# pwrite_engine

pwrite_engine, placement by cell class:
Scale bar: 100 um.
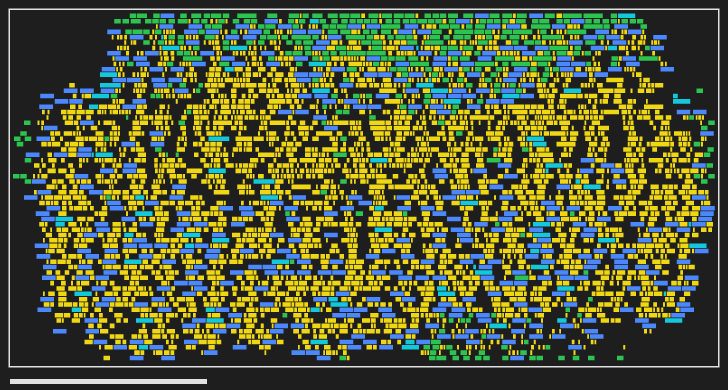

## src/rtl/pwrite_pkg.sv

```systemverilog
`default_nettype none
// ============================================================================
// pwrite_pkg : shared FSM state, LFSR constants and helpers for pwrite_engine
// Revision   : 1.0
// ============================================================================
package pwrite_pkg;

  typedef enum logic [1:0] {
    ST_IDLE  = 2'd0,
    ST_READ  = 2'd1,
    ST_CALC  = 2'd2,
    ST_WRITE = 2'd3
  } state_e;

  localparam logic [31:0] LFSR_TAPS   = 32'h8020_0003;
  localparam logic [31:0] STAT_MAX    = 32'hFFFF_FFFF;
  localparam logic [31:0] SEED_STRIDE = 32'h9E37_79B9;

  // Per-instance seed; an all-zero LFSR would lock up, so it is nudged to 1.
  function automatic logic [31:0] lfsr_seed(input logic [31:0] seed, input int unsigned k);
    logic [31:0] s;
    s = seed ^ (k * SEED_STRIDE);
    return (s == 32'd0) ? 32'd1 : s;
  endfunction

  function automatic logic [31:0] lfsr_step(input logic [31:0] s);
    return {1'b0, s[31:1]} ^ (s[0] ? LFSR_TAPS : 32'd0);
  endfunction

endpackage
`default_nettype wire

```

## src/rtl/pw_rng.sv

```systemverilog
`default_nettype none
// ============================================================================
// pw_rng   : bank of 32-bit Galois LFSRs forming a wide random vector
// Revision : 1.0
// ============================================================================
module pw_rng
  import pwrite_pkg::*;
#(
  parameter int          DATA_WIDTH = 32,
  parameter int          PROB_WIDTH = 8,
  parameter logic [31:0] SEED       = 32'hACE1_2024
) (
  input  logic                             clk,
  input  logic                             reset,
  input  logic                             adv,
  output logic [DATA_WIDTH*PROB_WIDTH-1:0] rnd
);

  localparam int NUM_LFSR = (DATA_WIDTH * PROB_WIDTH) / 32;

  generate
    for (genvar k = 0; k < NUM_LFSR; k++) begin : g_lfsr
      logic [31:0] lfsr_q;
      logic [31:0] lfsr_d;

      always_comb begin
        lfsr_d = lfsr_q;
        if (adv) lfsr_d = lfsr_step(lfsr_q);
      end

      always_ff @(posedge clk) begin
        if (reset) lfsr_q <= lfsr_seed(SEED, k);
        else       lfsr_q <= lfsr_d;
      end

      assign rnd[k*32 +: 32] = lfsr_q;
    end
  endgenerate

endmodule
`default_nettype wire

```

## src/rtl/pwrite_engine.sv

```systemverilog
`default_nettype none
// ============================================================================
// pwrite_engine : probabilistic read-modify-write engine for a 1-cycle RAM
// Revision      : 1.0
// ============================================================================
module pwrite_engine
  import pwrite_pkg::*;
#(
  parameter int          ADDR_WIDTH = 8,
  parameter int          DATA_WIDTH = 32,
  parameter int          PROB_WIDTH = 8,
  parameter logic [31:0] SEED       = 32'hACE1_2024
) (
  input  logic                               clk,
  input  logic                               reset,
  input  logic                               req_valid,
  output logic                               req_ready,
  input  logic [ADDR_WIDTH-1:0]              req_addr,
  input  logic [DATA_WIDTH-1:0]              req_data,
  input  logic [DATA_WIDTH-1:0]              req_mask,
  input  logic                               req_bypass,
  input  logic [PROB_WIDTH:0]                p_set,
  input  logic [PROB_WIDTH:0]                p_clr,
  output logic                               mem_en,
  output logic [DATA_WIDTH/8-1:0]            mem_we,
  output logic [ADDR_WIDTH-1:0]              mem_addr,
  output logic [DATA_WIDTH-1:0]              mem_din,
  input  logic [DATA_WIDTH-1:0]              mem_dout,
  output logic                               done_valid,
  output logic [$clog2(DATA_WIDTH+1)-1:0]    done_flips,
  input  logic                               stat_clear,
  output logic [31:0]                        stat_flips
);

  localparam int FLIP_W = $clog2(DATA_WIDTH + 1);
  localparam int RND_W  = DATA_WIDTH * PROB_WIDTH;

  state_e                  state_q, state_d;
  logic [ADDR_WIDTH-1:0]   addr_q, addr_d;
  logic [DATA_WIDTH-1:0]   data_q, data_d;
  logic [DATA_WIDTH-1:0]   mask_q, mask_d;
  logic [PROB_WIDTH:0]     p_set_q, p_set_d;
  logic [PROB_WIDTH:0]     p_clr_q, p_clr_d;
  logic [DATA_WIDTH-1:0]   word_q, word_d;
  logic [FLIP_W-1:0]       flips_q, flips_d;
  logic [31:0]             stat_q, stat_d;

  logic [RND_W-1:0]        rnd;
  logic                    rng_adv;
  logic [DATA_WIDTH-1:0]   new_word;
  logic [FLIP_W-1:0]       new_flips;
  logic [PROB_WIDTH:0]     rnd_bit;
  logic [32:0]             stat_sum;

  pw_rng #(
    .DATA_WIDTH (DATA_WIDTH),
    .PROB_WIDTH (PROB_WIDTH),
    .SEED       (SEED)
  ) u_rng (
    .clk   (clk),
    .reset (reset),
    .adv   (rng_adv),
    .rnd   (rnd)
  );

  // A bit moves toward its target only when eligible, different, and the dice allow.
  always_comb begin
    new_word  = mem_dout;
    new_flips = '0;
    rnd_bit   = '0;
    for (int i = 0; i < DATA_WIDTH; i++) begin
      rnd_bit = {1'b0, rnd[i*PROB_WIDTH +: PROB_WIDTH]};
      if (mask_q[i] && (data_q[i] != mem_dout[i]) &&
          (data_q[i] ? (rnd_bit < p_set_q) : (rnd_bit < p_clr_q))) begin
        new_word[i] = data_q[i];
        new_flips   = new_flips + FLIP_W'(1);
      end
    end
  end

  always_comb begin
    state_d = state_q;
    addr_d  = addr_q;
    data_d  = data_q;
    mask_d  = mask_q;
    p_set_d = p_set_q;
    p_clr_d = p_clr_q;
    word_d  = word_q;
    flips_d = flips_q;
    rng_adv = 1'b0;
    case (state_q)
      ST_IDLE: begin
        if (req_valid) begin
          addr_d  = req_addr;
          data_d  = req_data;
          mask_d  = req_mask;
          p_set_d = p_set;
          p_clr_d = p_clr;
          if (req_bypass) begin
            word_d  = req_data;
            flips_d = '0;
            state_d = ST_WRITE;
          end else begin
            state_d = ST_READ;
          end
        end
      end
      ST_READ:  state_d = ST_CALC;
      ST_CALC: begin
        word_d  = new_word;
        flips_d = new_flips;
        rng_adv = 1'b1;
        state_d = ST_WRITE;
      end
      ST_WRITE: state_d = ST_IDLE;
      default:  state_d = ST_IDLE;
    endcase
  end

  // Clear takes priority over accumulation; the sum saturates instead of wrapping.
  always_comb begin
    stat_d   = stat_q;
    stat_sum = '0;
    if (stat_clear) begin
      stat_d = '0;
    end else if (done_valid) begin
      stat_sum = {1'b0, stat_q} + 33'(done_flips);
      stat_d   = stat_sum[32] ? STAT_MAX : stat_sum[31:0];
    end
  end

  always_ff @(posedge clk) begin
    if (reset) begin
      state_q <= ST_IDLE;
      addr_q  <= '0;
      data_q  <= '0;
      mask_q  <= '0;
      p_set_q <= '0;
      p_clr_q <= '0;
      word_q  <= '0;
      flips_q <= '0;
      stat_q  <= '0;
    end else begin
      state_q <= state_d;
      addr_q  <= addr_d;
      data_q  <= data_d;
      mask_q  <= mask_d;
      p_set_q <= p_set_d;
      p_clr_q <= p_clr_d;
      word_q  <= word_d;
      flips_q <= flips_d;
      stat_q  <= stat_d;
    end
  end

  assign req_ready  = (state_q == ST_IDLE);
  assign mem_en     = (state_q == ST_READ) || (state_q == ST_WRITE);
  assign mem_we     = (state_q == ST_WRITE) ? '1 : '0;
  assign mem_addr   = addr_q;
  assign mem_din    = word_q;
  assign done_valid = (state_q == ST_WRITE);
  assign done_flips = (state_q == ST_WRITE) ? flips_q : '0;
  assign stat_flips = stat_q;

endmodule
`default_nettype wire

```

## config.mk

```make
export PLATFORM = sky130hd
export DESIGN_NAME = pwrite_engine
export DESIGN_NICKNAME = d
export VERILOG_FILES = /design/src/rtl/pwrite_pkg.sv /design/src/rtl/pw_rng.sv /design/src/rtl/pwrite_engine.sv
export SDC_FILE = /design/constraint.sdc
export NUM_CORES = 1
export LEC_CHECK = 0
export CAP_MARGIN = 40
export CORE_ASPECT_RATIO = 0.5
export CORE_MARGIN = 1
export CORE_UTILIZATION = 50
export DETAILED_ROUTE_END_ITERATION = 7
export PLACE_DENSITY = 0.69
export SYNTH_ARGS = -nofsm -noshare
export SYNTH_HDL_FRONTEND = slang
export SYNTH_SLANG_ARGS = --single-unit
```

## constraint.sdc

```tcl
create_clock -name clk -period 26 [get_ports clk]
set_clock_uncertainty 0.05 [all_clocks]
set_input_delay 5.2 -clock clk [delete_from_list [all_inputs] [get_ports clk]]
set_output_delay 5.2 -clock clk [all_outputs]
set_load 0.1 [all_outputs]
```

# core_pipe_seq_flat

### config.mk
export PLATFORM = sky130hd
export DESIGN_NAME = core_pipe_seq_flat
export DESIGN_NICKNAME = d
export VERILOG_FILES = /design/src/rtl/core_pipe_pkg.sv /design/src/rtl/core_pipe_seq_if.sv /design/src/rtl/core_fwd_sel.sv /design/src/rtl/core_pipe_seq.sv /design/src/flat_wrapper.sv
export SDC_FILE = /design/constraint.sdc
export NUM_CORES = 1
export LEC_CHECK = 0
export ABC_AREA = 1
export CAP_MARGIN = 20
export CORE_MARGIN = 2
export CORE_UTILIZATION = 35
export CTS_CLUSTER_DIAMETER = 120
export DETAILED_ROUTE_END_ITERATION = 10
export PLACE_DENSITY = 0.7
export SETUP_SLACK_MARGIN = 0.5
export SYNTH_ARGS = -nofsm -noshare
export SYNTH_HDL_FRONTEND = slang
export SYNTH_SLANG_ARGS = --single-unit
### constraint.sdc
create_clock -name clk -period 2.55 [get_ports clk]
set_clock_uncertainty 0.15 [all_clocks]
set_input_delay 0.51 -clock clk [delete_from_list [all_inputs] [get_ports clk]]
set_output_delay 0.51 -clock clk [all_outputs]
set_load 0.1 [all_outputs]
### src/rtl/core_pipe_pkg.sv
// core_pipe_pkg: shared stage indices, forwarding codes, scoreboard entry and helpers for the pipeline sequencer
package core_pipe_pkg;
  localparam int IFID = 0;
  localparam int IDEX = 1;
  localparam int EXMEM = 2;
  localparam int MEMWB = 3;
  localparam logic [1:0] FWD_REG = 2'd0;
  localparam logic [1:0] FWD_EXMEM = 2'd1;
  localparam logic [1:0] FWD_MEMWB = 2'd2;
  localparam int REG_AW = 5;
  typedef struct packed {
    logic valid;
    logic rd_we;
    logic isload;
    logic [REG_AW-1:0] rd;
    logic [REG_AW-1:0] rs1;
    logic [REG_AW-1:0] rs2;
  } sb_t;
  typedef enum logic [2:0] {C_BUSY, C_REDIR, C_HAZ, C_IDLE, C_RUN} ctl_e;
  function automatic logic hit(sb_t e, logic [REG_AW-1:0] rs);
    return e.valid && e.rd_we && (e.rd != '0) && (e.rd == rs);
  endfunction
  // flush clears only the liveness bits; the remaining fields keep their old contents
  function automatic sb_t stage_nx(sb_t cur, sb_t prv, logic en, logic fl);
    sb_t r;
    r = (en && !fl) ? prv : cur;
    if (fl) begin
      r.valid = 1'b0;
      r.rd_we = 1'b0;
    end
    return r;
  endfunction
endpackage

### src/rtl/core_pipe_seq_if.sv
// core_pipe_seq_if: pipeline-control bundle between the RV32I datapath (master) and the sequencer (slave)
interface core_pipe_seq_if #(parameter int XLEN = 32, parameter int RAW = 5);
  logic if_valid;
  logic mem_busy;
  logic redirect;
  logic [XLEN-1:0] redirect_pc;
  logic [RAW-1:0] id_rs1;
  logic [RAW-1:0] id_rs2;
  logic id_rs1_used;
  logic id_rs2_used;
  logic [RAW-1:0] id_rd;
  logic id_rd_we;
  logic id_isload;
  logic [XLEN-1:0] pc;
  logic pc_write;
  logic [3:0] stage_en;
  logic [3:0] stage_flush;
  logic [3:0] stage_valid;
  logic [1:0] fwd_sel1;
  logic [1:0] fwd_sel2;
  logic [RAW-1:0] wb_rd;
  logic wb_we;
  modport master (
    output if_valid, mem_busy, redirect, redirect_pc, id_rs1, id_rs2, id_rs1_used, id_rs2_used,
           id_rd, id_rd_we, id_isload,
    input  pc, pc_write, stage_en, stage_flush, stage_valid, fwd_sel1, fwd_sel2, wb_rd, wb_we
  );
  modport slave (
    input  if_valid, mem_busy, redirect, redirect_pc, id_rs1, id_rs2, id_rs1_used, id_rs2_used,
           id_rd, id_rd_we, id_isload,
    output pc, pc_write, stage_en, stage_flush, stage_valid, fwd_sel1, fwd_sel2, wb_rd, wb_we
  );
endinterface

### src/rtl/core_fwd_sel.sv
// core_fwd_sel: per-operand producer match against EX/MEM then MEM/WB (EX/MEM wins, x0 never matches)
module core_fwd_sel
  import core_pipe_pkg::*;
(
  input  logic [REG_AW-1:0] rs,
  input  sb_t               exmem,
  input  sb_t               memwb,
  output logic [1:0]        sel
);
  always_comb sel = hit(exmem, rs) ? FWD_EXMEM : hit(memwb, rs) ? FWD_MEMWB : FWD_REG;
endmodule

### src/rtl/core_pipe_seq.sv
// core_pipe_seq: PC owner, stage scoreboard, stall/flush/redirect priority and EX forwarding selects.
// CORE_FWD_EN: when defined, forward into EX and stall only on load-use; otherwise full interlock, selects tied to 0.
module core_pipe_seq
  import core_pipe_pkg::*;
#(
  parameter int              XLEN     = 32,
  parameter int              RAW      = 5,
  parameter logic [XLEN-1:0] RESET_PC = '0,
  parameter int              PC_STEP  = 4
) (
  input logic           clk,
  input logic           nrst,
  core_pipe_seq_if.slave bus
);
  logic [XLEN-1:0] pc;
  logic ifid_v;
  sb_t idex, exmem, memwb, id_e;
  ctl_e c;
  logic [3:0] en, fl;
  logic haz, pc_wr;
  logic [REG_AW-1:0] rs_a, rs_b;
  logic [1:0] s_a, s_b;
  assign id_e = '{valid: ifid_v, rd_we: bus.id_rd_we, isload: bus.id_isload, rd: REG_AW'(bus.id_rd),
                  rs1: REG_AW'(bus.id_rs1), rs2: REG_AW'(bus.id_rs2)};
  core_fwd_sel u_fwd_a (.rs(rs_a), .exmem(exmem), .memwb(memwb), .sel(s_a));
  core_fwd_sel u_fwd_b (.rs(rs_b), .exmem(exmem), .memwb(memwb), .sel(s_b));
`ifdef CORE_FWD_EN
  assign rs_a = idex.rs1;
  assign rs_b = idex.rs2;
  assign haz = idex.isload && ((bus.id_rs1_used && hit(idex, id_e.rs1)) || (bus.id_rs2_used && hit(idex, id_e.rs2)));
  assign bus.fwd_sel1 = s_a;
  assign bus.fwd_sel2 = s_b;
`else
  // without bypassing, the comparators watch the ID sources to find any pending producer
  assign rs_a = id_e.rs1;
  assign rs_b = id_e.rs2;
  assign haz = (bus.id_rs1_used && (hit(idex, rs_a) || s_a != FWD_REG)) ||
               (bus.id_rs2_used && (hit(idex, rs_b) || s_b != FWD_REG));
  assign bus.fwd_sel1 = FWD_REG;
  assign bus.fwd_sel2 = FWD_REG;
`endif
  always_comb begin
    c = bus.mem_busy ? C_BUSY : bus.redirect ? C_REDIR : haz ? C_HAZ : !bus.if_valid ? C_IDLE : C_RUN;
    en = 4'b1111;
    fl = 4'b0000;
    case (c)
      C_BUSY:  begin en = 4'b1000; fl = 4'b1000; end
      C_REDIR: begin en = 4'b1100; fl = 4'b0011; end
      C_HAZ:   begin en = 4'b1100; fl = 4'b0010; end
      C_IDLE:  begin en = 4'b1110; fl = 4'b0001; end
      default: ;
    endcase
    pc_wr = (c == C_REDIR) || (c == C_RUN);
  end
  assign bus.pc = pc;
  assign bus.pc_write = nrst && pc_wr;
  assign bus.stage_en = nrst ? en : 4'h0;
  assign bus.stage_flush = nrst ? fl : 4'hF;
  assign bus.stage_valid = {memwb.valid, exmem.valid, idex.valid, ifid_v};
  assign bus.wb_rd = RAW'(memwb.rd);
  assign bus.wb_we = memwb.valid && memwb.rd_we && (memwb.rd != '0);
  always_ff @(posedge clk or negedge nrst)
    if (!nrst) begin
      pc <= RESET_PC;
      ifid_v <= 1'b0;
      idex <= '0;
      exmem <= '0;
      memwb <= '0;
    end else begin
      if (pc_wr) pc <= (c == C_REDIR) ? bus.redirect_pc : pc + XLEN'(PC_STEP);
      ifid_v <= fl[IFID] ? 1'b0 : en[IFID] ? 1'b1 : ifid_v;
      idex <= stage_nx(idex, id_e, en[IDEX], fl[IDEX]);
      exmem <= stage_nx(exmem, idex, en[EXMEM], fl[EXMEM]);
      memwb <= stage_nx(memwb, exmem, en[MEMWB], fl[MEMWB]);
    end
endmodule
### src/flat_wrapper.sv
// flat-port wrapper written by rule: the top's interface ports become plain ports
module core_pipe_seq_flat import core_pipe_pkg::*;
#(
  parameter int              XLEN     = 32,
  parameter int              RAW      = 5,
  parameter logic [XLEN-1:0] RESET_PC = '0,
  parameter int              PC_STEP  = 4
)
  (clk, nrst, bus_if_valid, bus_mem_busy, bus_redirect, bus_redirect_pc, bus_id_rs1, bus_id_rs2, bus_id_rs1_used, bus_id_rs2_used, bus_id_rd, bus_id_rd_we, bus_id_isload, bus_pc, bus_pc_write, bus_stage_en, bus_stage_flush, bus_stage_valid, bus_fwd_sel1, bus_fwd_sel2, bus_wb_rd, bus_wb_we);
  core_pipe_seq_if #(.XLEN(XLEN), .RAW(RAW)) bus_i ();
  input logic clk;
  input logic nrst;
  input wire logic [$bits(bus_i.if_valid)-1:0] bus_if_valid;
  input wire logic [$bits(bus_i.mem_busy)-1:0] bus_mem_busy;
  input wire logic [$bits(bus_i.redirect)-1:0] bus_redirect;
  input wire logic [$bits(bus_i.redirect_pc)-1:0] bus_redirect_pc;
  input wire logic [$bits(bus_i.id_rs1)-1:0] bus_id_rs1;
  input wire logic [$bits(bus_i.id_rs2)-1:0] bus_id_rs2;
  input wire logic [$bits(bus_i.id_rs1_used)-1:0] bus_id_rs1_used;
  input wire logic [$bits(bus_i.id_rs2_used)-1:0] bus_id_rs2_used;
  input wire logic [$bits(bus_i.id_rd)-1:0] bus_id_rd;
  input wire logic [$bits(bus_i.id_rd_we)-1:0] bus_id_rd_we;
  input wire logic [$bits(bus_i.id_isload)-1:0] bus_id_isload;
  output wire logic [$bits(bus_i.pc)-1:0] bus_pc;
  output wire logic [$bits(bus_i.pc_write)-1:0] bus_pc_write;
  output wire logic [$bits(bus_i.stage_en)-1:0] bus_stage_en;
  output wire logic [$bits(bus_i.stage_flush)-1:0] bus_stage_flush;
  output wire logic [$bits(bus_i.stage_valid)-1:0] bus_stage_valid;
  output wire logic [$bits(bus_i.fwd_sel1)-1:0] bus_fwd_sel1;
  output wire logic [$bits(bus_i.fwd_sel2)-1:0] bus_fwd_sel2;
  output wire logic [$bits(bus_i.wb_rd)-1:0] bus_wb_rd;
  output wire logic [$bits(bus_i.wb_we)-1:0] bus_wb_we;
  assign bus_i.if_valid = bus_if_valid;
  assign bus_i.mem_busy = bus_mem_busy;
  assign bus_i.redirect = bus_redirect;
  assign bus_i.redirect_pc = bus_redirect_pc;
  assign bus_i.id_rs1 = bus_id_rs1;
  assign bus_i.id_rs2 = bus_id_rs2;
  assign bus_i.id_rs1_used = bus_id_rs1_used;
  assign bus_i.id_rs2_used = bus_id_rs2_used;
  assign bus_i.id_rd = bus_id_rd;
  assign bus_i.id_rd_we = bus_id_rd_we;
  assign bus_i.id_isload = bus_id_isload;
  assign bus_pc = bus_i.pc;
  assign bus_pc_write = bus_i.pc_write;
  assign bus_stage_en = bus_i.stage_en;
  assign bus_stage_flush = bus_i.stage_flush;
  assign bus_stage_valid = bus_i.stage_valid;
  assign bus_fwd_sel1 = bus_i.fwd_sel1;
  assign bus_fwd_sel2 = bus_i.fwd_sel2;
  assign bus_wb_rd = bus_i.wb_rd;
  assign bus_wb_we = bus_i.wb_we;
  core_pipe_seq #(.XLEN(XLEN), .RAW(RAW), .RESET_PC(RESET_PC), .PC_STEP(PC_STEP)) u_core (.clk(clk), .nrst(nrst), .bus(bus_i));
endmodule
# fpga_sdpram_fifo_ctrl

### src/rtl/fpga_fifo_pkg.sv
// Shared constants and types for the SDPRAM-backed FWFT FIFO controller.
// Sizing of the output buffer and the level counter are derived here.
package fpga_fifo_pkg;

  // One slot per read-pipeline stage plus one, so reads stream without bubbles.
  function automatic int unsigned obuf_depth(input int unsigned read_laten);
    return read_laten + 1;
  endfunction

  // Level counts RAM words plus in-flight reads plus output buffer words.
  function automatic int unsigned level_width(input int unsigned addr_width);
    return addr_width + 2;
  endfunction

  typedef struct packed {
    logic push;
    logic rd_issue;
    logic ret;
    logic pop;
  } fifo_op_t;

endpackage

### src/rtl/fpga_sdpram_sync.sv
// Simple dual-port RAM, common clock, port A write / port B read,
// READ_LATEN 1 (output latch) or 2 (extra output register).
module fpga_sdpram_sync #(
  parameter int unsigned ADDR_WIDTH = 6,
  parameter int unsigned DATA_WIDTH = 8,
  parameter int unsigned READ_LATEN = 1
) (
  input  logic                  clk,
  input  logic                  rst_n,
  input  logic                  wea,
  input  logic                  ena,
  input  logic [ADDR_WIDTH-1:0] addra,
  input  logic [DATA_WIDTH-1:0] dina,
  input  logic                  enb,
  input  logic [ADDR_WIDTH-1:0] addrb,
  output logic [DATA_WIDTH-1:0] doutb
);

  localparam int unsigned DEPTH = 2 ** ADDR_WIDTH;

  logic [DATA_WIDTH-1:0] mem [DEPTH];
  logic [DATA_WIDTH-1:0] rd_d, rd_q;

  // NOTE: the storage array has no reset so it maps onto block RAM; only the
  // output registers are reset.
  always_ff @(posedge clk) begin
    if (ena && wea) mem[addra] <= dina;
  end

  always_comb begin
    rd_d = rd_q;
    if (enb) rd_d = mem[addrb];
  end

  always_ff @(posedge clk or negedge rst_n) begin
    if (!rst_n) rd_q <= '0;
    else        rd_q <= rd_d;
  end

  if (READ_LATEN >= 2) begin : g_oreg
    logic [DATA_WIDTH-1:0] oreg_d, oreg_q;
    always_comb oreg_d = rd_q;
    always_ff @(posedge clk or negedge rst_n) begin
      if (!rst_n) oreg_q <= '0;
      else        oreg_q <= oreg_d;
    end
    assign doutb = oreg_q;
  end else begin : g_noreg
    assign doutb = rd_q;
  end

endmodule

### src/rtl/fpga_sdpram_fifo_ctrl.sv
// First-word-fall-through FIFO on a synchronous SDPRAM: a small credit-managed
// output buffer hides the RAM read latency and sustains one word per clock.
module fpga_sdpram_fifo_ctrl
  import fpga_fifo_pkg::*;
#(
  parameter int unsigned ADDR_WIDTH = 6,
  parameter int unsigned DATA_WIDTH = 8,
  parameter int unsigned READ_LATEN = 1,
  localparam int unsigned LVL_W     = level_width(ADDR_WIDTH)
) (
  input  logic                  clk,
  input  logic                  rst_n,
  input  logic                  clr,
  input  logic                  wr_en,
  input  logic [DATA_WIDTH-1:0] wr_data,
  output logic                  full,
  output logic                  dout_vld,
  input  logic                  dout_rdy,
  output logic [DATA_WIDTH-1:0] dout,
  output logic [LVL_W-1:0]      level,
  output logic                  empty,
  output logic                  ovf,
  output logic                  udf
);

  localparam int unsigned DEPTH      = 2 ** ADDR_WIDTH;
  localparam int unsigned RAM_CW     = ADDR_WIDTH + 1;
  localparam int unsigned OBUF_DEPTH = obuf_depth(READ_LATEN);
  localparam int unsigned OB_PW      = $clog2(OBUF_DEPTH);
  localparam int unsigned OB_CW      = $clog2(OBUF_DEPTH + 1);

  logic [ADDR_WIDTH-1:0] wptr_d, wptr_q, rptr_d, rptr_q;
  logic [RAM_CW-1:0]     ram_cnt_d, ram_cnt_q;
  logic [READ_LATEN-1:0] tag_d, tag_q;
  logic [DATA_WIDTH-1:0] obuf_d [OBUF_DEPTH];
  logic [DATA_WIDTH-1:0] obuf_q [OBUF_DEPTH];
  logic [OB_PW-1:0]      ob_head_d, ob_head_q, ob_tail_d, ob_tail_q;
  logic [OB_CW-1:0]      ob_cnt_d, ob_cnt_q;
  logic                  ovf_d, ovf_q, udf_d, udf_q;

  logic [OB_CW-1:0]      inflight;
  logic [2:0]            credit;
  logic [DATA_WIDTH-1:0] ram_doutb;
  fifo_op_t              op;

  function automatic logic [OB_PW-1:0] ob_inc(input logic [OB_PW-1:0] p);
    return (p == OB_PW'(OBUF_DEPTH - 1)) ? '0 : p + OB_PW'(1);
  endfunction

  // Status is derived from registered state only; no request input reaches it.
  assign inflight = OB_CW'($countones(tag_q));
  assign full     = (ram_cnt_q == RAM_CW'(DEPTH));
  assign dout_vld = (ob_cnt_q != '0);
  assign dout     = obuf_q[ob_head_q];
  assign level    = LVL_W'(ram_cnt_q) + LVL_W'(inflight) + LVL_W'(ob_cnt_q);
  assign empty    = (level == '0);
  assign ovf      = ovf_q;
  assign udf      = udf_q;

  // NOTE: every signal gets a default at the top of the block, so no path
  // leaves one unassigned and no latch is inferred.
  always_comb begin
    op        = '0;
    credit    = '0;
    wptr_d    = wptr_q;
    rptr_d    = rptr_q;
    ram_cnt_d = ram_cnt_q;
    tag_d     = tag_q;
    obuf_d    = obuf_q;
    ob_head_d = ob_head_q;
    ob_tail_d = ob_tail_q;
    ob_cnt_d  = ob_cnt_q;
    ovf_d     = ovf_q;
    udf_d     = udf_q;

    if (clr) begin
      wptr_d    = '0;
      rptr_d    = '0;
      ram_cnt_d = '0;
      tag_d     = '0;
      obuf_d    = '{default: '0};
      ob_head_d = '0;
      ob_tail_d = '0;
      ob_cnt_d  = '0;
      ovf_d     = 1'b0;
      udf_d     = 1'b0;
    end else begin
      op.push = wr_en & ~full;
      op.pop  = dout_vld & dout_rdy;
      op.ret  = tag_q[READ_LATEN-1];
      // A pop this cycle frees a slot; a returning word only moves between
      // the in-flight and buffered counts, so it is neutral for credit.
      credit      = 3'(ob_cnt_q) + 3'(inflight) - 3'(op.pop);
      op.rd_issue = (ram_cnt_q != '0) && (credit < 3'(OBUF_DEPTH));

      wptr_d    = wptr_q + ADDR_WIDTH'(op.push);
      rptr_d    = rptr_q + ADDR_WIDTH'(op.rd_issue);
      ram_cnt_d = ram_cnt_q + RAM_CW'(op.push) - RAM_CW'(op.rd_issue);
      tag_d     = READ_LATEN'({tag_q, op.rd_issue});

      if (op.ret) begin
        obuf_d[ob_tail_q] = ram_doutb;
        ob_tail_d         = ob_inc(ob_tail_q);
      end
      if (op.pop) ob_head_d = ob_inc(ob_head_q);
      ob_cnt_d = ob_cnt_q + OB_CW'(op.ret) - OB_CW'(op.pop);

      ovf_d = ovf_q | (wr_en & full);
      udf_d = udf_q | (dout_rdy & ~dout_vld);
    end
  end

  // NOTE: sequential state is updated with non-blocking assignments only, so
  // every flop samples the pre-edge values computed above.
  always_ff @(posedge clk or negedge rst_n) begin
    if (!rst_n) begin
      wptr_q    <= '0;
      rptr_q    <= '0;
      ram_cnt_q <= '0;
      tag_q     <= '0;
      obuf_q    <= '{default: '0};
      ob_head_q <= '0;
      ob_tail_q <= '0;
      ob_cnt_q  <= '0;
      ovf_q     <= 1'b0;
      udf_q     <= 1'b0;
    end else begin
      wptr_q    <= wptr_d;
      rptr_q    <= rptr_d;
      ram_cnt_q <= ram_cnt_d;
      tag_q     <= tag_d;
      obuf_q    <= obuf_d;
      ob_head_q <= ob_head_d;
      ob_tail_q <= ob_tail_d;
      ob_cnt_q  <= ob_cnt_d;
      ovf_q     <= ovf_d;
      udf_q     <= udf_d;
    end
  end

  // Reads only issue with ram_cnt != 0 and writes only below DEPTH, so the two
  // port addresses can never coincide while both ports are active.
  fpga_sdpram_sync #(
    .ADDR_WIDTH (ADDR_WIDTH),
    .DATA_WIDTH (DATA_WIDTH),
    .READ_LATEN (READ_LATEN)
  ) u_ram (
    .clk   (clk),
    .rst_n (rst_n),
    .wea   (1'b1),
    .ena   (op.push),
    .addra (wptr_q),
    .dina  (wr_data),
    .enb   (op.rd_issue),
    .addrb (rptr_q),
    .doutb (ram_doutb)
  );

endmodule

### config.mk
export PLATFORM = sky130hd
export DESIGN_NAME = fpga_sdpram_fifo_ctrl
export DESIGN_NICKNAME = d
export VERILOG_FILES = /design/src/rtl/fpga_fifo_pkg.sv /design/src/rtl/fpga_sdpram_sync.sv /design/src/rtl/fpga_sdpram_fifo_ctrl.sv
export SDC_FILE = /design/constraint.sdc
export NUM_CORES = 1
export LEC_CHECK = 0
export ABC_CLOCK_PERIOD_IN_PS = 6200
export CAP_MARGIN = 0
export CORE_ASPECT_RATIO = 0.6
export CORE_UTILIZATION = 23
export DETAILED_ROUTE_END_ITERATION = 12
export GPL_TIMING_DRIVEN = 1
export PLACE_DENSITY = 0.42
export REMOVE_ABC_BUFFERS = 1
export SYNTH_ARGS = -nofsm -noshare
export SYNTH_HDL_FRONTEND = slang
export SYNTH_SLANG_ARGS = --single-unit
### constraint.sdc
create_clock -name clk -period 6.2 [get_ports clk]
set_input_delay 1.24 -clock clk [delete_from_list [all_inputs] [get_ports clk]]
set_output_delay 1.24 -clock clk [all_outputs]
set_load 0.02 [all_outputs]
# router_sync_n

==> src/rtl/router_pkg.sv <==
// Shared defaults and width helpers for the router synchroniser slice.
package router_pkg;

  localparam int unsigned DefNumCh   = 3;
  localparam int unsigned DefTimeout = 30;

  // Returns $clog2(n), but never less than 1 so a single-bit field always exists
  function automatic int unsigned clog2_min1(input int unsigned n);
    return (n <= 2) ? 1 : $clog2(n);
  endfunction

endpackage

==> src/rtl/router_sync_timer.sv <==
// Per-channel stall timer: emits a one-cycle soft_reset when a valid FIFO
// has gone unread for TIMEOUT consecutive edges.
module router_sync_timer #(
  parameter int unsigned TIMEOUT = 30,
  parameter int unsigned CNT_W   = 5
) (
  input  logic clock,
  input  logic reset,
  input  logic vld,
  input  logic rd,
  output logic soft_reset
);

  localparam logic [CNT_W-1:0] CntMax = CNT_W'(TIMEOUT - 1);

  logic [CNT_W-1:0] cnt_q;
  logic             soft_reset_q;

  always_ff @(posedge clock) begin
    if (reset) begin
      cnt_q        <= '0;
      soft_reset_q <= 1'b0;
    end else if (!vld || rd) begin
      cnt_q        <= '0;
      soft_reset_q <= 1'b0;
    end else if (cnt_q == CntMax) begin
      cnt_q        <= '0;
      soft_reset_q <= 1'b1;
    end else begin
      cnt_q        <= cnt_q + 1'b1;
      soft_reset_q <= 1'b0;
    end
  end

  assign soft_reset = soft_reset_q;

endmodule

==> src/rtl/router_sync_n.sv <==
// NUM_CH-way router synchroniser: latches the header address, steers FIFO
// write enables, returns the addressed full flag and drives stall soft-resets.
module router_sync_n
  import router_pkg::*;
#(
  parameter int unsigned NUM_CH  = DefNumCh,
  parameter int unsigned ADDR_W  = clog2_min1(NUM_CH),
  parameter int unsigned TIMEOUT = DefTimeout,
  parameter int unsigned CNT_W   = clog2_min1(TIMEOUT)
) (
  input  logic              clock,
  input  logic              reset,
  input  logic              detect_add,
  input  logic [ADDR_W-1:0] data_in,
  input  logic              write_enb_reg,
  input  logic [NUM_CH-1:0] read_enb,
  input  logic [NUM_CH-1:0] empty,
  input  logic [NUM_CH-1:0] full,
  output logic [NUM_CH-1:0] write_enb,
  output logic              fifo_full,
  output logic [NUM_CH-1:0] vld_out,
  output logic [NUM_CH-1:0] soft_reset,
  output logic              soft_reset_any,
  output logic              addr_err
);

  logic [ADDR_W-1:0] addr_q;
  logic              addr_err_q;

  always_ff @(posedge clock) begin
    if (reset) begin
      addr_q     <= '0;
      addr_err_q <= 1'b0;
    end else if (detect_add) begin
      addr_q     <= data_in;
      addr_err_q <= (32'(data_in) >= NUM_CH);
    end
  end

  // addr_q only indexes the vectors while it is known to be in range
  always_comb begin
    write_enb = '0;
    if (!reset && write_enb_reg && !addr_err_q) begin
      write_enb[addr_q] = 1'b1;
    end
  end

  always_comb begin
    fifo_full = 1'b0;
    if (!reset && !addr_err_q) begin
      fifo_full = full[addr_q];
    end
  end

  assign vld_out        = ~empty;
  assign addr_err       = addr_err_q;
  assign soft_reset_any = |soft_reset;

  for (genvar i = 0; i < NUM_CH; i++) begin : g_timer
    router_sync_timer #(
      .TIMEOUT (TIMEOUT),
      .CNT_W   (CNT_W)
    ) u_timer (
      .clock      (clock),
      .reset      (reset),
      .vld        (vld_out[i]),
      .rd         (read_enb[i]),
      .soft_reset (soft_reset[i])
    );
  end

endmodule

==> config.mk <==
export PLATFORM = sky130hd
export DESIGN_NAME = router_sync_n
export DESIGN_NICKNAME = d
export VERILOG_FILES = /design/src/rtl/router_pkg.sv /design/src/rtl/router_sync_timer.sv /design/src/rtl/router_sync_n.sv
export SDC_FILE = /design/constraint.sdc
export NUM_CORES = 1
export LEC_CHECK = 0
export CORE_MARGIN = 2
export CORE_UTILIZATION = 35
export DETAILED_ROUTE_END_ITERATION = 10
export PLACE_DENSITY = 0.65
export SLEW_MARGIN = 20
export SYNTH_ARGS = -nofsm -noshare
export SYNTH_HDL_FRONTEND = slang
export SYNTH_SLANG_ARGS = --single-unit
export TNS_END_PERCENT = 1
==> constraint.sdc <==
create_clock -name clock -period 1 [get_ports clock]
set_input_delay 0.1 -clock clock [delete_from_list [all_inputs] [get_ports clock]]
set_output_delay 0.1 -clock clock [all_outputs]
set_load 0.05 [all_outputs]
pwrite_engine, M1 wires:
Supply wires on this layer in gray.
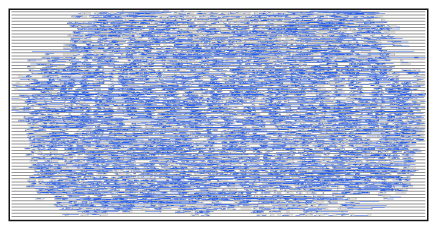
- main direction: horizontal
- wire length on this layer: 43.1 mm

Notes on 'placement by cell class' of pwrite_engine above:
- green: remaining buffers and delay cells (cells 343; share of their area 11%)
- cyan: clock drivers and dummy loads (cells 76; share of their area 4.1%)
- blue: sequential cells (cells 418; share of their area 23%)
- yellow: remaining logic cells (cells 3,159; share of their area 62%)
core area: 0.0632 mm^2
Row Count: 65
Final Instance Area: 0.0380 mm^2

==> run_results.csv, pwrite_engine <==
group,metric,value,unit
run_status,outcome,"complete, no violations",
global_routing,grt.total_usage,28.3,%
worst_setup_path,cp.arrival,22.70,ns
sta,rsz0062_at_grt,"no",
pwr,leakage,15.3,nW
synth,ys_area,0.0321,mm^2
synth,synth.most_common_cell,"ha_1",
sta,whs,0.405,ns
layout,clkCellAreaFrac,3.96,%
detailed_routing,wl_met1,43.1,mm
synth,ys_async_sr_fraction,0,%
floorplan,die_h,181,um
synth,top_cells_by_count,"ha_1 (489), dfxtp_1 (418), nand2_1 (350), nor2_1 (338), a21oi_1 (302)",
detailed_routing,wl_met2,45.2,mm
pwr,ir_worst_vdd,66.8,uV
sta,slew_headroom,31.2,%
worst_setup_path,r2r_slack,7.08,ns
floorplan,die_w,360,um
clocking,cts_sinks,418,
layout,layout_top_cells,"ha_1 (488), dfxtp_1 (417), nand2_1 (349)",
worst_setup_path,cp_slowest_cell,"clkdlybuf4s50_1",
synth,syn_inst,3752,
detailed_routing,totalWireLength,95.3,mm
worst_setup_path,worstSetupStartpointType,"input pin",
clocking,postCtsSetupRepairBufs,0,
synth,ys.flops,418,
synth,edf_count,0,
synth,netlist_area,0.0321,mm^2
pwr,p_comb,0.00238,W
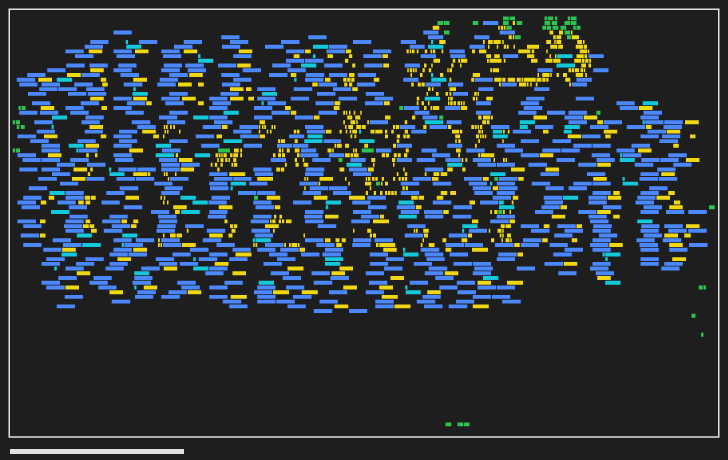
fpga_sdpram_fifo_ctrl: placement by cell class
Scale bar: 100 um.
- yellow: remaining logic cells (cells 610; share of their area 23%)
- blue: sequential cells (cells 562; share of their area 68%)
- cyan: clock drivers and dummy loads (cells 94; share of their area 7.2%)
- green: remaining buffers and delay cells (cells 53; share of their area 1.9%)

==> run_results.csv, fpga_sdpram_fifo_ctrl <==
group,metric,value,unit
sta,slew_headroom,22.4,%
worst_setup_path,r2r_slack,2.05,ns
floorplan,num_tap_cells,1305,
sta,finalHoldViolCount,0,
clocking,postCtsHoldBufs,0,
clocking,cts_tree,"yes",
sta,finalCritPeriodShare,82.5,%
pwr,powerSeq,0.00442,W
placement,port_buffers,33,
pwr,sequentialPowerShare,46.1,%
layout,regArea,0.0166,mm^2
layout,top_register,"u_ram.mem",
synth,yosys_warnings,0,
hold_path,worstHoldStart,"udf",
pwr,power_clock,0.00341,W
sta,rsz0062_at_grt,"no",
global_routing,use_met1,18.4,%
global_routing,grt.busiest_layer,"met1",
layout,clkCellAreaFrac,6.75,%
global_routing,grt.total_usage,12.2,%
detailed_routing,vias,11435,
layout,layout_top_cells,"edfxtp_1 (512), nor2_1 (99), mux4_2 (87)",
pwr,power.total,0.00959,W
layout,logic_area,0.00564,mm^2
detailed_routing,drc_errors,0,
layout,fin_area,0.0262,mm^2
run_status,outcome,"complete, no violations",
clocking,root_buffer,"clkbuf_16",
synth,ys_cells,1238,
worst_setup_path,cp_max_fo,14,
worst_setup_path,cp_num_cells,8,
worst_setup_path,worst-setup-path-type,"flop to output port",
worst_setup_path,cp.arrival,3.87,ns
layout,nClkBuffers,63,
placement,pre_cts_slack,1.09,ns
floorplan,die_w,408,um
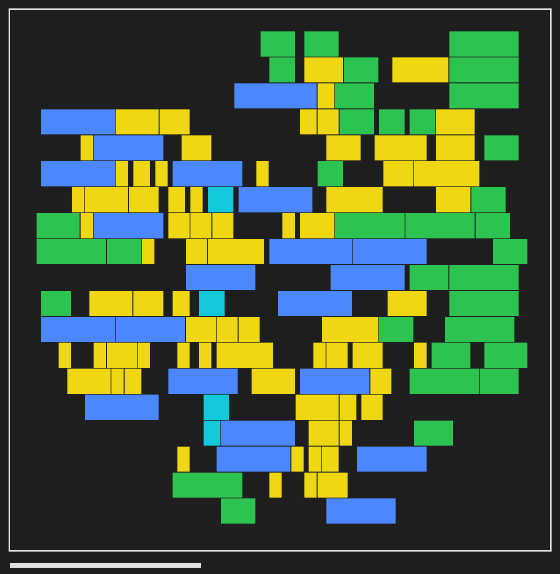
router_sync_n: placement by cell class
Scale bar: 20 um.
- blue: sequential cells (cells 21; share of their area 30%)
- green: remaining buffers and delay cells (cells 34; share of their area 31%)
- cyan: clock drivers and dummy loads (cells 4; share of their area 1.9%)
- yellow: remaining logic cells (cells 71; share of their area 37%)
Final Instance Area: 0.00150 mm^2
Row Count: 19
core area: 0.00269 mm^2

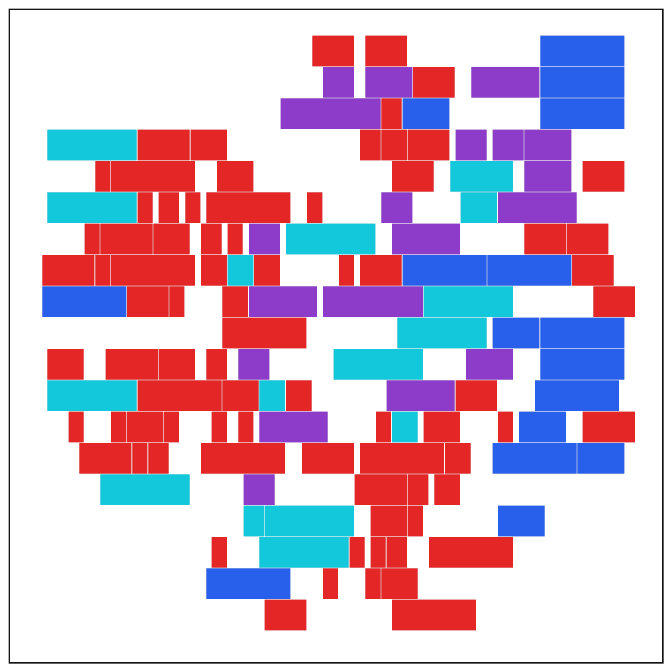
router_sync_n: sizing map
- blue: x6 and larger (cells 16; share 12%)
- purple: x3 and x4 (cells 19; share 15%)
- cyan: x2 (cells 16; share 12%)
- red: x1 and smaller (cells 79; share 61%)
non-clock buffer count in the final layout: 34
final worst setup slack: -0.414 ns

==> run_results.csv, router_sync_n <==
group,metric,value,unit
run_status,outcome,"complete, but fails checks",
run_status,failed_checks,"setup timing",
clocking,postCtsSetupRepairBufs,0,
detailed_routing,post_drt_via_cell_ratio,4.69,
pwr,power.share.clock,25.3,%
worst_setup_path,cp_num_cells,4,
hold_path,worstHoldStart,"empty[1]",
sta,post-route-worst-setup-slack,-0.414,ns
sta,setup_viol,6,
synth,avgSynthCellArea,9.78,um^2
pwr,ir_worst_vdd,790,uV
pwr,powerDensity,1040,mW/mm^2
synth,muxShareOfSynthArea,3.10,%
worst_setup_path,worstSetupStartpointType,"flop",
detailed_routing,dr_wl_met3,99,um
synth,ys_sh_simple,27.4,%
floorplan,dieArea,0.00320,mm^2
synth,ys.flops,21,
floorplan,num_tap_cells,31,
pwr,powerSeq,0.000862,W
detailed_routing,wl_met2,838,um
hold_path,min_to,"g_timer[1].u_timer.soft_reset",
global_routing,use_met3,1.61,%
sta,max_slew.worst_pin.slew,0.169,ns
detailed_routing,wl_met1,829,um
sta,finClkSkew,0.00542,ns
synth,ys_sh_xor,8.14,%
detailed_routing,initialDrtViolationCount,7,
worst_setup_path,max_stage_delay,0.38,ns
run,warning_count,32,
layout,largest_class,"combinational gates",
synth,ys_area,968,um^2
sta,finalCritPeriodShare,141,%
clocking,cts_tree,"yes",
synth,yosysTopAreaCellShare,43.4,%
synth,top_cells_by_count,"dfxtp_1 (21), nor2_1 (17), nand3_1 (7)",
pwr,power_clock,0.000396,W
worst_setup_path,path_buffers,1,
pwr,power.internal,0.00116,W
layout,sh_comb_area,34.6,%
synth,yosys.stat.seqShare,43.4,%
global_routing,grt_max_degree,13,
global_routing,grt.total_usage,12.3,%
layout,largest_reg_flops,15,
synth,ys_cells,99,
synth,synth.comb.largest_family,"simple AND/OR/NAND/NOR gates",
synth,ys_async_sr_fraction,0,%
pwr,power.share.switching,26.0,%
global_routing,grt_pass1_vias,753,
worst_setup_path,r2r_start,"g_timer[0].u_timer.cnt_q[0]",
pwr,power_top_consumer,"sequential cells",
global_routing,grt_first_pass_wirelength,3.14,mm
worst_setup_path,cp_slowest_cell,"dfxtp_2",
layout,nClkBuffers,3,
global_routing,grt-ovfl-total,0,
detailed_routing,antenna_left,0,
worst_setup_path,worstSetupStartpoint,"addr_q[0]",
layout,final_nets,152,
hold_path,min_path_cells,3,
clocking,clk_pin_slew,0.12,ns
synth,netlist_area,968,um^2
synth,edf_count,0,
placement,pre_cts_slack,-0.285,ns
worst_setup_path,crit_end,"fifo_full",
pwr,sequentialPowerShare,55.1,%
detailed_routing,firstDrtPassIters,4,
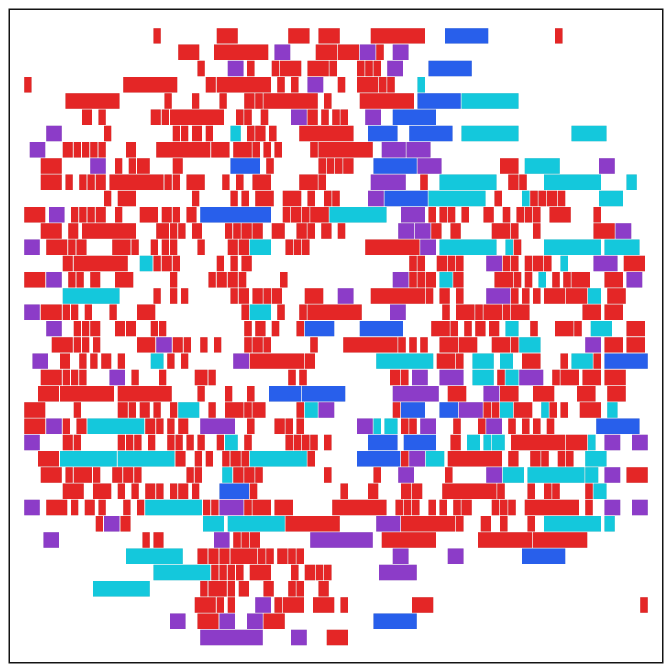
core_pipe_seq_flat: sizing map
- red: x1 and smaller (cells 530; share 76%)
- blue: x6 and larger (cells 24; share 3.4%)
- purple: x3 and x4 (cells 76; share 11%)
- cyan: x2 (cells 66; share 9.5%)
Area Growth Syn to Fin: 42.0%
Final Instance Area: 0.00548 mm^2
non-clock buffer count in the final layout: 131
final worst setup slack: -0.00526 ns

==> run_results.csv, core_pipe_seq_flat <==
group,metric,value,unit
worst_setup_path,worstSetupStartpoint,"u_core.exmem[10]",
detailed_routing,vias,4060,
pwr,ir_worst_vdd,390,uV
clocking,post_cts_resized,46,
floorplan,coreArea,0.0108,mm^2
synth,yosysTopAreaCellShare,35.0,%
sta,setup_tns,-0.00526,ns
layout,largest_reg_flops,32,
hold_path,hold_class,"input pin to async pin",
pwr,power.internal,0.00175,W
detailed_routing,wl_met1,5.08,mm
layout,regArea,0.00139,mm^2
worst_setup_path,r2r_slack,0.41,ns
worst_setup_path,cp_cell_sequence,"nor2_4, nand3_2, nand2_2, nor2_2, nand2_1, nand3_2, nand2_4, nand4_4, a21oi_4, buf_12",
run,warning_count,30,
run_status,failed_checks,"setup timing",
global_routing,use_met2,36.0,%
synth,fa_ha_area_share,0.324,%
synth,yosys.stat.seqShare,35.0,%
run_status,outcome,"complete, but fails checks",
synth,yosys_warnings,0,
global_routing,use_met3,3.53,%
layout,logic_area,0.00236,mm^2
synth,avgSynthCellArea,6.59,um^2
layout,layout-drive-gt1-share,23.9,%
clocking,cts_tree,"yes",
layout,utilization,50.8,%
run,max_cap_viol_count,0,
sta,setup_viol,1,
layout,final_nets,752,
synth,ys_async_sr_fraction,100,%
synth,syn_inst,586,
clocking,postCtsSetupRepairBufs,4,
pwr,power.share.switching,53.3,%
synth,yosysUniqueCellTypes,24,
layout,buf_share,24.0,%
placement,port_buffers,105,
sta,post-route-worst-setup-slack,-0.00526,ns
synth,ys_sh_aoi,3.76,%
layout,sh_comb_area,43.0,%
clocking,cts-buffers-inserted,5,
layout,nClkBuffers,6,
worst_setup_path,cp_common_cell,"nand3_2",
clocking,h-tree-depth,2,
synth,muxShareOfSynthArea,0,%
clocking,postCtsHoldBufs,0,
pwr,leakage,2.71,nW
detailed_routing,post_drt_via_cell_ratio,4.86,
pwr,powerDensity,683,mW/mm^2
pwr,p_comb_share,53.0,%
worst_setup_path,worst_path_dominant_cell_family,"simple AND/OR/NAND/NOR gates",
sta,min_period,2.56,ns
worst_setup_path,max_stage_delay,0.47,ns

# instr_fetch_unit

instr_fetch_unit, M1 wires:
Supply wires on this layer in gray.
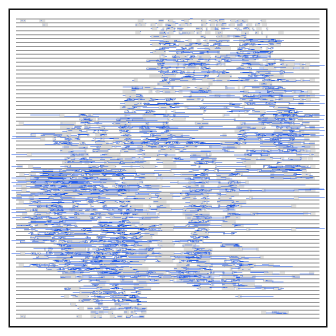

[config.mk]
export PLATFORM = sky130hd
export DESIGN_NAME = instr_fetch_unit
export DESIGN_NICKNAME = d
export VERILOG_FILES = /design/src/rtl/instr_fetch_unit.sv
export SDC_FILE = /design/constraint.sdc
export NUM_CORES = 1
export LEC_CHECK = 0
export ABC_AREA = 1
export CORE_MARGIN = 4
export CORE_UTILIZATION = 25
export DETAILED_ROUTE_END_ITERATION = 12
export GPL_TIMING_DRIVEN = 0
export PLACE_DENSITY = 0.54
export RECOVER_POWER = 25
export SLEW_MARGIN = 10
export SYNTH_ARGS = -nofsm -noshare
export SYNTH_HDL_FRONTEND = slang
export SYNTH_SLANG_ARGS = --single-unit
[constraint.sdc]
create_clock -name clk -period 5.08 [get_ports clk]
set_input_delay 0.508 -clock clk [delete_from_list [all_inputs] [get_ports clk]]
set_output_delay 0.508 -clock clk [all_outputs]
set_load 0.01 [all_outputs]
[src/rtl/instr_fetch_unit.sv]
// ---------------------------------------------------------------------------
// instr_fetch_unit
//
// Fetch stage sitting directly in front of the instruction register. It owns
// the program counter, issues word fetches over a req/gnt/rvalid handshake,
// keeps returned words (tagged with their PC) in a small in-order queue and
// hands them to the instruction register with a valid/ready handshake.
// Redirects (branch/jump/trap) reload the PC, flush the queue and discard any
// responses that are still in flight.
//
// Parameters
//   RESET_PC  first PC fetched after reset
//   DEPTH     fetch queue entries; also the bound on
//             (buffered words + outstanding requests)
//
// Ports
//   clk               system clock, rising edge
//   rst_n             asynchronous active-low reset
//   redirect_i        load redirect_pc_i into the PC and flush the queue
//   redirect_pc_i     redirect target
//   imem_req_o        fetch request
//   imem_addr_o       fetch address (current PC)
//   imem_gnt_i        memory accepted the request this cycle
//   imem_rvalid_i     response word valid
//   imem_rdata_i      response word
//   instr_valid_o     instr_o / instr_pc_o valid
//   instr_o           fetched instruction (instruction register D input)
//   instr_pc_o        PC of instr_o
//   instr_ready_i     consumer accepts instr_o this cycle
//   fetch_misalign_o  (FETCH_MISALIGN_EN only) a misaligned redirect target
//                     is held in the PC; fetching is stalled until the next
//                     aligned redirect
//
// Build option
//   FETCH_MISALIGN_EN  when defined, misaligned redirect targets are flagged
//                      on fetch_misalign_o instead of being silently aligned.
// ---------------------------------------------------------------------------
module instr_fetch_unit #(
  parameter logic [31:0] RESET_PC = 32'h0000_0000,
  parameter int          DEPTH    = 2
) (
  input  logic        clk,
  input  logic        rst_n,
  input  logic        redirect_i,
  input  logic [31:0] redirect_pc_i,
  output logic        imem_req_o,
  output logic [31:0] imem_addr_o,
  input  logic        imem_gnt_i,
  input  logic        imem_rvalid_i,
  input  logic [31:0] imem_rdata_i,
  output logic        instr_valid_o,
  output logic [31:0] instr_o,
  output logic [31:0] instr_pc_o,
  input  logic        instr_ready_i
`ifdef FETCH_MISALIGN_EN
  ,
  output logic        fetch_misalign_o
`endif
);

  localparam int              CNT_W   = $clog2(DEPTH + 1);
  localparam logic [CNT_W:0]  DEPTH_W = (CNT_W + 1)'(DEPTH);

  typedef enum logic {
    RUN   = 1'b0,
    DRAIN = 1'b1
  } state_t;

  state_t             state;
  logic               live;          // low until the first edge after reset
  logic [31:0]        pc;
  logic [CNT_W-1:0]   outstanding;   // granted requests awaiting a response
  logic [CNT_W-1:0]   discard;       // oldest outstanding responses to drop
  logic [CNT_W-1:0]   count;         // words held in the fetch queue
  logic               misalign;

  // Fetch queue, entry 0 is the head and drives the outputs directly.
  logic [31:0]        q_instr [DEPTH];
  logic [31:0]        q_pc    [DEPTH];
  // PCs of granted requests, in grant order, entry 0 is the oldest.
  logic [31:0]        pend_pc [DEPTH];

  logic [CNT_W:0]     occupancy;
  logic               gnt_fire;
  logic               rsp;
  logic               rsp_keep;
  logic               rsp_drop;
  logic               push;
  logic               pop;
  logic [CNT_W-1:0]   outstanding_nxt;
  logic [CNT_W-1:0]   discard_dec;
  logic [CNT_W-1:0]   q_wr;
  logic [CNT_W-1:0]   pend_wr;
  logic [31:0]        target_pc;
  logic               target_misalign;

  // ---- request / response bookkeeping ------------------------------------
  assign occupancy  = {1'b0, count} + {1'b0, outstanding};
  assign imem_req_o = live && (state == RUN) && (occupancy < DEPTH_W) && !misalign;
  assign imem_addr_o = pc;

  assign gnt_fire = imem_req_o && imem_gnt_i;
  // A response with nothing outstanding (e.g. one issued before a reset) is ignored.
  assign rsp      = imem_rvalid_i && (outstanding != '0);
  assign rsp_keep = rsp && (discard == '0);
  assign rsp_drop = rsp && (discard != '0);

  // A redirect flushes the queue, so the head is dropped and the incoming word too.
  assign push = rsp_keep && !redirect_i;
  assign pop  = instr_valid_o && instr_ready_i && !redirect_i;

  assign outstanding_nxt = outstanding + CNT_W'(gnt_fire) - CNT_W'(rsp);
  assign discard_dec     = discard - CNT_W'(rsp_drop);

  assign q_wr    = pop ? (count - 1'b1) : count;
  assign pend_wr = rsp ? (outstanding - 1'b1) : outstanding;

`ifdef FETCH_MISALIGN_EN
  assign target_pc        = redirect_pc_i;
  assign target_misalign  = |redirect_pc_i[1:0];
  assign fetch_misalign_o = misalign;
`else
  assign target_pc        = redirect_pc_i & ~32'h0000_0003;
  assign target_misalign  = 1'b0;
`endif

  // ---- control state: PC, counters, FSM ----------------------------------
  always_ff @(posedge clk or negedge rst_n) begin
    if (!rst_n) begin
      state       <= RUN;
      live        <= 1'b0;
      pc          <= RESET_PC;
      outstanding <= '0;
      discard     <= '0;
      count       <= '0;
      misalign    <= 1'b0;
    end else begin
      live        <= 1'b1;
      outstanding <= outstanding_nxt;
      if (redirect_i) begin
        pc       <= target_pc;
        misalign <= target_misalign;
        count    <= '0;
        // Everything still in flight after this cycle belongs to the old stream.
        discard  <= outstanding_nxt;
        state    <= (outstanding_nxt != '0) ? DRAIN : RUN;
      end else begin
        if (gnt_fire) begin
          pc <= pc + 32'd4;
        end
        discard <= discard_dec;
        count   <= count + CNT_W'(push) - CNT_W'(pop);
        if ((state == DRAIN) && (discard_dec == '0)) begin
          state <= RUN;
        end
      end
    end
  end

  // ---- fetch queue -------------------------------------------------------
  always_ff @(posedge clk or negedge rst_n) begin
    if (!rst_n) begin
      for (int i = 0; i < DEPTH; i++) begin
        q_instr[i] <= '0;
        q_pc[i]    <= '0;
      end
    end else begin
      if (pop) begin
        for (int i = 0; i < DEPTH - 1; i++) begin
          q_instr[i] <= q_instr[i+1];
          q_pc[i]    <= q_pc[i+1];
        end
      end
      // Placed after the shift so a same-cycle push lands in the freed slot.
      for (int i = 0; i < DEPTH; i++) begin
        if (push && (q_wr == CNT_W'(i))) begin
          q_instr[i] <= imem_rdata_i;
          q_pc[i]    <= pend_pc[0];
        end
      end
    end
  end

  assign instr_valid_o = (count != '0);
  assign instr_o       = q_instr[0];
  assign instr_pc_o    = q_pc[0];

  // ---- pending-PC queue --------------------------------------------------
  // Popped on every accepted response, kept or dropped, so its length always
  // equals outstanding and its head is the PC of the next response.
  always_ff @(posedge clk) begin
    if (rsp) begin
      for (int i = 0; i < DEPTH - 1; i++) begin
        pend_pc[i] <= pend_pc[i+1];
      end
    end
    for (int i = 0; i < DEPTH; i++) begin
      if (gnt_fire && (pend_wr == CNT_W'(i))) begin
        pend_pc[i] <= pc;
      end
    end
  end

endmodule

# quadrant_mapper

==> config.mk <==
export PLATFORM = sky130hd
export DESIGN_NAME = quadrant_mapper
export DESIGN_NICKNAME = d
export VERILOG_FILES = /design/src/rtl/quadrant_mapper_pkg.sv /design/src/rtl/qm_fold_sat.sv /design/src/rtl/quadrant_mapper.sv
export SDC_FILE = /design/constraint.sdc
export NUM_CORES = 1
export LEC_CHECK = 0
export CORE_AREA = 2 2 90 92
export DETAILED_ROUTE_END_ITERATION = 16
export DIE_AREA = 0 0 92 94
export PLACE_DENSITY = 0.84
export SYNTH_ARGS = -nofsm -noshare
export SYNTH_HDL_FRONTEND = slang
export SYNTH_SLANG_ARGS = --single-unit
==> constraint.sdc <==
create_clock -name clock -period 2 [get_ports clock]
set_clock_uncertainty 0.2 [all_clocks]
set_input_delay 0.4 -clock clock [delete_from_list [all_inputs] [get_ports clock]]
set_output_delay 0.4 -clock clock [all_outputs]
set_load 0.03 [all_outputs]
==> src/rtl/quadrant_mapper_pkg.sv <==
// Shared types and constants for the quadrant mapper: quarter codes, midscale helper
// and saturation counter width.
package quadrant_mapper_pkg;

    typedef enum logic [1:0] {
        Q_PP = 2'b00,
        Q_NP = 2'b01,
        Q_NN = 2'b10,
        Q_PN = 2'b11
    } quarter_t;

    localparam int SAT_CNT_W = 16;

    function automatic int mid_of(input int width);
        return 1 << (width - 1);
    endfunction

endpackage

==> src/rtl/qm_fold_sat.sv <==
// One axis of the output stage: applies the quarter sign, adds midscale and clamps
// the result into the unsigned offset-binary range.
module qm_fold_sat
    import quadrant_mapper_pkg::*;
#(
    parameter int DATA_WIDTH = 12
) (
    input  logic signed [DATA_WIDTH:0]   operand,
    input  logic                         negate,
    output logic        [DATA_WIDTH-1:0] result,
    output logic                         clamped
);

    // Two extra bits cover MID +/- the full signed operand range without overflow.
    localparam int EW = DATA_WIDTH + 2;
    localparam logic signed [EW-1:0] MID = EW'(mid_of(DATA_WIDTH));
    localparam logic signed [EW-1:0] TOP = EW'((1 << DATA_WIDTH) - 1);

    logic signed [EW-1:0] operand_ext;
    logic signed [EW-1:0] sum;

    always_comb begin
        operand_ext = {operand[DATA_WIDTH], operand};
        sum         = negate ? (MID - operand_ext) : (MID + operand_ext);
        result      = sum[DATA_WIDTH-1:0];
        clamped     = 1'b0;
        if (sum < 0) begin
            result  = '0;
            clamped = 1'b1;
        end else if (sum > TOP) begin
            result  = '1;
            clamped = 1'b1;
        end
    end

endmodule

==> src/rtl/quadrant_mapper.sv <==
// Two-stage valid/ready output stage folding CORDIC x/y back to the full circle as
// clamped offset-binary. QUADRANT_MAPPER_STATS_EN builds the saturated-beat counter.
module quadrant_mapper
    import quadrant_mapper_pkg::*;
#(
    parameter int DATA_WIDTH  = 12,
    parameter int TAG_WIDTH   = 4,
    parameter int OCTANT_MODE = 0
) (
    input  logic                        clock,
    input  logic                        reset,
    input  logic                        s_valid,
    output logic                        s_ready,
    input  logic [1:0]                  s_quarter,
    input  logic                        s_swap,
    input  logic signed [DATA_WIDTH:0]  s_x,
    input  logic signed [DATA_WIDTH:0]  s_y,
    input  logic [TAG_WIDTH-1:0]        s_tag,
    output logic                        m_valid,
    input  logic                        m_ready,
    output logic [DATA_WIDTH-1:0]       m_x,
    output logic [DATA_WIDTH-1:0]       m_y,
    output logic [TAG_WIDTH-1:0]        m_tag,
    output logic [1:0]                  m_sat,
    output logic [SAT_CNT_W-1:0]        sat_count
);

    logic                       v1;
    logic signed [DATA_WIDTH:0] a1;
    logic signed [DATA_WIDTH:0] b1;
    quarter_t                   q1;
    logic [TAG_WIDTH-1:0]       tag1;
    logic                       v2;
    logic                       advance2;
    logic                       swap_en;
    logic                       neg_x;
    logic                       neg_y;
    logic [DATA_WIDTH-1:0]      fold_x;
    logic [DATA_WIDTH-1:0]      fold_y;
    logic                       clamp_x;
    logic                       clamp_y;

    assign advance2 = !v2 || m_ready;
    assign s_ready  = !v1 || advance2;
    assign m_valid  = v2;
    assign swap_en  = (OCTANT_MODE != 0) && s_swap;

    always_ff @(posedge clock) begin
        if (reset) begin
            v1   <= 1'b0;
            a1   <= '0;
            b1   <= '0;
            q1   <= Q_PP;
            tag1 <= '0;
        end else if (s_ready) begin
            v1 <= s_valid;
            if (s_valid) begin
                a1   <= swap_en ? s_y : s_x;
                b1   <= swap_en ? s_x : s_y;
                q1   <= quarter_t'(s_quarter);
                tag1 <= s_tag;
            end
        end
    end

    // X is negated in the left half-plane, Y in the lower half-plane.
    assign neg_x = (q1 == Q_NP) || (q1 == Q_NN);
    assign neg_y = (q1 == Q_NN) || (q1 == Q_PN);

    qm_fold_sat #(.DATA_WIDTH(DATA_WIDTH)) fold_x_inst (
        .operand (a1),
        .negate  (neg_x),
        .result  (fold_x),
        .clamped (clamp_x)
    );

    qm_fold_sat #(.DATA_WIDTH(DATA_WIDTH)) fold_y_inst (
        .operand (b1),
        .negate  (neg_y),
        .result  (fold_y),
        .clamped (clamp_y)
    );

    always_ff @(posedge clock) begin
        if (reset) begin
            v2    <= 1'b0;
            m_x   <= '0;
            m_y   <= '0;
            m_tag <= '0;
            m_sat <= '0;
        end else if (advance2) begin
            v2 <= v1;
            if (v1) begin
                m_x   <= fold_x;
                m_y   <= fold_y;
                m_tag <= tag1;
                m_sat <= {clamp_y, clamp_x};
            end
        end
    end

`ifdef QUADRANT_MAPPER_STATS_EN
    logic [SAT_CNT_W-1:0] sat_cnt;

    always_ff @(posedge clock) begin
        if (reset) begin
            sat_cnt <= '0;
        end else if (v2 && m_ready && (m_sat != 2'b00) && (sat_cnt != '1)) begin
            sat_cnt <= sat_cnt + 1'b1;
        end
    end

    assign sat_count = sat_cnt;
`else
    assign sat_count = '0;
`endif

endmodule

# matrix_frame_sender_flat

===== src/rtl/matrix_frame_sender_if.sv =====
`default_nettype none
// ============================================================================
// Module   : matrix_frame_sender_if
// Brief    : Host/loader handshake and data bundle for matrix_frame_sender.
// Revision : 1.0
// ============================================================================
interface matrix_frame_sender_if;
  logic        in_valid;
  logic        in_ready;
  logic [31:0] mat_a;
  logic [31:0] mat_b;
  logic [1:0]  ctrl_logic;
  logic [7:0]  data_send;
  logic [63:0] res_mat;
  logic        res_valid;
  logic        res_ready;
  logic [63:0] res_out;
  logic        busy;

  modport slave (
    input  in_valid, mat_a, mat_b, res_mat, res_ready,
    output in_ready, ctrl_logic, data_send, res_valid, res_out, busy
  );

  modport master (
    output in_valid, mat_a, mat_b, res_mat, res_ready,
    input  in_ready, ctrl_logic, data_send, res_valid, res_out, busy
  );
endinterface
`default_nettype wire


===== src/rtl/matrix_frame_sender.sv =====
`default_nettype none
// ============================================================================
// Module   : matrix_frame_sender
// Brief    : Streams a header/data/trailer frame for a 2x2 matrix pair to the
//            loader, then captures and holds the loader's result for the host.
// Revision : 1.0
// ============================================================================
module matrix_frame_sender #(
  parameter int DIM      = 2,
  parameter int RES_WAIT = 5
) (
  input  logic                   CLK,
  input  logic                   rst_n,
  matrix_frame_sender_if.slave   bus
);

  localparam logic [7:0] C_DIM       = 8'(DIM);
  localparam logic [7:0] C_WAIT_LAST = 8'(RES_WAIT - 1);
  localparam logic [1:0] C_CTRL_DATA = 2'd0;
  localparam logic [1:0] C_CTRL_HDR  = 2'd1;
  localparam logic [1:0] C_CTRL_END  = 2'd2;

  typedef enum logic [2:0] {
    S_IDLE  = 3'd0,
    S_HDR   = 3'd1,
    S_LOAD  = 3'd2,
    S_TRAIL = 3'd3,
    S_WAIT  = 3'd4,
    S_RESP  = 3'd5
  } state_t;

  state_t      r_state;
  state_t      w_state_next;
  logic [7:0]  r_cnt;
  logic [7:0]  w_cnt_next;
  logic [31:0] r_mat_a;
  logic [31:0] r_mat_b;
  logic        r_in_ready;
  logic [1:0]  r_ctrl;
  logic [7:0]  r_data;
  logic        r_res_valid;
  logic [63:0] r_res_out;
  logic        w_accept;
  logic        w_capture;
  logic        w_consume;
  logic [1:0]  w_ctrl_next;
  logic [7:0]  w_data_next;
  logic [2:0]  w_byte_idx;
  logic [5:0]  w_shift;
  logic [63:0] w_frame;

  assign w_accept  = (r_state == S_IDLE) && bus.in_valid && r_in_ready;
  assign w_consume = (r_state == S_RESP) && r_res_valid && bus.res_ready;

  // Byte 0 of the load phase is A[31:24], i.e. the top byte of {A,B}.
  assign w_frame    = {r_mat_a, r_mat_b};
  assign w_byte_idx = w_cnt_next[2:0];
  assign w_shift    = {~w_byte_idx, 3'b000};

  always_comb begin
    w_state_next = r_state;
    w_cnt_next   = r_cnt;
    w_capture    = 1'b0;
    case (r_state)
      S_IDLE: if (w_accept) begin
        w_state_next = S_HDR;
        w_cnt_next   = 8'd0;
      end
      S_HDR: if (r_cnt == 8'd3) begin
        w_state_next = S_LOAD;
        w_cnt_next   = 8'd0;
      end else w_cnt_next = r_cnt + 8'd1;
      S_LOAD: if (r_cnt == 8'd7) begin
        w_state_next = S_TRAIL;
        w_cnt_next   = 8'd0;
      end else w_cnt_next = r_cnt + 8'd1;
      S_TRAIL: if (r_cnt == 8'd1) begin
        w_cnt_next = 8'd0;
        if (RES_WAIT == 0) begin
          w_state_next = S_RESP;
          w_capture    = 1'b1;
        end else w_state_next = S_WAIT;
      end else w_cnt_next = r_cnt + 8'd1;
      S_WAIT: if (r_cnt == C_WAIT_LAST) begin
        w_state_next = S_RESP;
        w_cnt_next   = 8'd0;
        w_capture    = 1'b1;
      end else w_cnt_next = r_cnt + 8'd1;
      S_RESP: if (w_consume) w_state_next = S_IDLE;
      default: begin
        w_state_next = S_IDLE;
        w_cnt_next   = 8'd0;
      end
    endcase
  end

  // Outputs are registered from the next state so they line up with it.
  always_comb begin
    w_ctrl_next = C_CTRL_END;
    w_data_next = 8'd0;
    case (w_state_next)
      S_HDR: begin
        w_ctrl_next = C_CTRL_HDR;
        w_data_next = C_DIM;
      end
      S_LOAD: begin
        w_ctrl_next = C_CTRL_DATA;
        w_data_next = w_frame[w_shift +: 8];
      end
      default: begin
        w_ctrl_next = C_CTRL_END;
        w_data_next = 8'd0;
      end
    endcase
  end

  always_ff @(posedge CLK or negedge rst_n) begin
    if (!rst_n) begin
      r_state     <= S_IDLE;
      r_cnt       <= 8'd0;
      r_mat_a     <= 32'd0;
      r_mat_b     <= 32'd0;
      r_in_ready  <= 1'b0;
      r_ctrl      <= C_CTRL_END;
      r_data      <= 8'd0;
      r_res_valid <= 1'b0;
      r_res_out   <= 64'd0;
    end else begin
      r_state    <= w_state_next;
      r_cnt      <= w_cnt_next;
      r_in_ready <= (w_state_next == S_IDLE);
      r_ctrl     <= w_ctrl_next;
      r_data     <= w_data_next;
      if (w_accept) begin
        r_mat_a <= bus.mat_a;
        r_mat_b <= bus.mat_b;
      end
      if (w_capture) begin
        r_res_out   <= bus.res_mat;
        r_res_valid <= 1'b1;
      end else if (w_consume) begin
        r_res_valid <= 1'b0;
      end
    end
  end

  assign bus.in_ready   = r_in_ready;
  assign bus.ctrl_logic = r_ctrl;
  assign bus.data_send  = r_data;
  assign bus.res_valid  = r_res_valid;
  assign bus.res_out    = r_res_out;
  assign bus.busy       = (r_state != S_IDLE);

endmodule
`default_nettype wire

===== src/flat_wrapper.sv =====
// flat-port wrapper written by rule: the top's interface ports become plain ports
module matrix_frame_sender_flat 
#(
  parameter int DIM      = 2,
  parameter int RES_WAIT = 5
)
  (CLK, rst_n, bus_in_valid, bus_mat_a, bus_mat_b, bus_res_mat, bus_res_ready, bus_in_ready, bus_ctrl_logic, bus_data_send, bus_res_valid, bus_res_out, bus_busy);
  matrix_frame_sender_if bus_i ();
  input  logic CLK;
  input  logic rst_n;
  input wire logic [$bits(bus_i.in_valid)-1:0] bus_in_valid;
  input wire logic [$bits(bus_i.mat_a)-1:0] bus_mat_a;
  input wire logic [$bits(bus_i.mat_b)-1:0] bus_mat_b;
  input wire logic [$bits(bus_i.res_mat)-1:0] bus_res_mat;
  input wire logic [$bits(bus_i.res_ready)-1:0] bus_res_ready;
  output wire logic [$bits(bus_i.in_ready)-1:0] bus_in_ready;
  output wire logic [$bits(bus_i.ctrl_logic)-1:0] bus_ctrl_logic;
  output wire logic [$bits(bus_i.data_send)-1:0] bus_data_send;
  output wire logic [$bits(bus_i.res_valid)-1:0] bus_res_valid;
  output wire logic [$bits(bus_i.res_out)-1:0] bus_res_out;
  output wire logic [$bits(bus_i.busy)-1:0] bus_busy;
  assign bus_i.in_valid = bus_in_valid;
  assign bus_i.mat_a = bus_mat_a;
  assign bus_i.mat_b = bus_mat_b;
  assign bus_i.res_mat = bus_res_mat;
  assign bus_i.res_ready = bus_res_ready;
  assign bus_in_ready = bus_i.in_ready;
  assign bus_ctrl_logic = bus_i.ctrl_logic;
  assign bus_data_send = bus_i.data_send;
  assign bus_res_valid = bus_i.res_valid;
  assign bus_res_out = bus_i.res_out;
  assign bus_busy = bus_i.busy;
  matrix_frame_sender #(.DIM(DIM), .RES_WAIT(RES_WAIT)) u_core (.CLK(CLK), .rst_n(rst_n), .bus(bus_i));
endmodule

===== config.mk =====
export PLATFORM = sky130hd
export DESIGN_NAME = matrix_frame_sender_flat
export DESIGN_NICKNAME = d
export VERILOG_FILES = /design/src/rtl/matrix_frame_sender_if.sv /design/src/rtl/matrix_frame_sender.sv /design/src/flat_wrapper.sv
export SDC_FILE = /design/constraint.sdc
export NUM_CORES = 1
export LEC_CHECK = 0
export CORE_MARGIN = 2
export CORE_UTILIZATION = 42
export CTS_CLUSTER_SIZE = 14
export DETAILED_ROUTE_END_ITERATION = 8
export PLACE_DENSITY = 0.77
export SLEW_MARGIN = 20
export SYNTH_ARGS = -nofsm -noshare
export SYNTH_HDL_FRONTEND = slang
export SYNTH_SLANG_ARGS = --single-unit

===== constraint.sdc =====
create_clock -name CLK -period 2.81 [get_ports CLK]
set_input_delay 0.562 -clock CLK [delete_from_list [all_inputs] [get_ports CLK]]
set_output_delay 0.562 -clock CLK [all_outputs]
set_load 0.05 [all_outputs]

# alu_mdu_param_flat

`src/rtl/alu_pkg.sv`:
```
`default_nettype none
// ============================================================================
//  Module  : alu_pkg
//  Brief   : Shared definitions for the execute-stage ALU/MDU: funct codes,
//            multiply/divide sequencer states and width-derived helpers.
//  Ports   : none (package)
//  Revision: 1.0 - initial parametrised release
// ============================================================================
package alu_pkg;

  // Funct codes carried on the Signal bus
  localparam logic [5:0] F_AND   = 6'b100100;
  localparam logic [5:0] F_OR    = 6'b100101;
  localparam logic [5:0] F_ADD   = 6'b100000;
  localparam logic [5:0] F_SUB   = 6'b100010;
  localparam logic [5:0] F_SLT   = 6'b101010;
  localparam logic [5:0] F_SLL   = 6'b000000;
  localparam logic [5:0] F_SRL   = 6'b000010;
  localparam logic [5:0] F_MULTU = 6'b011001;
  localparam logic [5:0] F_DIVU  = 6'b011011;
  localparam logic [5:0] F_MFHI  = 6'b010000;
  localparam logic [5:0] F_MFLO  = 6'b010010;

  // Legal datapath widths
  localparam int MIN_WIDTH = 8;
  localparam int MAX_WIDTH = 64;

  typedef enum logic [1:0] {
    ST_IDLE = 2'd0,
    ST_MUL  = 2'd1,
    ST_DIV  = 2'd2
  } state_e;

  // Width of an iteration counter that must count 0..w-1
  function automatic int cnt_width(input int w);
    return (w > 1) ? $clog2(w) : 1;
  endfunction

endpackage
`default_nettype wire

```
`src/rtl/alu_mdu_param_if.sv`:
```
`default_nettype none
// ============================================================================
//  Module  : alu_mdu_param_if
//  Brief   : Request/response bundle between the register-read stage, the
//            ALU/MDU and writeback.
//  Ports   : in_valid/in_ready request handshake, Signal funct code,
//            dataA/dataB operands, out_valid result pulse, Output result,
//            busy multiply/divide in progress.
//  Revision: 1.0 - initial parametrised release
// ============================================================================
interface alu_mdu_param_if #(
  parameter int WIDTH = 32
);
  logic             in_valid;
  logic             in_ready;
  logic [5:0]       Signal;
  logic [WIDTH-1:0] dataA;
  logic [WIDTH-1:0] dataB;
  logic             out_valid;
  logic [WIDTH-1:0] Output;
  logic             busy;

  modport master (
    output in_valid, Signal, dataA, dataB,
    input  in_ready, out_valid, Output, busy
  );

  modport slave (
    input  in_valid, Signal, dataA, dataB,
    output in_ready, out_valid, Output, busy
  );
endinterface
`default_nettype wire

```
`src/rtl/mdu_iter.sv`:
```
`default_nettype none
// ============================================================================
//  Module  : mdu_iter
//  Brief   : Iterative unsigned multiply (radix-2 shift-add) and restoring
//            divide, one iteration per clock, WIDTH iterations per operation.
//  Ports   : clk, reset (async, active-high)
//            start_i  load operands and clear counter
//            div_i    1 = divide, 0 = multiply (sampled with start_i)
//            run_i    iterate this cycle (owner's FSM is in MUL/DIV)
//            a_i/b_i  multiplicand|dividend / multiplier|divisor
//            done_o   final iteration happens on the coming edge
//            hi_o/lo_o result of the current iteration (valid with done_o)
//  Revision: 1.0 - initial parametrised release
// ============================================================================
module mdu_iter
  import alu_pkg::*;
#(
  parameter int WIDTH = 32
) (
  input  wire logic             clk,
  input  wire logic             reset,
  input  wire logic             start_i,
  input  wire logic             div_i,
  input  wire logic             run_i,
  input  wire logic [WIDTH-1:0] a_i,
  input  wire logic [WIDTH-1:0] b_i,
  output logic                  done_o,
  output logic      [WIDTH-1:0] hi_o,
  output logic      [WIDTH-1:0] lo_o
);

  localparam int CW = cnt_width(WIDTH);

  // acc: partial product high half / partial remainder
  // mq : multiplier being consumed / dividend shifting out, quotient in
  logic [WIDTH-1:0] acc_q, acc_d;
  logic [WIDTH-1:0] mq_q,  mq_d;
  logic [WIDTH-1:0] b_q;
  logic [CW-1:0]    cnt_q;
  logic             div_q;

  logic [WIDTH:0]   mul_sum;
  logic [WIDTH:0]   div_shift;
  logic [WIDTH+1:0] div_diff;

  always_comb begin
    mul_sum   = {1'b0, acc_q} + (mq_q[0] ? {1'b0, b_q} : '0);
    div_shift = {acc_q, mq_q[WIDTH-1]};
    // One extra bit so the borrow is visible even when div_shift[WIDTH] is set
    div_diff  = {1'b0, div_shift} - {2'b00, b_q};
    if (div_q) begin
      if (div_diff[WIDTH+1]) begin
        acc_d = div_shift[WIDTH-1:0];
        mq_d  = {mq_q[WIDTH-2:0], 1'b0};
      end else begin
        // Divisor zero always lands here: quotient all ones, remainder = dividend
        acc_d = div_diff[WIDTH-1:0];
        mq_d  = {mq_q[WIDTH-2:0], 1'b1};
      end
    end else begin
      acc_d = mul_sum[WIDTH:1];
      mq_d  = {mul_sum[0], mq_q[WIDTH-1:1]};
    end
  end

  assign done_o = run_i && (cnt_q == CW'(WIDTH - 1));
  assign hi_o   = acc_d;
  assign lo_o   = mq_d;

  always_ff @(posedge clk or posedge reset) begin
    if (reset) begin
      acc_q <= '0;
      mq_q  <= '0;
      b_q   <= '0;
      cnt_q <= '0;
      div_q <= 1'b0;
    end else if (start_i) begin
      acc_q <= '0;
      mq_q  <= a_i;
      b_q   <= b_i;
      cnt_q <= '0;
      div_q <= div_i;
    end else if (run_i) begin
      acc_q <= acc_d;
      mq_q  <= mq_d;
      // WIDTH is a power of two, so the counter wraps to 0 after the last step
      cnt_q <= cnt_q + 1'b1;
    end
  end

endmodule
`default_nettype wire

```
`src/rtl/alu_mdu_param.sv`:
```
`default_nettype none
// ============================================================================
//  Module  : alu_mdu_param
//  Brief   : Execute-stage ALU, shifter, iterative MULTU/DIVU, HI/LO pair
//            and registered result under one valid/ready handshake.
//  Ports   : clk    rising-edge clock
//            reset  asynchronous active-high reset
//            bus    alu_mdu_param_if slave (in_valid/in_ready, Signal,
//                   dataA, dataB, out_valid, Output, busy)
//  Revision: 1.0 - initial parametrised release
// ============================================================================
module alu_mdu_param
  import alu_pkg::*;
#(
  parameter int WIDTH = 32,
  parameter int SHW   = $clog2(WIDTH)
) (
  input  wire logic       clk,
  input  wire logic       reset,
  alu_mdu_param_if.slave  bus
);

  state_e           state_q;
  logic [WIDTH-1:0] out_q;
  logic [WIDTH-1:0] hi_q;
  logic [WIDTH-1:0] lo_q;
  logic             out_valid_q;

  logic             w_accept;
  logic             w_is_mul;
  logic             w_is_div;
  logic [WIDTH-1:0] w_alu;
  logic             w_mdu_done;
  logic [WIDTH-1:0] w_mdu_hi;
  logic [WIDTH-1:0] w_mdu_lo;

  assign w_accept = bus.in_valid && (state_q == ST_IDLE);
  assign w_is_mul = (bus.Signal == F_MULTU);
  assign w_is_div = (bus.Signal == F_DIVU);

  // Single-cycle result; MFHI/MFLO read only committed HI/LO
  always_comb begin
    w_alu = '0;
    case (bus.Signal)
      F_AND:  w_alu = bus.dataA & bus.dataB;
      F_OR:   w_alu = bus.dataA | bus.dataB;
      F_ADD:  w_alu = bus.dataA + bus.dataB;
      F_SUB:  w_alu = bus.dataA - bus.dataB;
      F_SLT:  w_alu = ($signed(bus.dataA) < $signed(bus.dataB)) ? WIDTH'(1) : '0;
      F_SLL:  w_alu = bus.dataA << bus.dataB[SHW-1:0];
      F_SRL:  w_alu = bus.dataA >> bus.dataB[SHW-1:0];
      F_MFHI: w_alu = hi_q;
      F_MFLO: w_alu = lo_q;
      default: w_alu = '0;
    endcase
  end

  mdu_iter #(
    .WIDTH (WIDTH)
  ) u_mdu (
    .clk     (clk),
    .reset   (reset),
    .start_i (w_accept && (w_is_mul || w_is_div)),
    .div_i   (w_is_div),
    .run_i   (state_q != ST_IDLE),
    .a_i     (bus.dataA),
    .b_i     (bus.dataB),
    .done_o  (w_mdu_done),
    .hi_o    (w_mdu_hi),
    .lo_o    (w_mdu_lo)
  );

  always_ff @(posedge clk or posedge reset) begin
    if (reset) begin
      state_q     <= ST_IDLE;
      out_q       <= '0;
      hi_q        <= '0;
      lo_q        <= '0;
      out_valid_q <= 1'b0;
    end else begin
      out_valid_q <= 1'b0;
      case (state_q)
        ST_IDLE: begin
          if (w_accept) begin
            if (w_is_mul) begin
              state_q <= ST_MUL;
            end else if (w_is_div) begin
              state_q <= ST_DIV;
            end else begin
              out_q       <= w_alu;
              out_valid_q <= 1'b1;
            end
          end
        end
        ST_MUL, ST_DIV: begin
          // HI/LO commit atomically on the last iteration edge
          if (w_mdu_done) begin
            hi_q        <= w_mdu_hi;
            lo_q        <= w_mdu_lo;
            out_q       <= w_mdu_lo;
            out_valid_q <= 1'b1;
            state_q     <= ST_IDLE;
          end
        end
        default: state_q <= ST_IDLE;
      endcase
    end
  end

  assign bus.in_ready  = (state_q == ST_IDLE);
  assign bus.busy      = (state_q != ST_IDLE);
  assign bus.out_valid = out_valid_q;
  assign bus.Output    = out_q;

endmodule
`default_nettype wire

```
`src/flat_wrapper.sv`:
```
// flat-port wrapper written by rule: the top's interface ports become plain ports
module alu_mdu_param_flat import alu_pkg::*;
#(
  parameter int WIDTH = 32,
  parameter int SHW   = $clog2(WIDTH)
)
  (clk, reset, bus_in_valid, bus_Signal, bus_dataA, bus_dataB, bus_in_ready, bus_out_valid, bus_Output, bus_busy);
  alu_mdu_param_if #(.WIDTH(WIDTH)) bus_i ();
  input  wire logic clk;
  input  wire logic reset;
  input wire logic [$bits(bus_i.in_valid)-1:0] bus_in_valid;
  input wire logic [$bits(bus_i.Signal)-1:0] bus_Signal;
  input wire logic [$bits(bus_i.dataA)-1:0] bus_dataA;
  input wire logic [$bits(bus_i.dataB)-1:0] bus_dataB;
  output wire logic [$bits(bus_i.in_ready)-1:0] bus_in_ready;
  output wire logic [$bits(bus_i.out_valid)-1:0] bus_out_valid;
  output wire logic [$bits(bus_i.Output)-1:0] bus_Output;
  output wire logic [$bits(bus_i.busy)-1:0] bus_busy;
  assign bus_i.in_valid = bus_in_valid;
  assign bus_i.Signal = bus_Signal;
  assign bus_i.dataA = bus_dataA;
  assign bus_i.dataB = bus_dataB;
  assign bus_in_ready = bus_i.in_ready;
  assign bus_out_valid = bus_i.out_valid;
  assign bus_Output = bus_i.Output;
  assign bus_busy = bus_i.busy;
  alu_mdu_param #(.WIDTH(WIDTH), .SHW(SHW)) u_core (.clk(clk), .reset(reset), .bus(bus_i));
endmodule
```
`config.mk`:
```
export PLATFORM = sky130hd
export DESIGN_NAME = alu_mdu_param_flat
export DESIGN_NICKNAME = d
export VERILOG_FILES = /design/src/rtl/alu_pkg.sv /design/src/rtl/alu_mdu_param_if.sv /design/src/rtl/mdu_iter.sv /design/src/rtl/alu_mdu_param.sv /design/src/flat_wrapper.sv
export SDC_FILE = /design/constraint.sdc
export NUM_CORES = 1
export LEC_CHECK = 0
export CAP_MARGIN = 10
export CORE_MARGIN = 1
export CORE_UTILIZATION = 40
export DETAILED_ROUTE_END_ITERATION = 10
export PLACE_DENSITY = 0.67
export SLEW_MARGIN = 10
export SYNTH_ARGS = -nofsm -noshare
export SYNTH_HDL_FRONTEND = slang
export SYNTH_SLANG_ARGS = --single-unit
```
`constraint.sdc`:
```
create_clock -name clk -period 8.57 [get_ports clk]
set_clock_uncertainty 0.05 [all_clocks]
set_input_delay 0.857 -clock clk [delete_from_list [all_inputs] [get_ports clk]]
set_output_delay 0.857 -clock clk [all_outputs]
set_load 0.01 [all_outputs]
```

==> notes/layouts.md <==
Pictures saved along the way, in no particular order.

Clock nets.
panel A
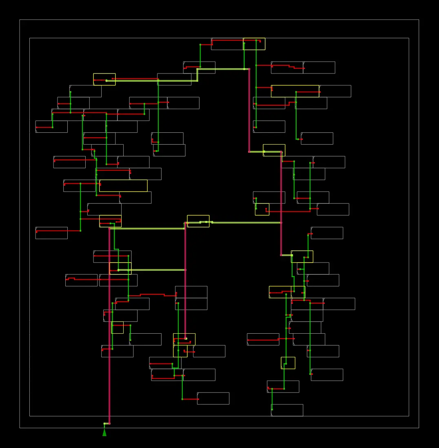
panel B
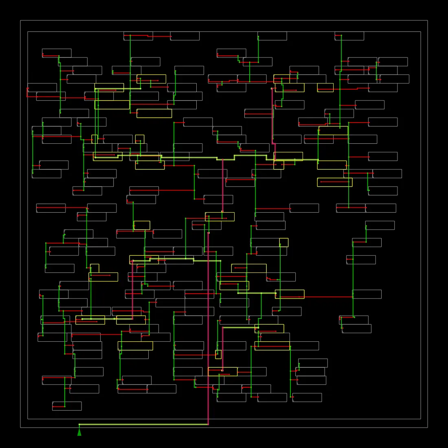
panel C
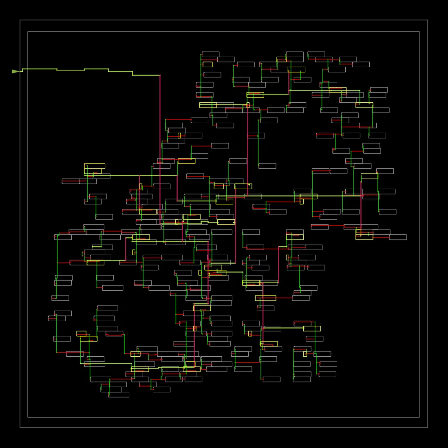
panel D
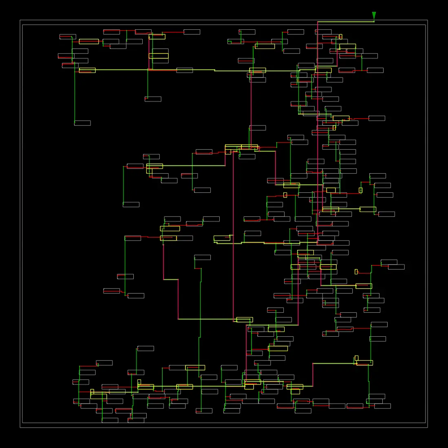
Of these, most clock buffers: panel C
Of these, fewest sequential cells: panel A
Panel C comes from instr_fetch_unit.
Panel B comes from matrix_frame_sender_flat.
Panel A comes from quadrant_mapper.
Panel D comes from alu_mdu_param_flat.

matrix_frame_sender_flat, sizing map:
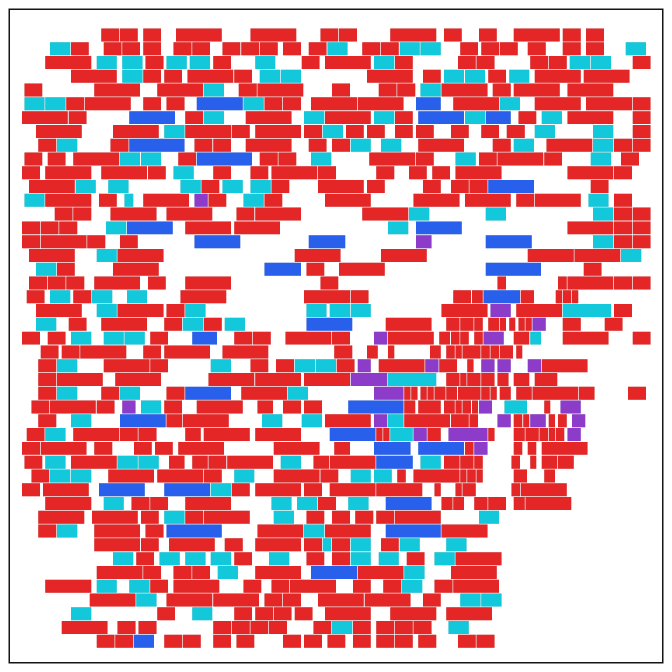
- purple: x3 and x4 (cells 24; share 3.4%)
- red: x1 and smaller (cells 504; share 72%)
- cyan: x2 (cells 139; share 20%)
- blue: x6 and larger (cells 32; share 4.6%)

==> run_results.csv, matrix_frame_sender_flat <==
group,metric,value,unit
run_status,outcome,"complete, no violations",
worst_setup_path,crit_end,"u_core.bus.data_send[2]",
global_routing,antenna_found_initial,0,
global_routing,use_met3,5.45,%
worst_setup_path,cp.arrival,3.07,ns
worst_setup_path,cp_slowest_cell,"or4_4",
pwr,sequentialPowerShare,29.6,%
layout,largest_class,"flip-flops and latches",
sta,rsz0062_at_grt,"no",
layout,buffers,226,
synth,ys_sh_simple,4.94,%
layout,regArea,0.00378,mm^2
placement,gp_congestion,0.829,
sta,slew_viol_final,0,
synth,synth.most_common_cell,"dfrtp_1",
sta,fmax,368,MHz
layout,final_cells,887,
clocking,clock_latency,0.42,ns
worst_setup_path,cp_num_cells,7,
sta,max_slew.worst_pin.slew,0.819,ns
sta,finClkSkew,0.00818,ns
synth,netlist_area,0.00653,mm^2
pwr,p_switching,0.00518,W
sta,finalHoldViolCount,0,
sta,slew_headroom,45.4,%
clocking,h-tree-depth,4,
layout,nClkBuffers,20,
synth,yosys_warnings,0,
pwr,power_top_consumer,"combinational logic",
sta,setup_tns,0,ns
layout,seq_cells,151,
worst_setup_path,cp_cell_sequence,"or4_4, or2_4, o311a_1, or4_4, a211oi_4, buf_4, a22o_1",
pwr,ir_worst_vdd,674,uV
clocking,cts_sinks,151,
floorplan,die_h,129,um
layout,area_delta_synth_final,48.0,%
detailed_routing,initialDrtViolationCount,214,
global_routing,grt_max_degree,68,
pwr,powerSeq,0.00384,W
worst_setup_path,worst_path_dominant_cell_family,"simple AND/OR/NAND/NOR gates",
pwr,power.share.clock,20.1,%
hold_path,hold_class,"input pin to async pin",
layout,utilization,63.6,%
layout,logic_gates,282,
global_routing,use_met1,21.8,%
detailed_routing,totalWireLength,15.9,mm
layout,seq_share,39.1,%
global_routing,grt.total_usage,19.4,%
layout,buf_share,23.6,%
worst_setup_path,path_buffers,1,
floorplan,fp_util,42.9,%
synth,fa_ha_area_share,0.575,%
synth,syn_inst,465,
synth,ys_area,0.00653,mm^2
pwr,power.share.switching,39.9,%
worst_setup_path,r2r_slack,0.09,ns
pwr,p_comb_share,50.3,%
floorplan,num_rows,45,
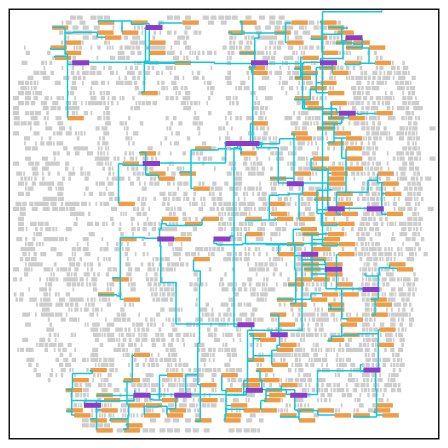
alu_mdu_param_flat: clock distribution
- orange: flip-flops (count 201)
- cyan: clock wires (length 3,490 um)
- purple: clock-net drivers (count 25)
- routed clock nets: 26
clock share of power: 17.2%
P_clk: 0.00121 W
Clk Latency, worst-skew pair: 0.56 ns

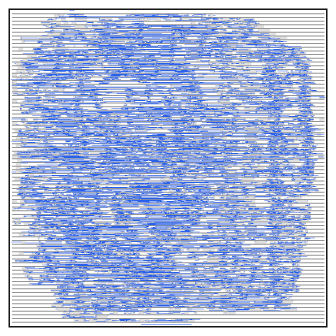
alu_mdu_param_flat: M1 wires
Supply wires on this layer in gray.
- main direction: horizontal
- longest straight run: 105 um
- wire length on this layer: 41.4 mm
- share of all routed wire: 41%
Total Wirelength: 101 mm
via count: 22,649
M1 GR Usage: 49.9%

==> run_results.csv, alu_mdu_param_flat <==
group,metric,value,unit
synth,yosys.stat.seqShare,23.9,%
pwr,powerSeq,0.00157,W
synth,syn_inst,2766,
synth,ys_sh_aoi,29.5,%
run_status,outcome,"complete, no violations",
layout,n_all_inverters,164,
worst_setup_path,worst-setup-path-type,"input pin to flop",
synth,yosysTopAreaCellShare,23.9,%
sta,rsz0062_at_grt,"no",
detailed_routing,wl_per_cell,29.2,um
worst_setup_path,cp_cell_sequence,"clkdlybuf4s50_1, inv_1, ha_1, nor3_1, nand3_1, a211oi_1, a31oi_1, a2111oi_0, buf_4, nor2_1, xor2_1, a221oi_1, nor2_1",
synth,ys_async_sr_fraction,100,%
worst_setup_path,path_buffers,3,
synth,ys_area,0.0210,mm^2
clocking,post_cts_resized,0,
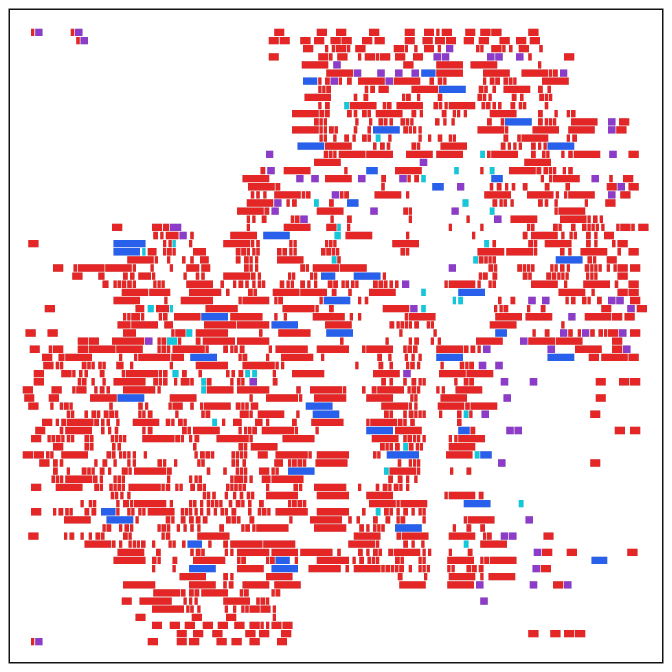
instr_fetch_unit: sizing map
- blue: x6 and larger (cells 43; share 2.7%)
- purple: x3 and x4 (cells 78; share 4.9%)
- red: x1 and smaller (cells 1,421; share 90%)
- cyan: x2 (cells 37; share 2.3%)
Final Instance Area: 0.0143 mm^2
non-clock buffer count in the final layout: 297

Notes on 'M1 wires' of instr_fetch_unit above:
- main direction: horizontal
- longest straight run: 83.7 um

==> run_results.csv, instr_fetch_unit <==
group,metric,value,unit
run_status,outcome,"complete, but fails checks",
run_status,failed_checks,"capacitance limit, slew limit",
layout,fill_cells,4620,
detailed_routing,wl_per_cell,14.8,um
global_routing,use_met3,2.59,%
clocking,post_cts_resized,0,
pwr,power.share.clock,26.0,%
layout,layout-drive-gt1-share,10.0,%
sta,finalCritPeriodShare,69.7,%
global_routing,grt.busiest_layer,"met2",
clocking,clk_pin_slew,0.05,ns
run,max_cap_viol_count,1,
clocking,postCtsHoldBufs,1,
sta,slew_viol_final,106,
synth,netlist_area,0.0111,mm^2
hold_path,hold_class,"flop to flop",
synth,ys_area,0.0111,mm^2
sta,setup_tns,0,ns
sta,finalHoldViolCount,0,
synth,yosys_warnings,0,
floorplan,die_w,218,um
synth,yosysTopAreaCellShare,36.7,%
placement,pre_cts_slack,1.41,ns
synth,syn_inst,1364,
synth,fa_ha_area_share,1.09,%
layout,clkCellAreaFrac,6.08,%
synth,top_cells_by_count,"nand2_1 (502), nand3_1 (179), dfrtp_1 (162), inv_1 (124), buf_4 (74)",
worst_setup_path,crit_path_end_kind,"async pin",
sta,max_slew.worst_pin.slew,2.72,ns
worst_setup_path,r2r_cells,10,
floorplan,die_h,218,um
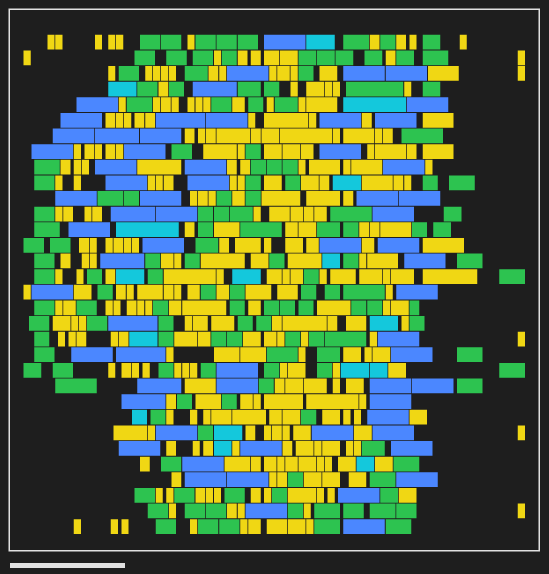
quadrant_mapper: placement by cell class
Scale bar: 20 um.
- yellow: remaining logic cells (cells 319; share of their area 42%)
- blue: sequential cells (cells 64; share of their area 26%)
- green: remaining buffers and delay cells (cells 145; share of their area 28%)
- cyan: clock drivers and dummy loads (cells 16; share of their area 4.5%)
Util after Layout: 68.2%
sequential share of cell area: 25.1%

==> run_results.csv, quadrant_mapper <==
group,metric,value,unit
run_status,outcome,"complete, but fails checks",
run_status,failed_checks,"setup timing",
global_routing,grt_max_degree,35,
layout,fill_cells,502,
placement,gp_congestion,0.854,
synth,edf_count,0,
worst_setup_path,cp_slowest_cell,"dfxtp_2",
hold_path,min_to,"m_x[0]",
synth,ys_sh_aoi,21.2,%
synth,yosys_warnings,0,
global_routing,grt.busiest_layer,"met2",
pwr,ir_worst_vdd,487,uV
layout,final_common_cell,"nand2_1",
hold_path,worstHoldStart,"reset",
synth,yosysUniqueCellTypes,46,
detailed_routing,vias,3560,
hold_path,hold_class,"input pin to flop",
detailed_routing,wl_per_cell,17.3,um
placement,dp_hpwl,6.50,mm
hold_path,min_path_cells,3,
layout,final_cells,646,
layout,seq_cells,64,
layout,area_delta_synth_final,53.1,%
detailed_routing,dr_wl_met3,723,um
sta,post-route-worst-setup-slack,-0.340,ns
sta,setup_viol,26,
synth,ys_async_sr_fraction,0,%
global_routing,grt.total_usage,23.0,%
pwr,p_comb,0.00107,W
global_routing,antenna_found_initial,0,
synth,syn_inst,409,
pwr,power.internal,0.00256,W
pwr,power_clock,0.00128,W
synth,ys_sh_xor,5.17,%
clocking,postCtsHoldBufs,0,
pwr,power_top_consumer,"sequential cells",
placement,place_area,0.00454,mm^2
worst_setup_path,worst-setup-path-type,"flop to flop",
pwr,leakage,2.44,nW
sta,whs,0.242,ns
run,max_cap_viol_count,0,
sta,min_period,2.34,ns
clocking,clock_latency,0.36,ns
clocking,post_cts_resized,44,
worst_setup_path,cp.required,2.07,ns
sta,setup_tns,-4.85,ns
sta,rsz0062_at_grt,"yes",
synth,synth.comb.largest_family,"simple AND/OR/NAND/NOR gates",
clocking,clk_pin_slew,0.08,ns
placement,port_buffers,67,
floorplan,fp_util,44.6,%
detailed_routing,drc_errors,0,
clocking,cts_tree,"yes",
detailed_routing,totalWireLength,11.2,mm


==> layout pictures side by side <==
M1 wires.
Supply wires on this layer in gray.
shot_01.png
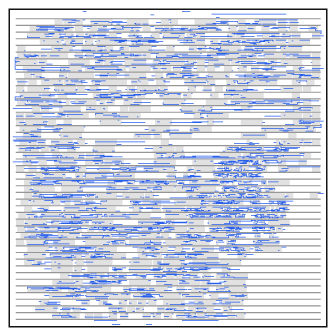
shot_02.png
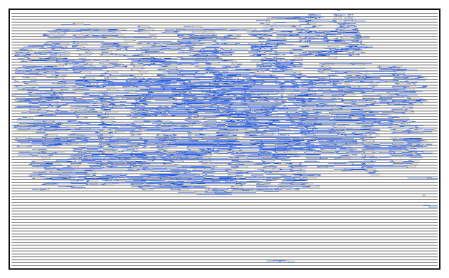
shot_03.png
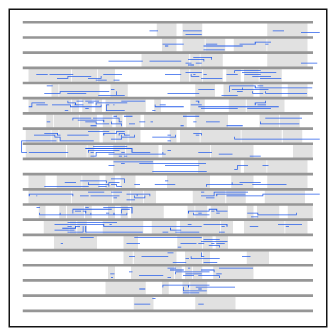
shot_04.png
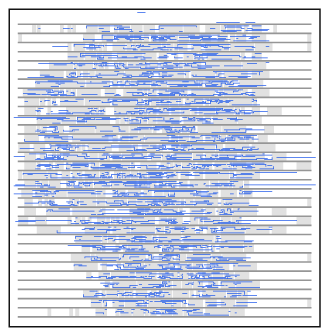
shot_05.png
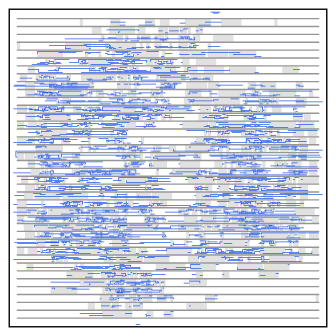
shot_02.png: fpga_sdpram_fifo_ctrl
shot_04.png: quadrant_mapper
shot_03.png: router_sync_n
shot_01.png: matrix_frame_sender_flat
shot_05.png: core_pipe_seq_flat

Key to shot_04.png:
- wire length on this layer: 4,430 um
- main direction: horizontal


==> gallery <==
Clock nets.
image #1
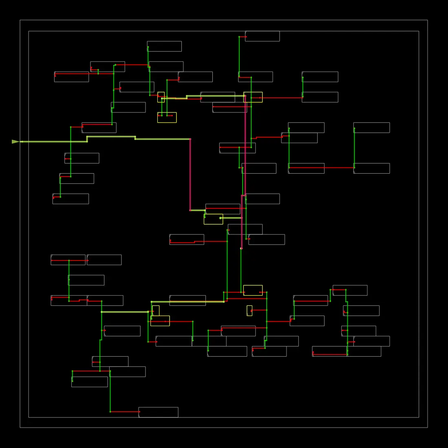
image #2
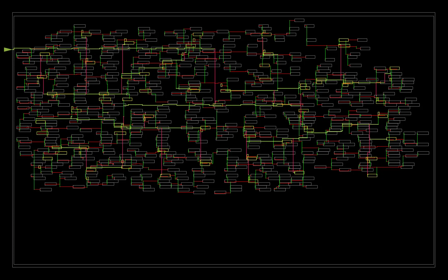
image #3
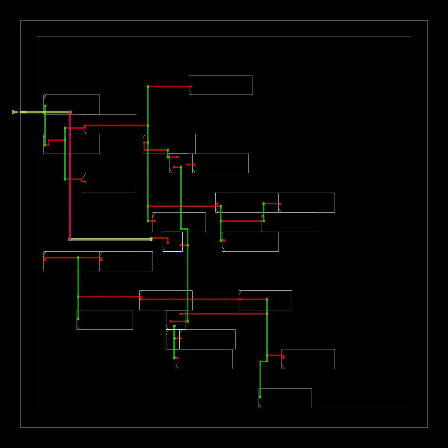
image #4
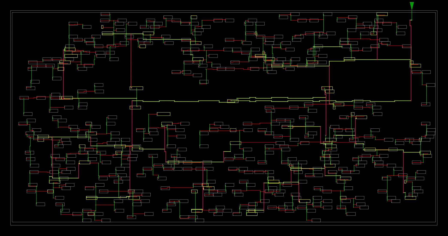
core_pipe_seq_flat is image #1.
router_sync_n is image #3.
fpga_sdpram_fifo_ctrl is image #2.
pwrite_engine is image #4.
Of these, most sequential cells: image #2

Power is estimated from default activity; no workload was simulated.
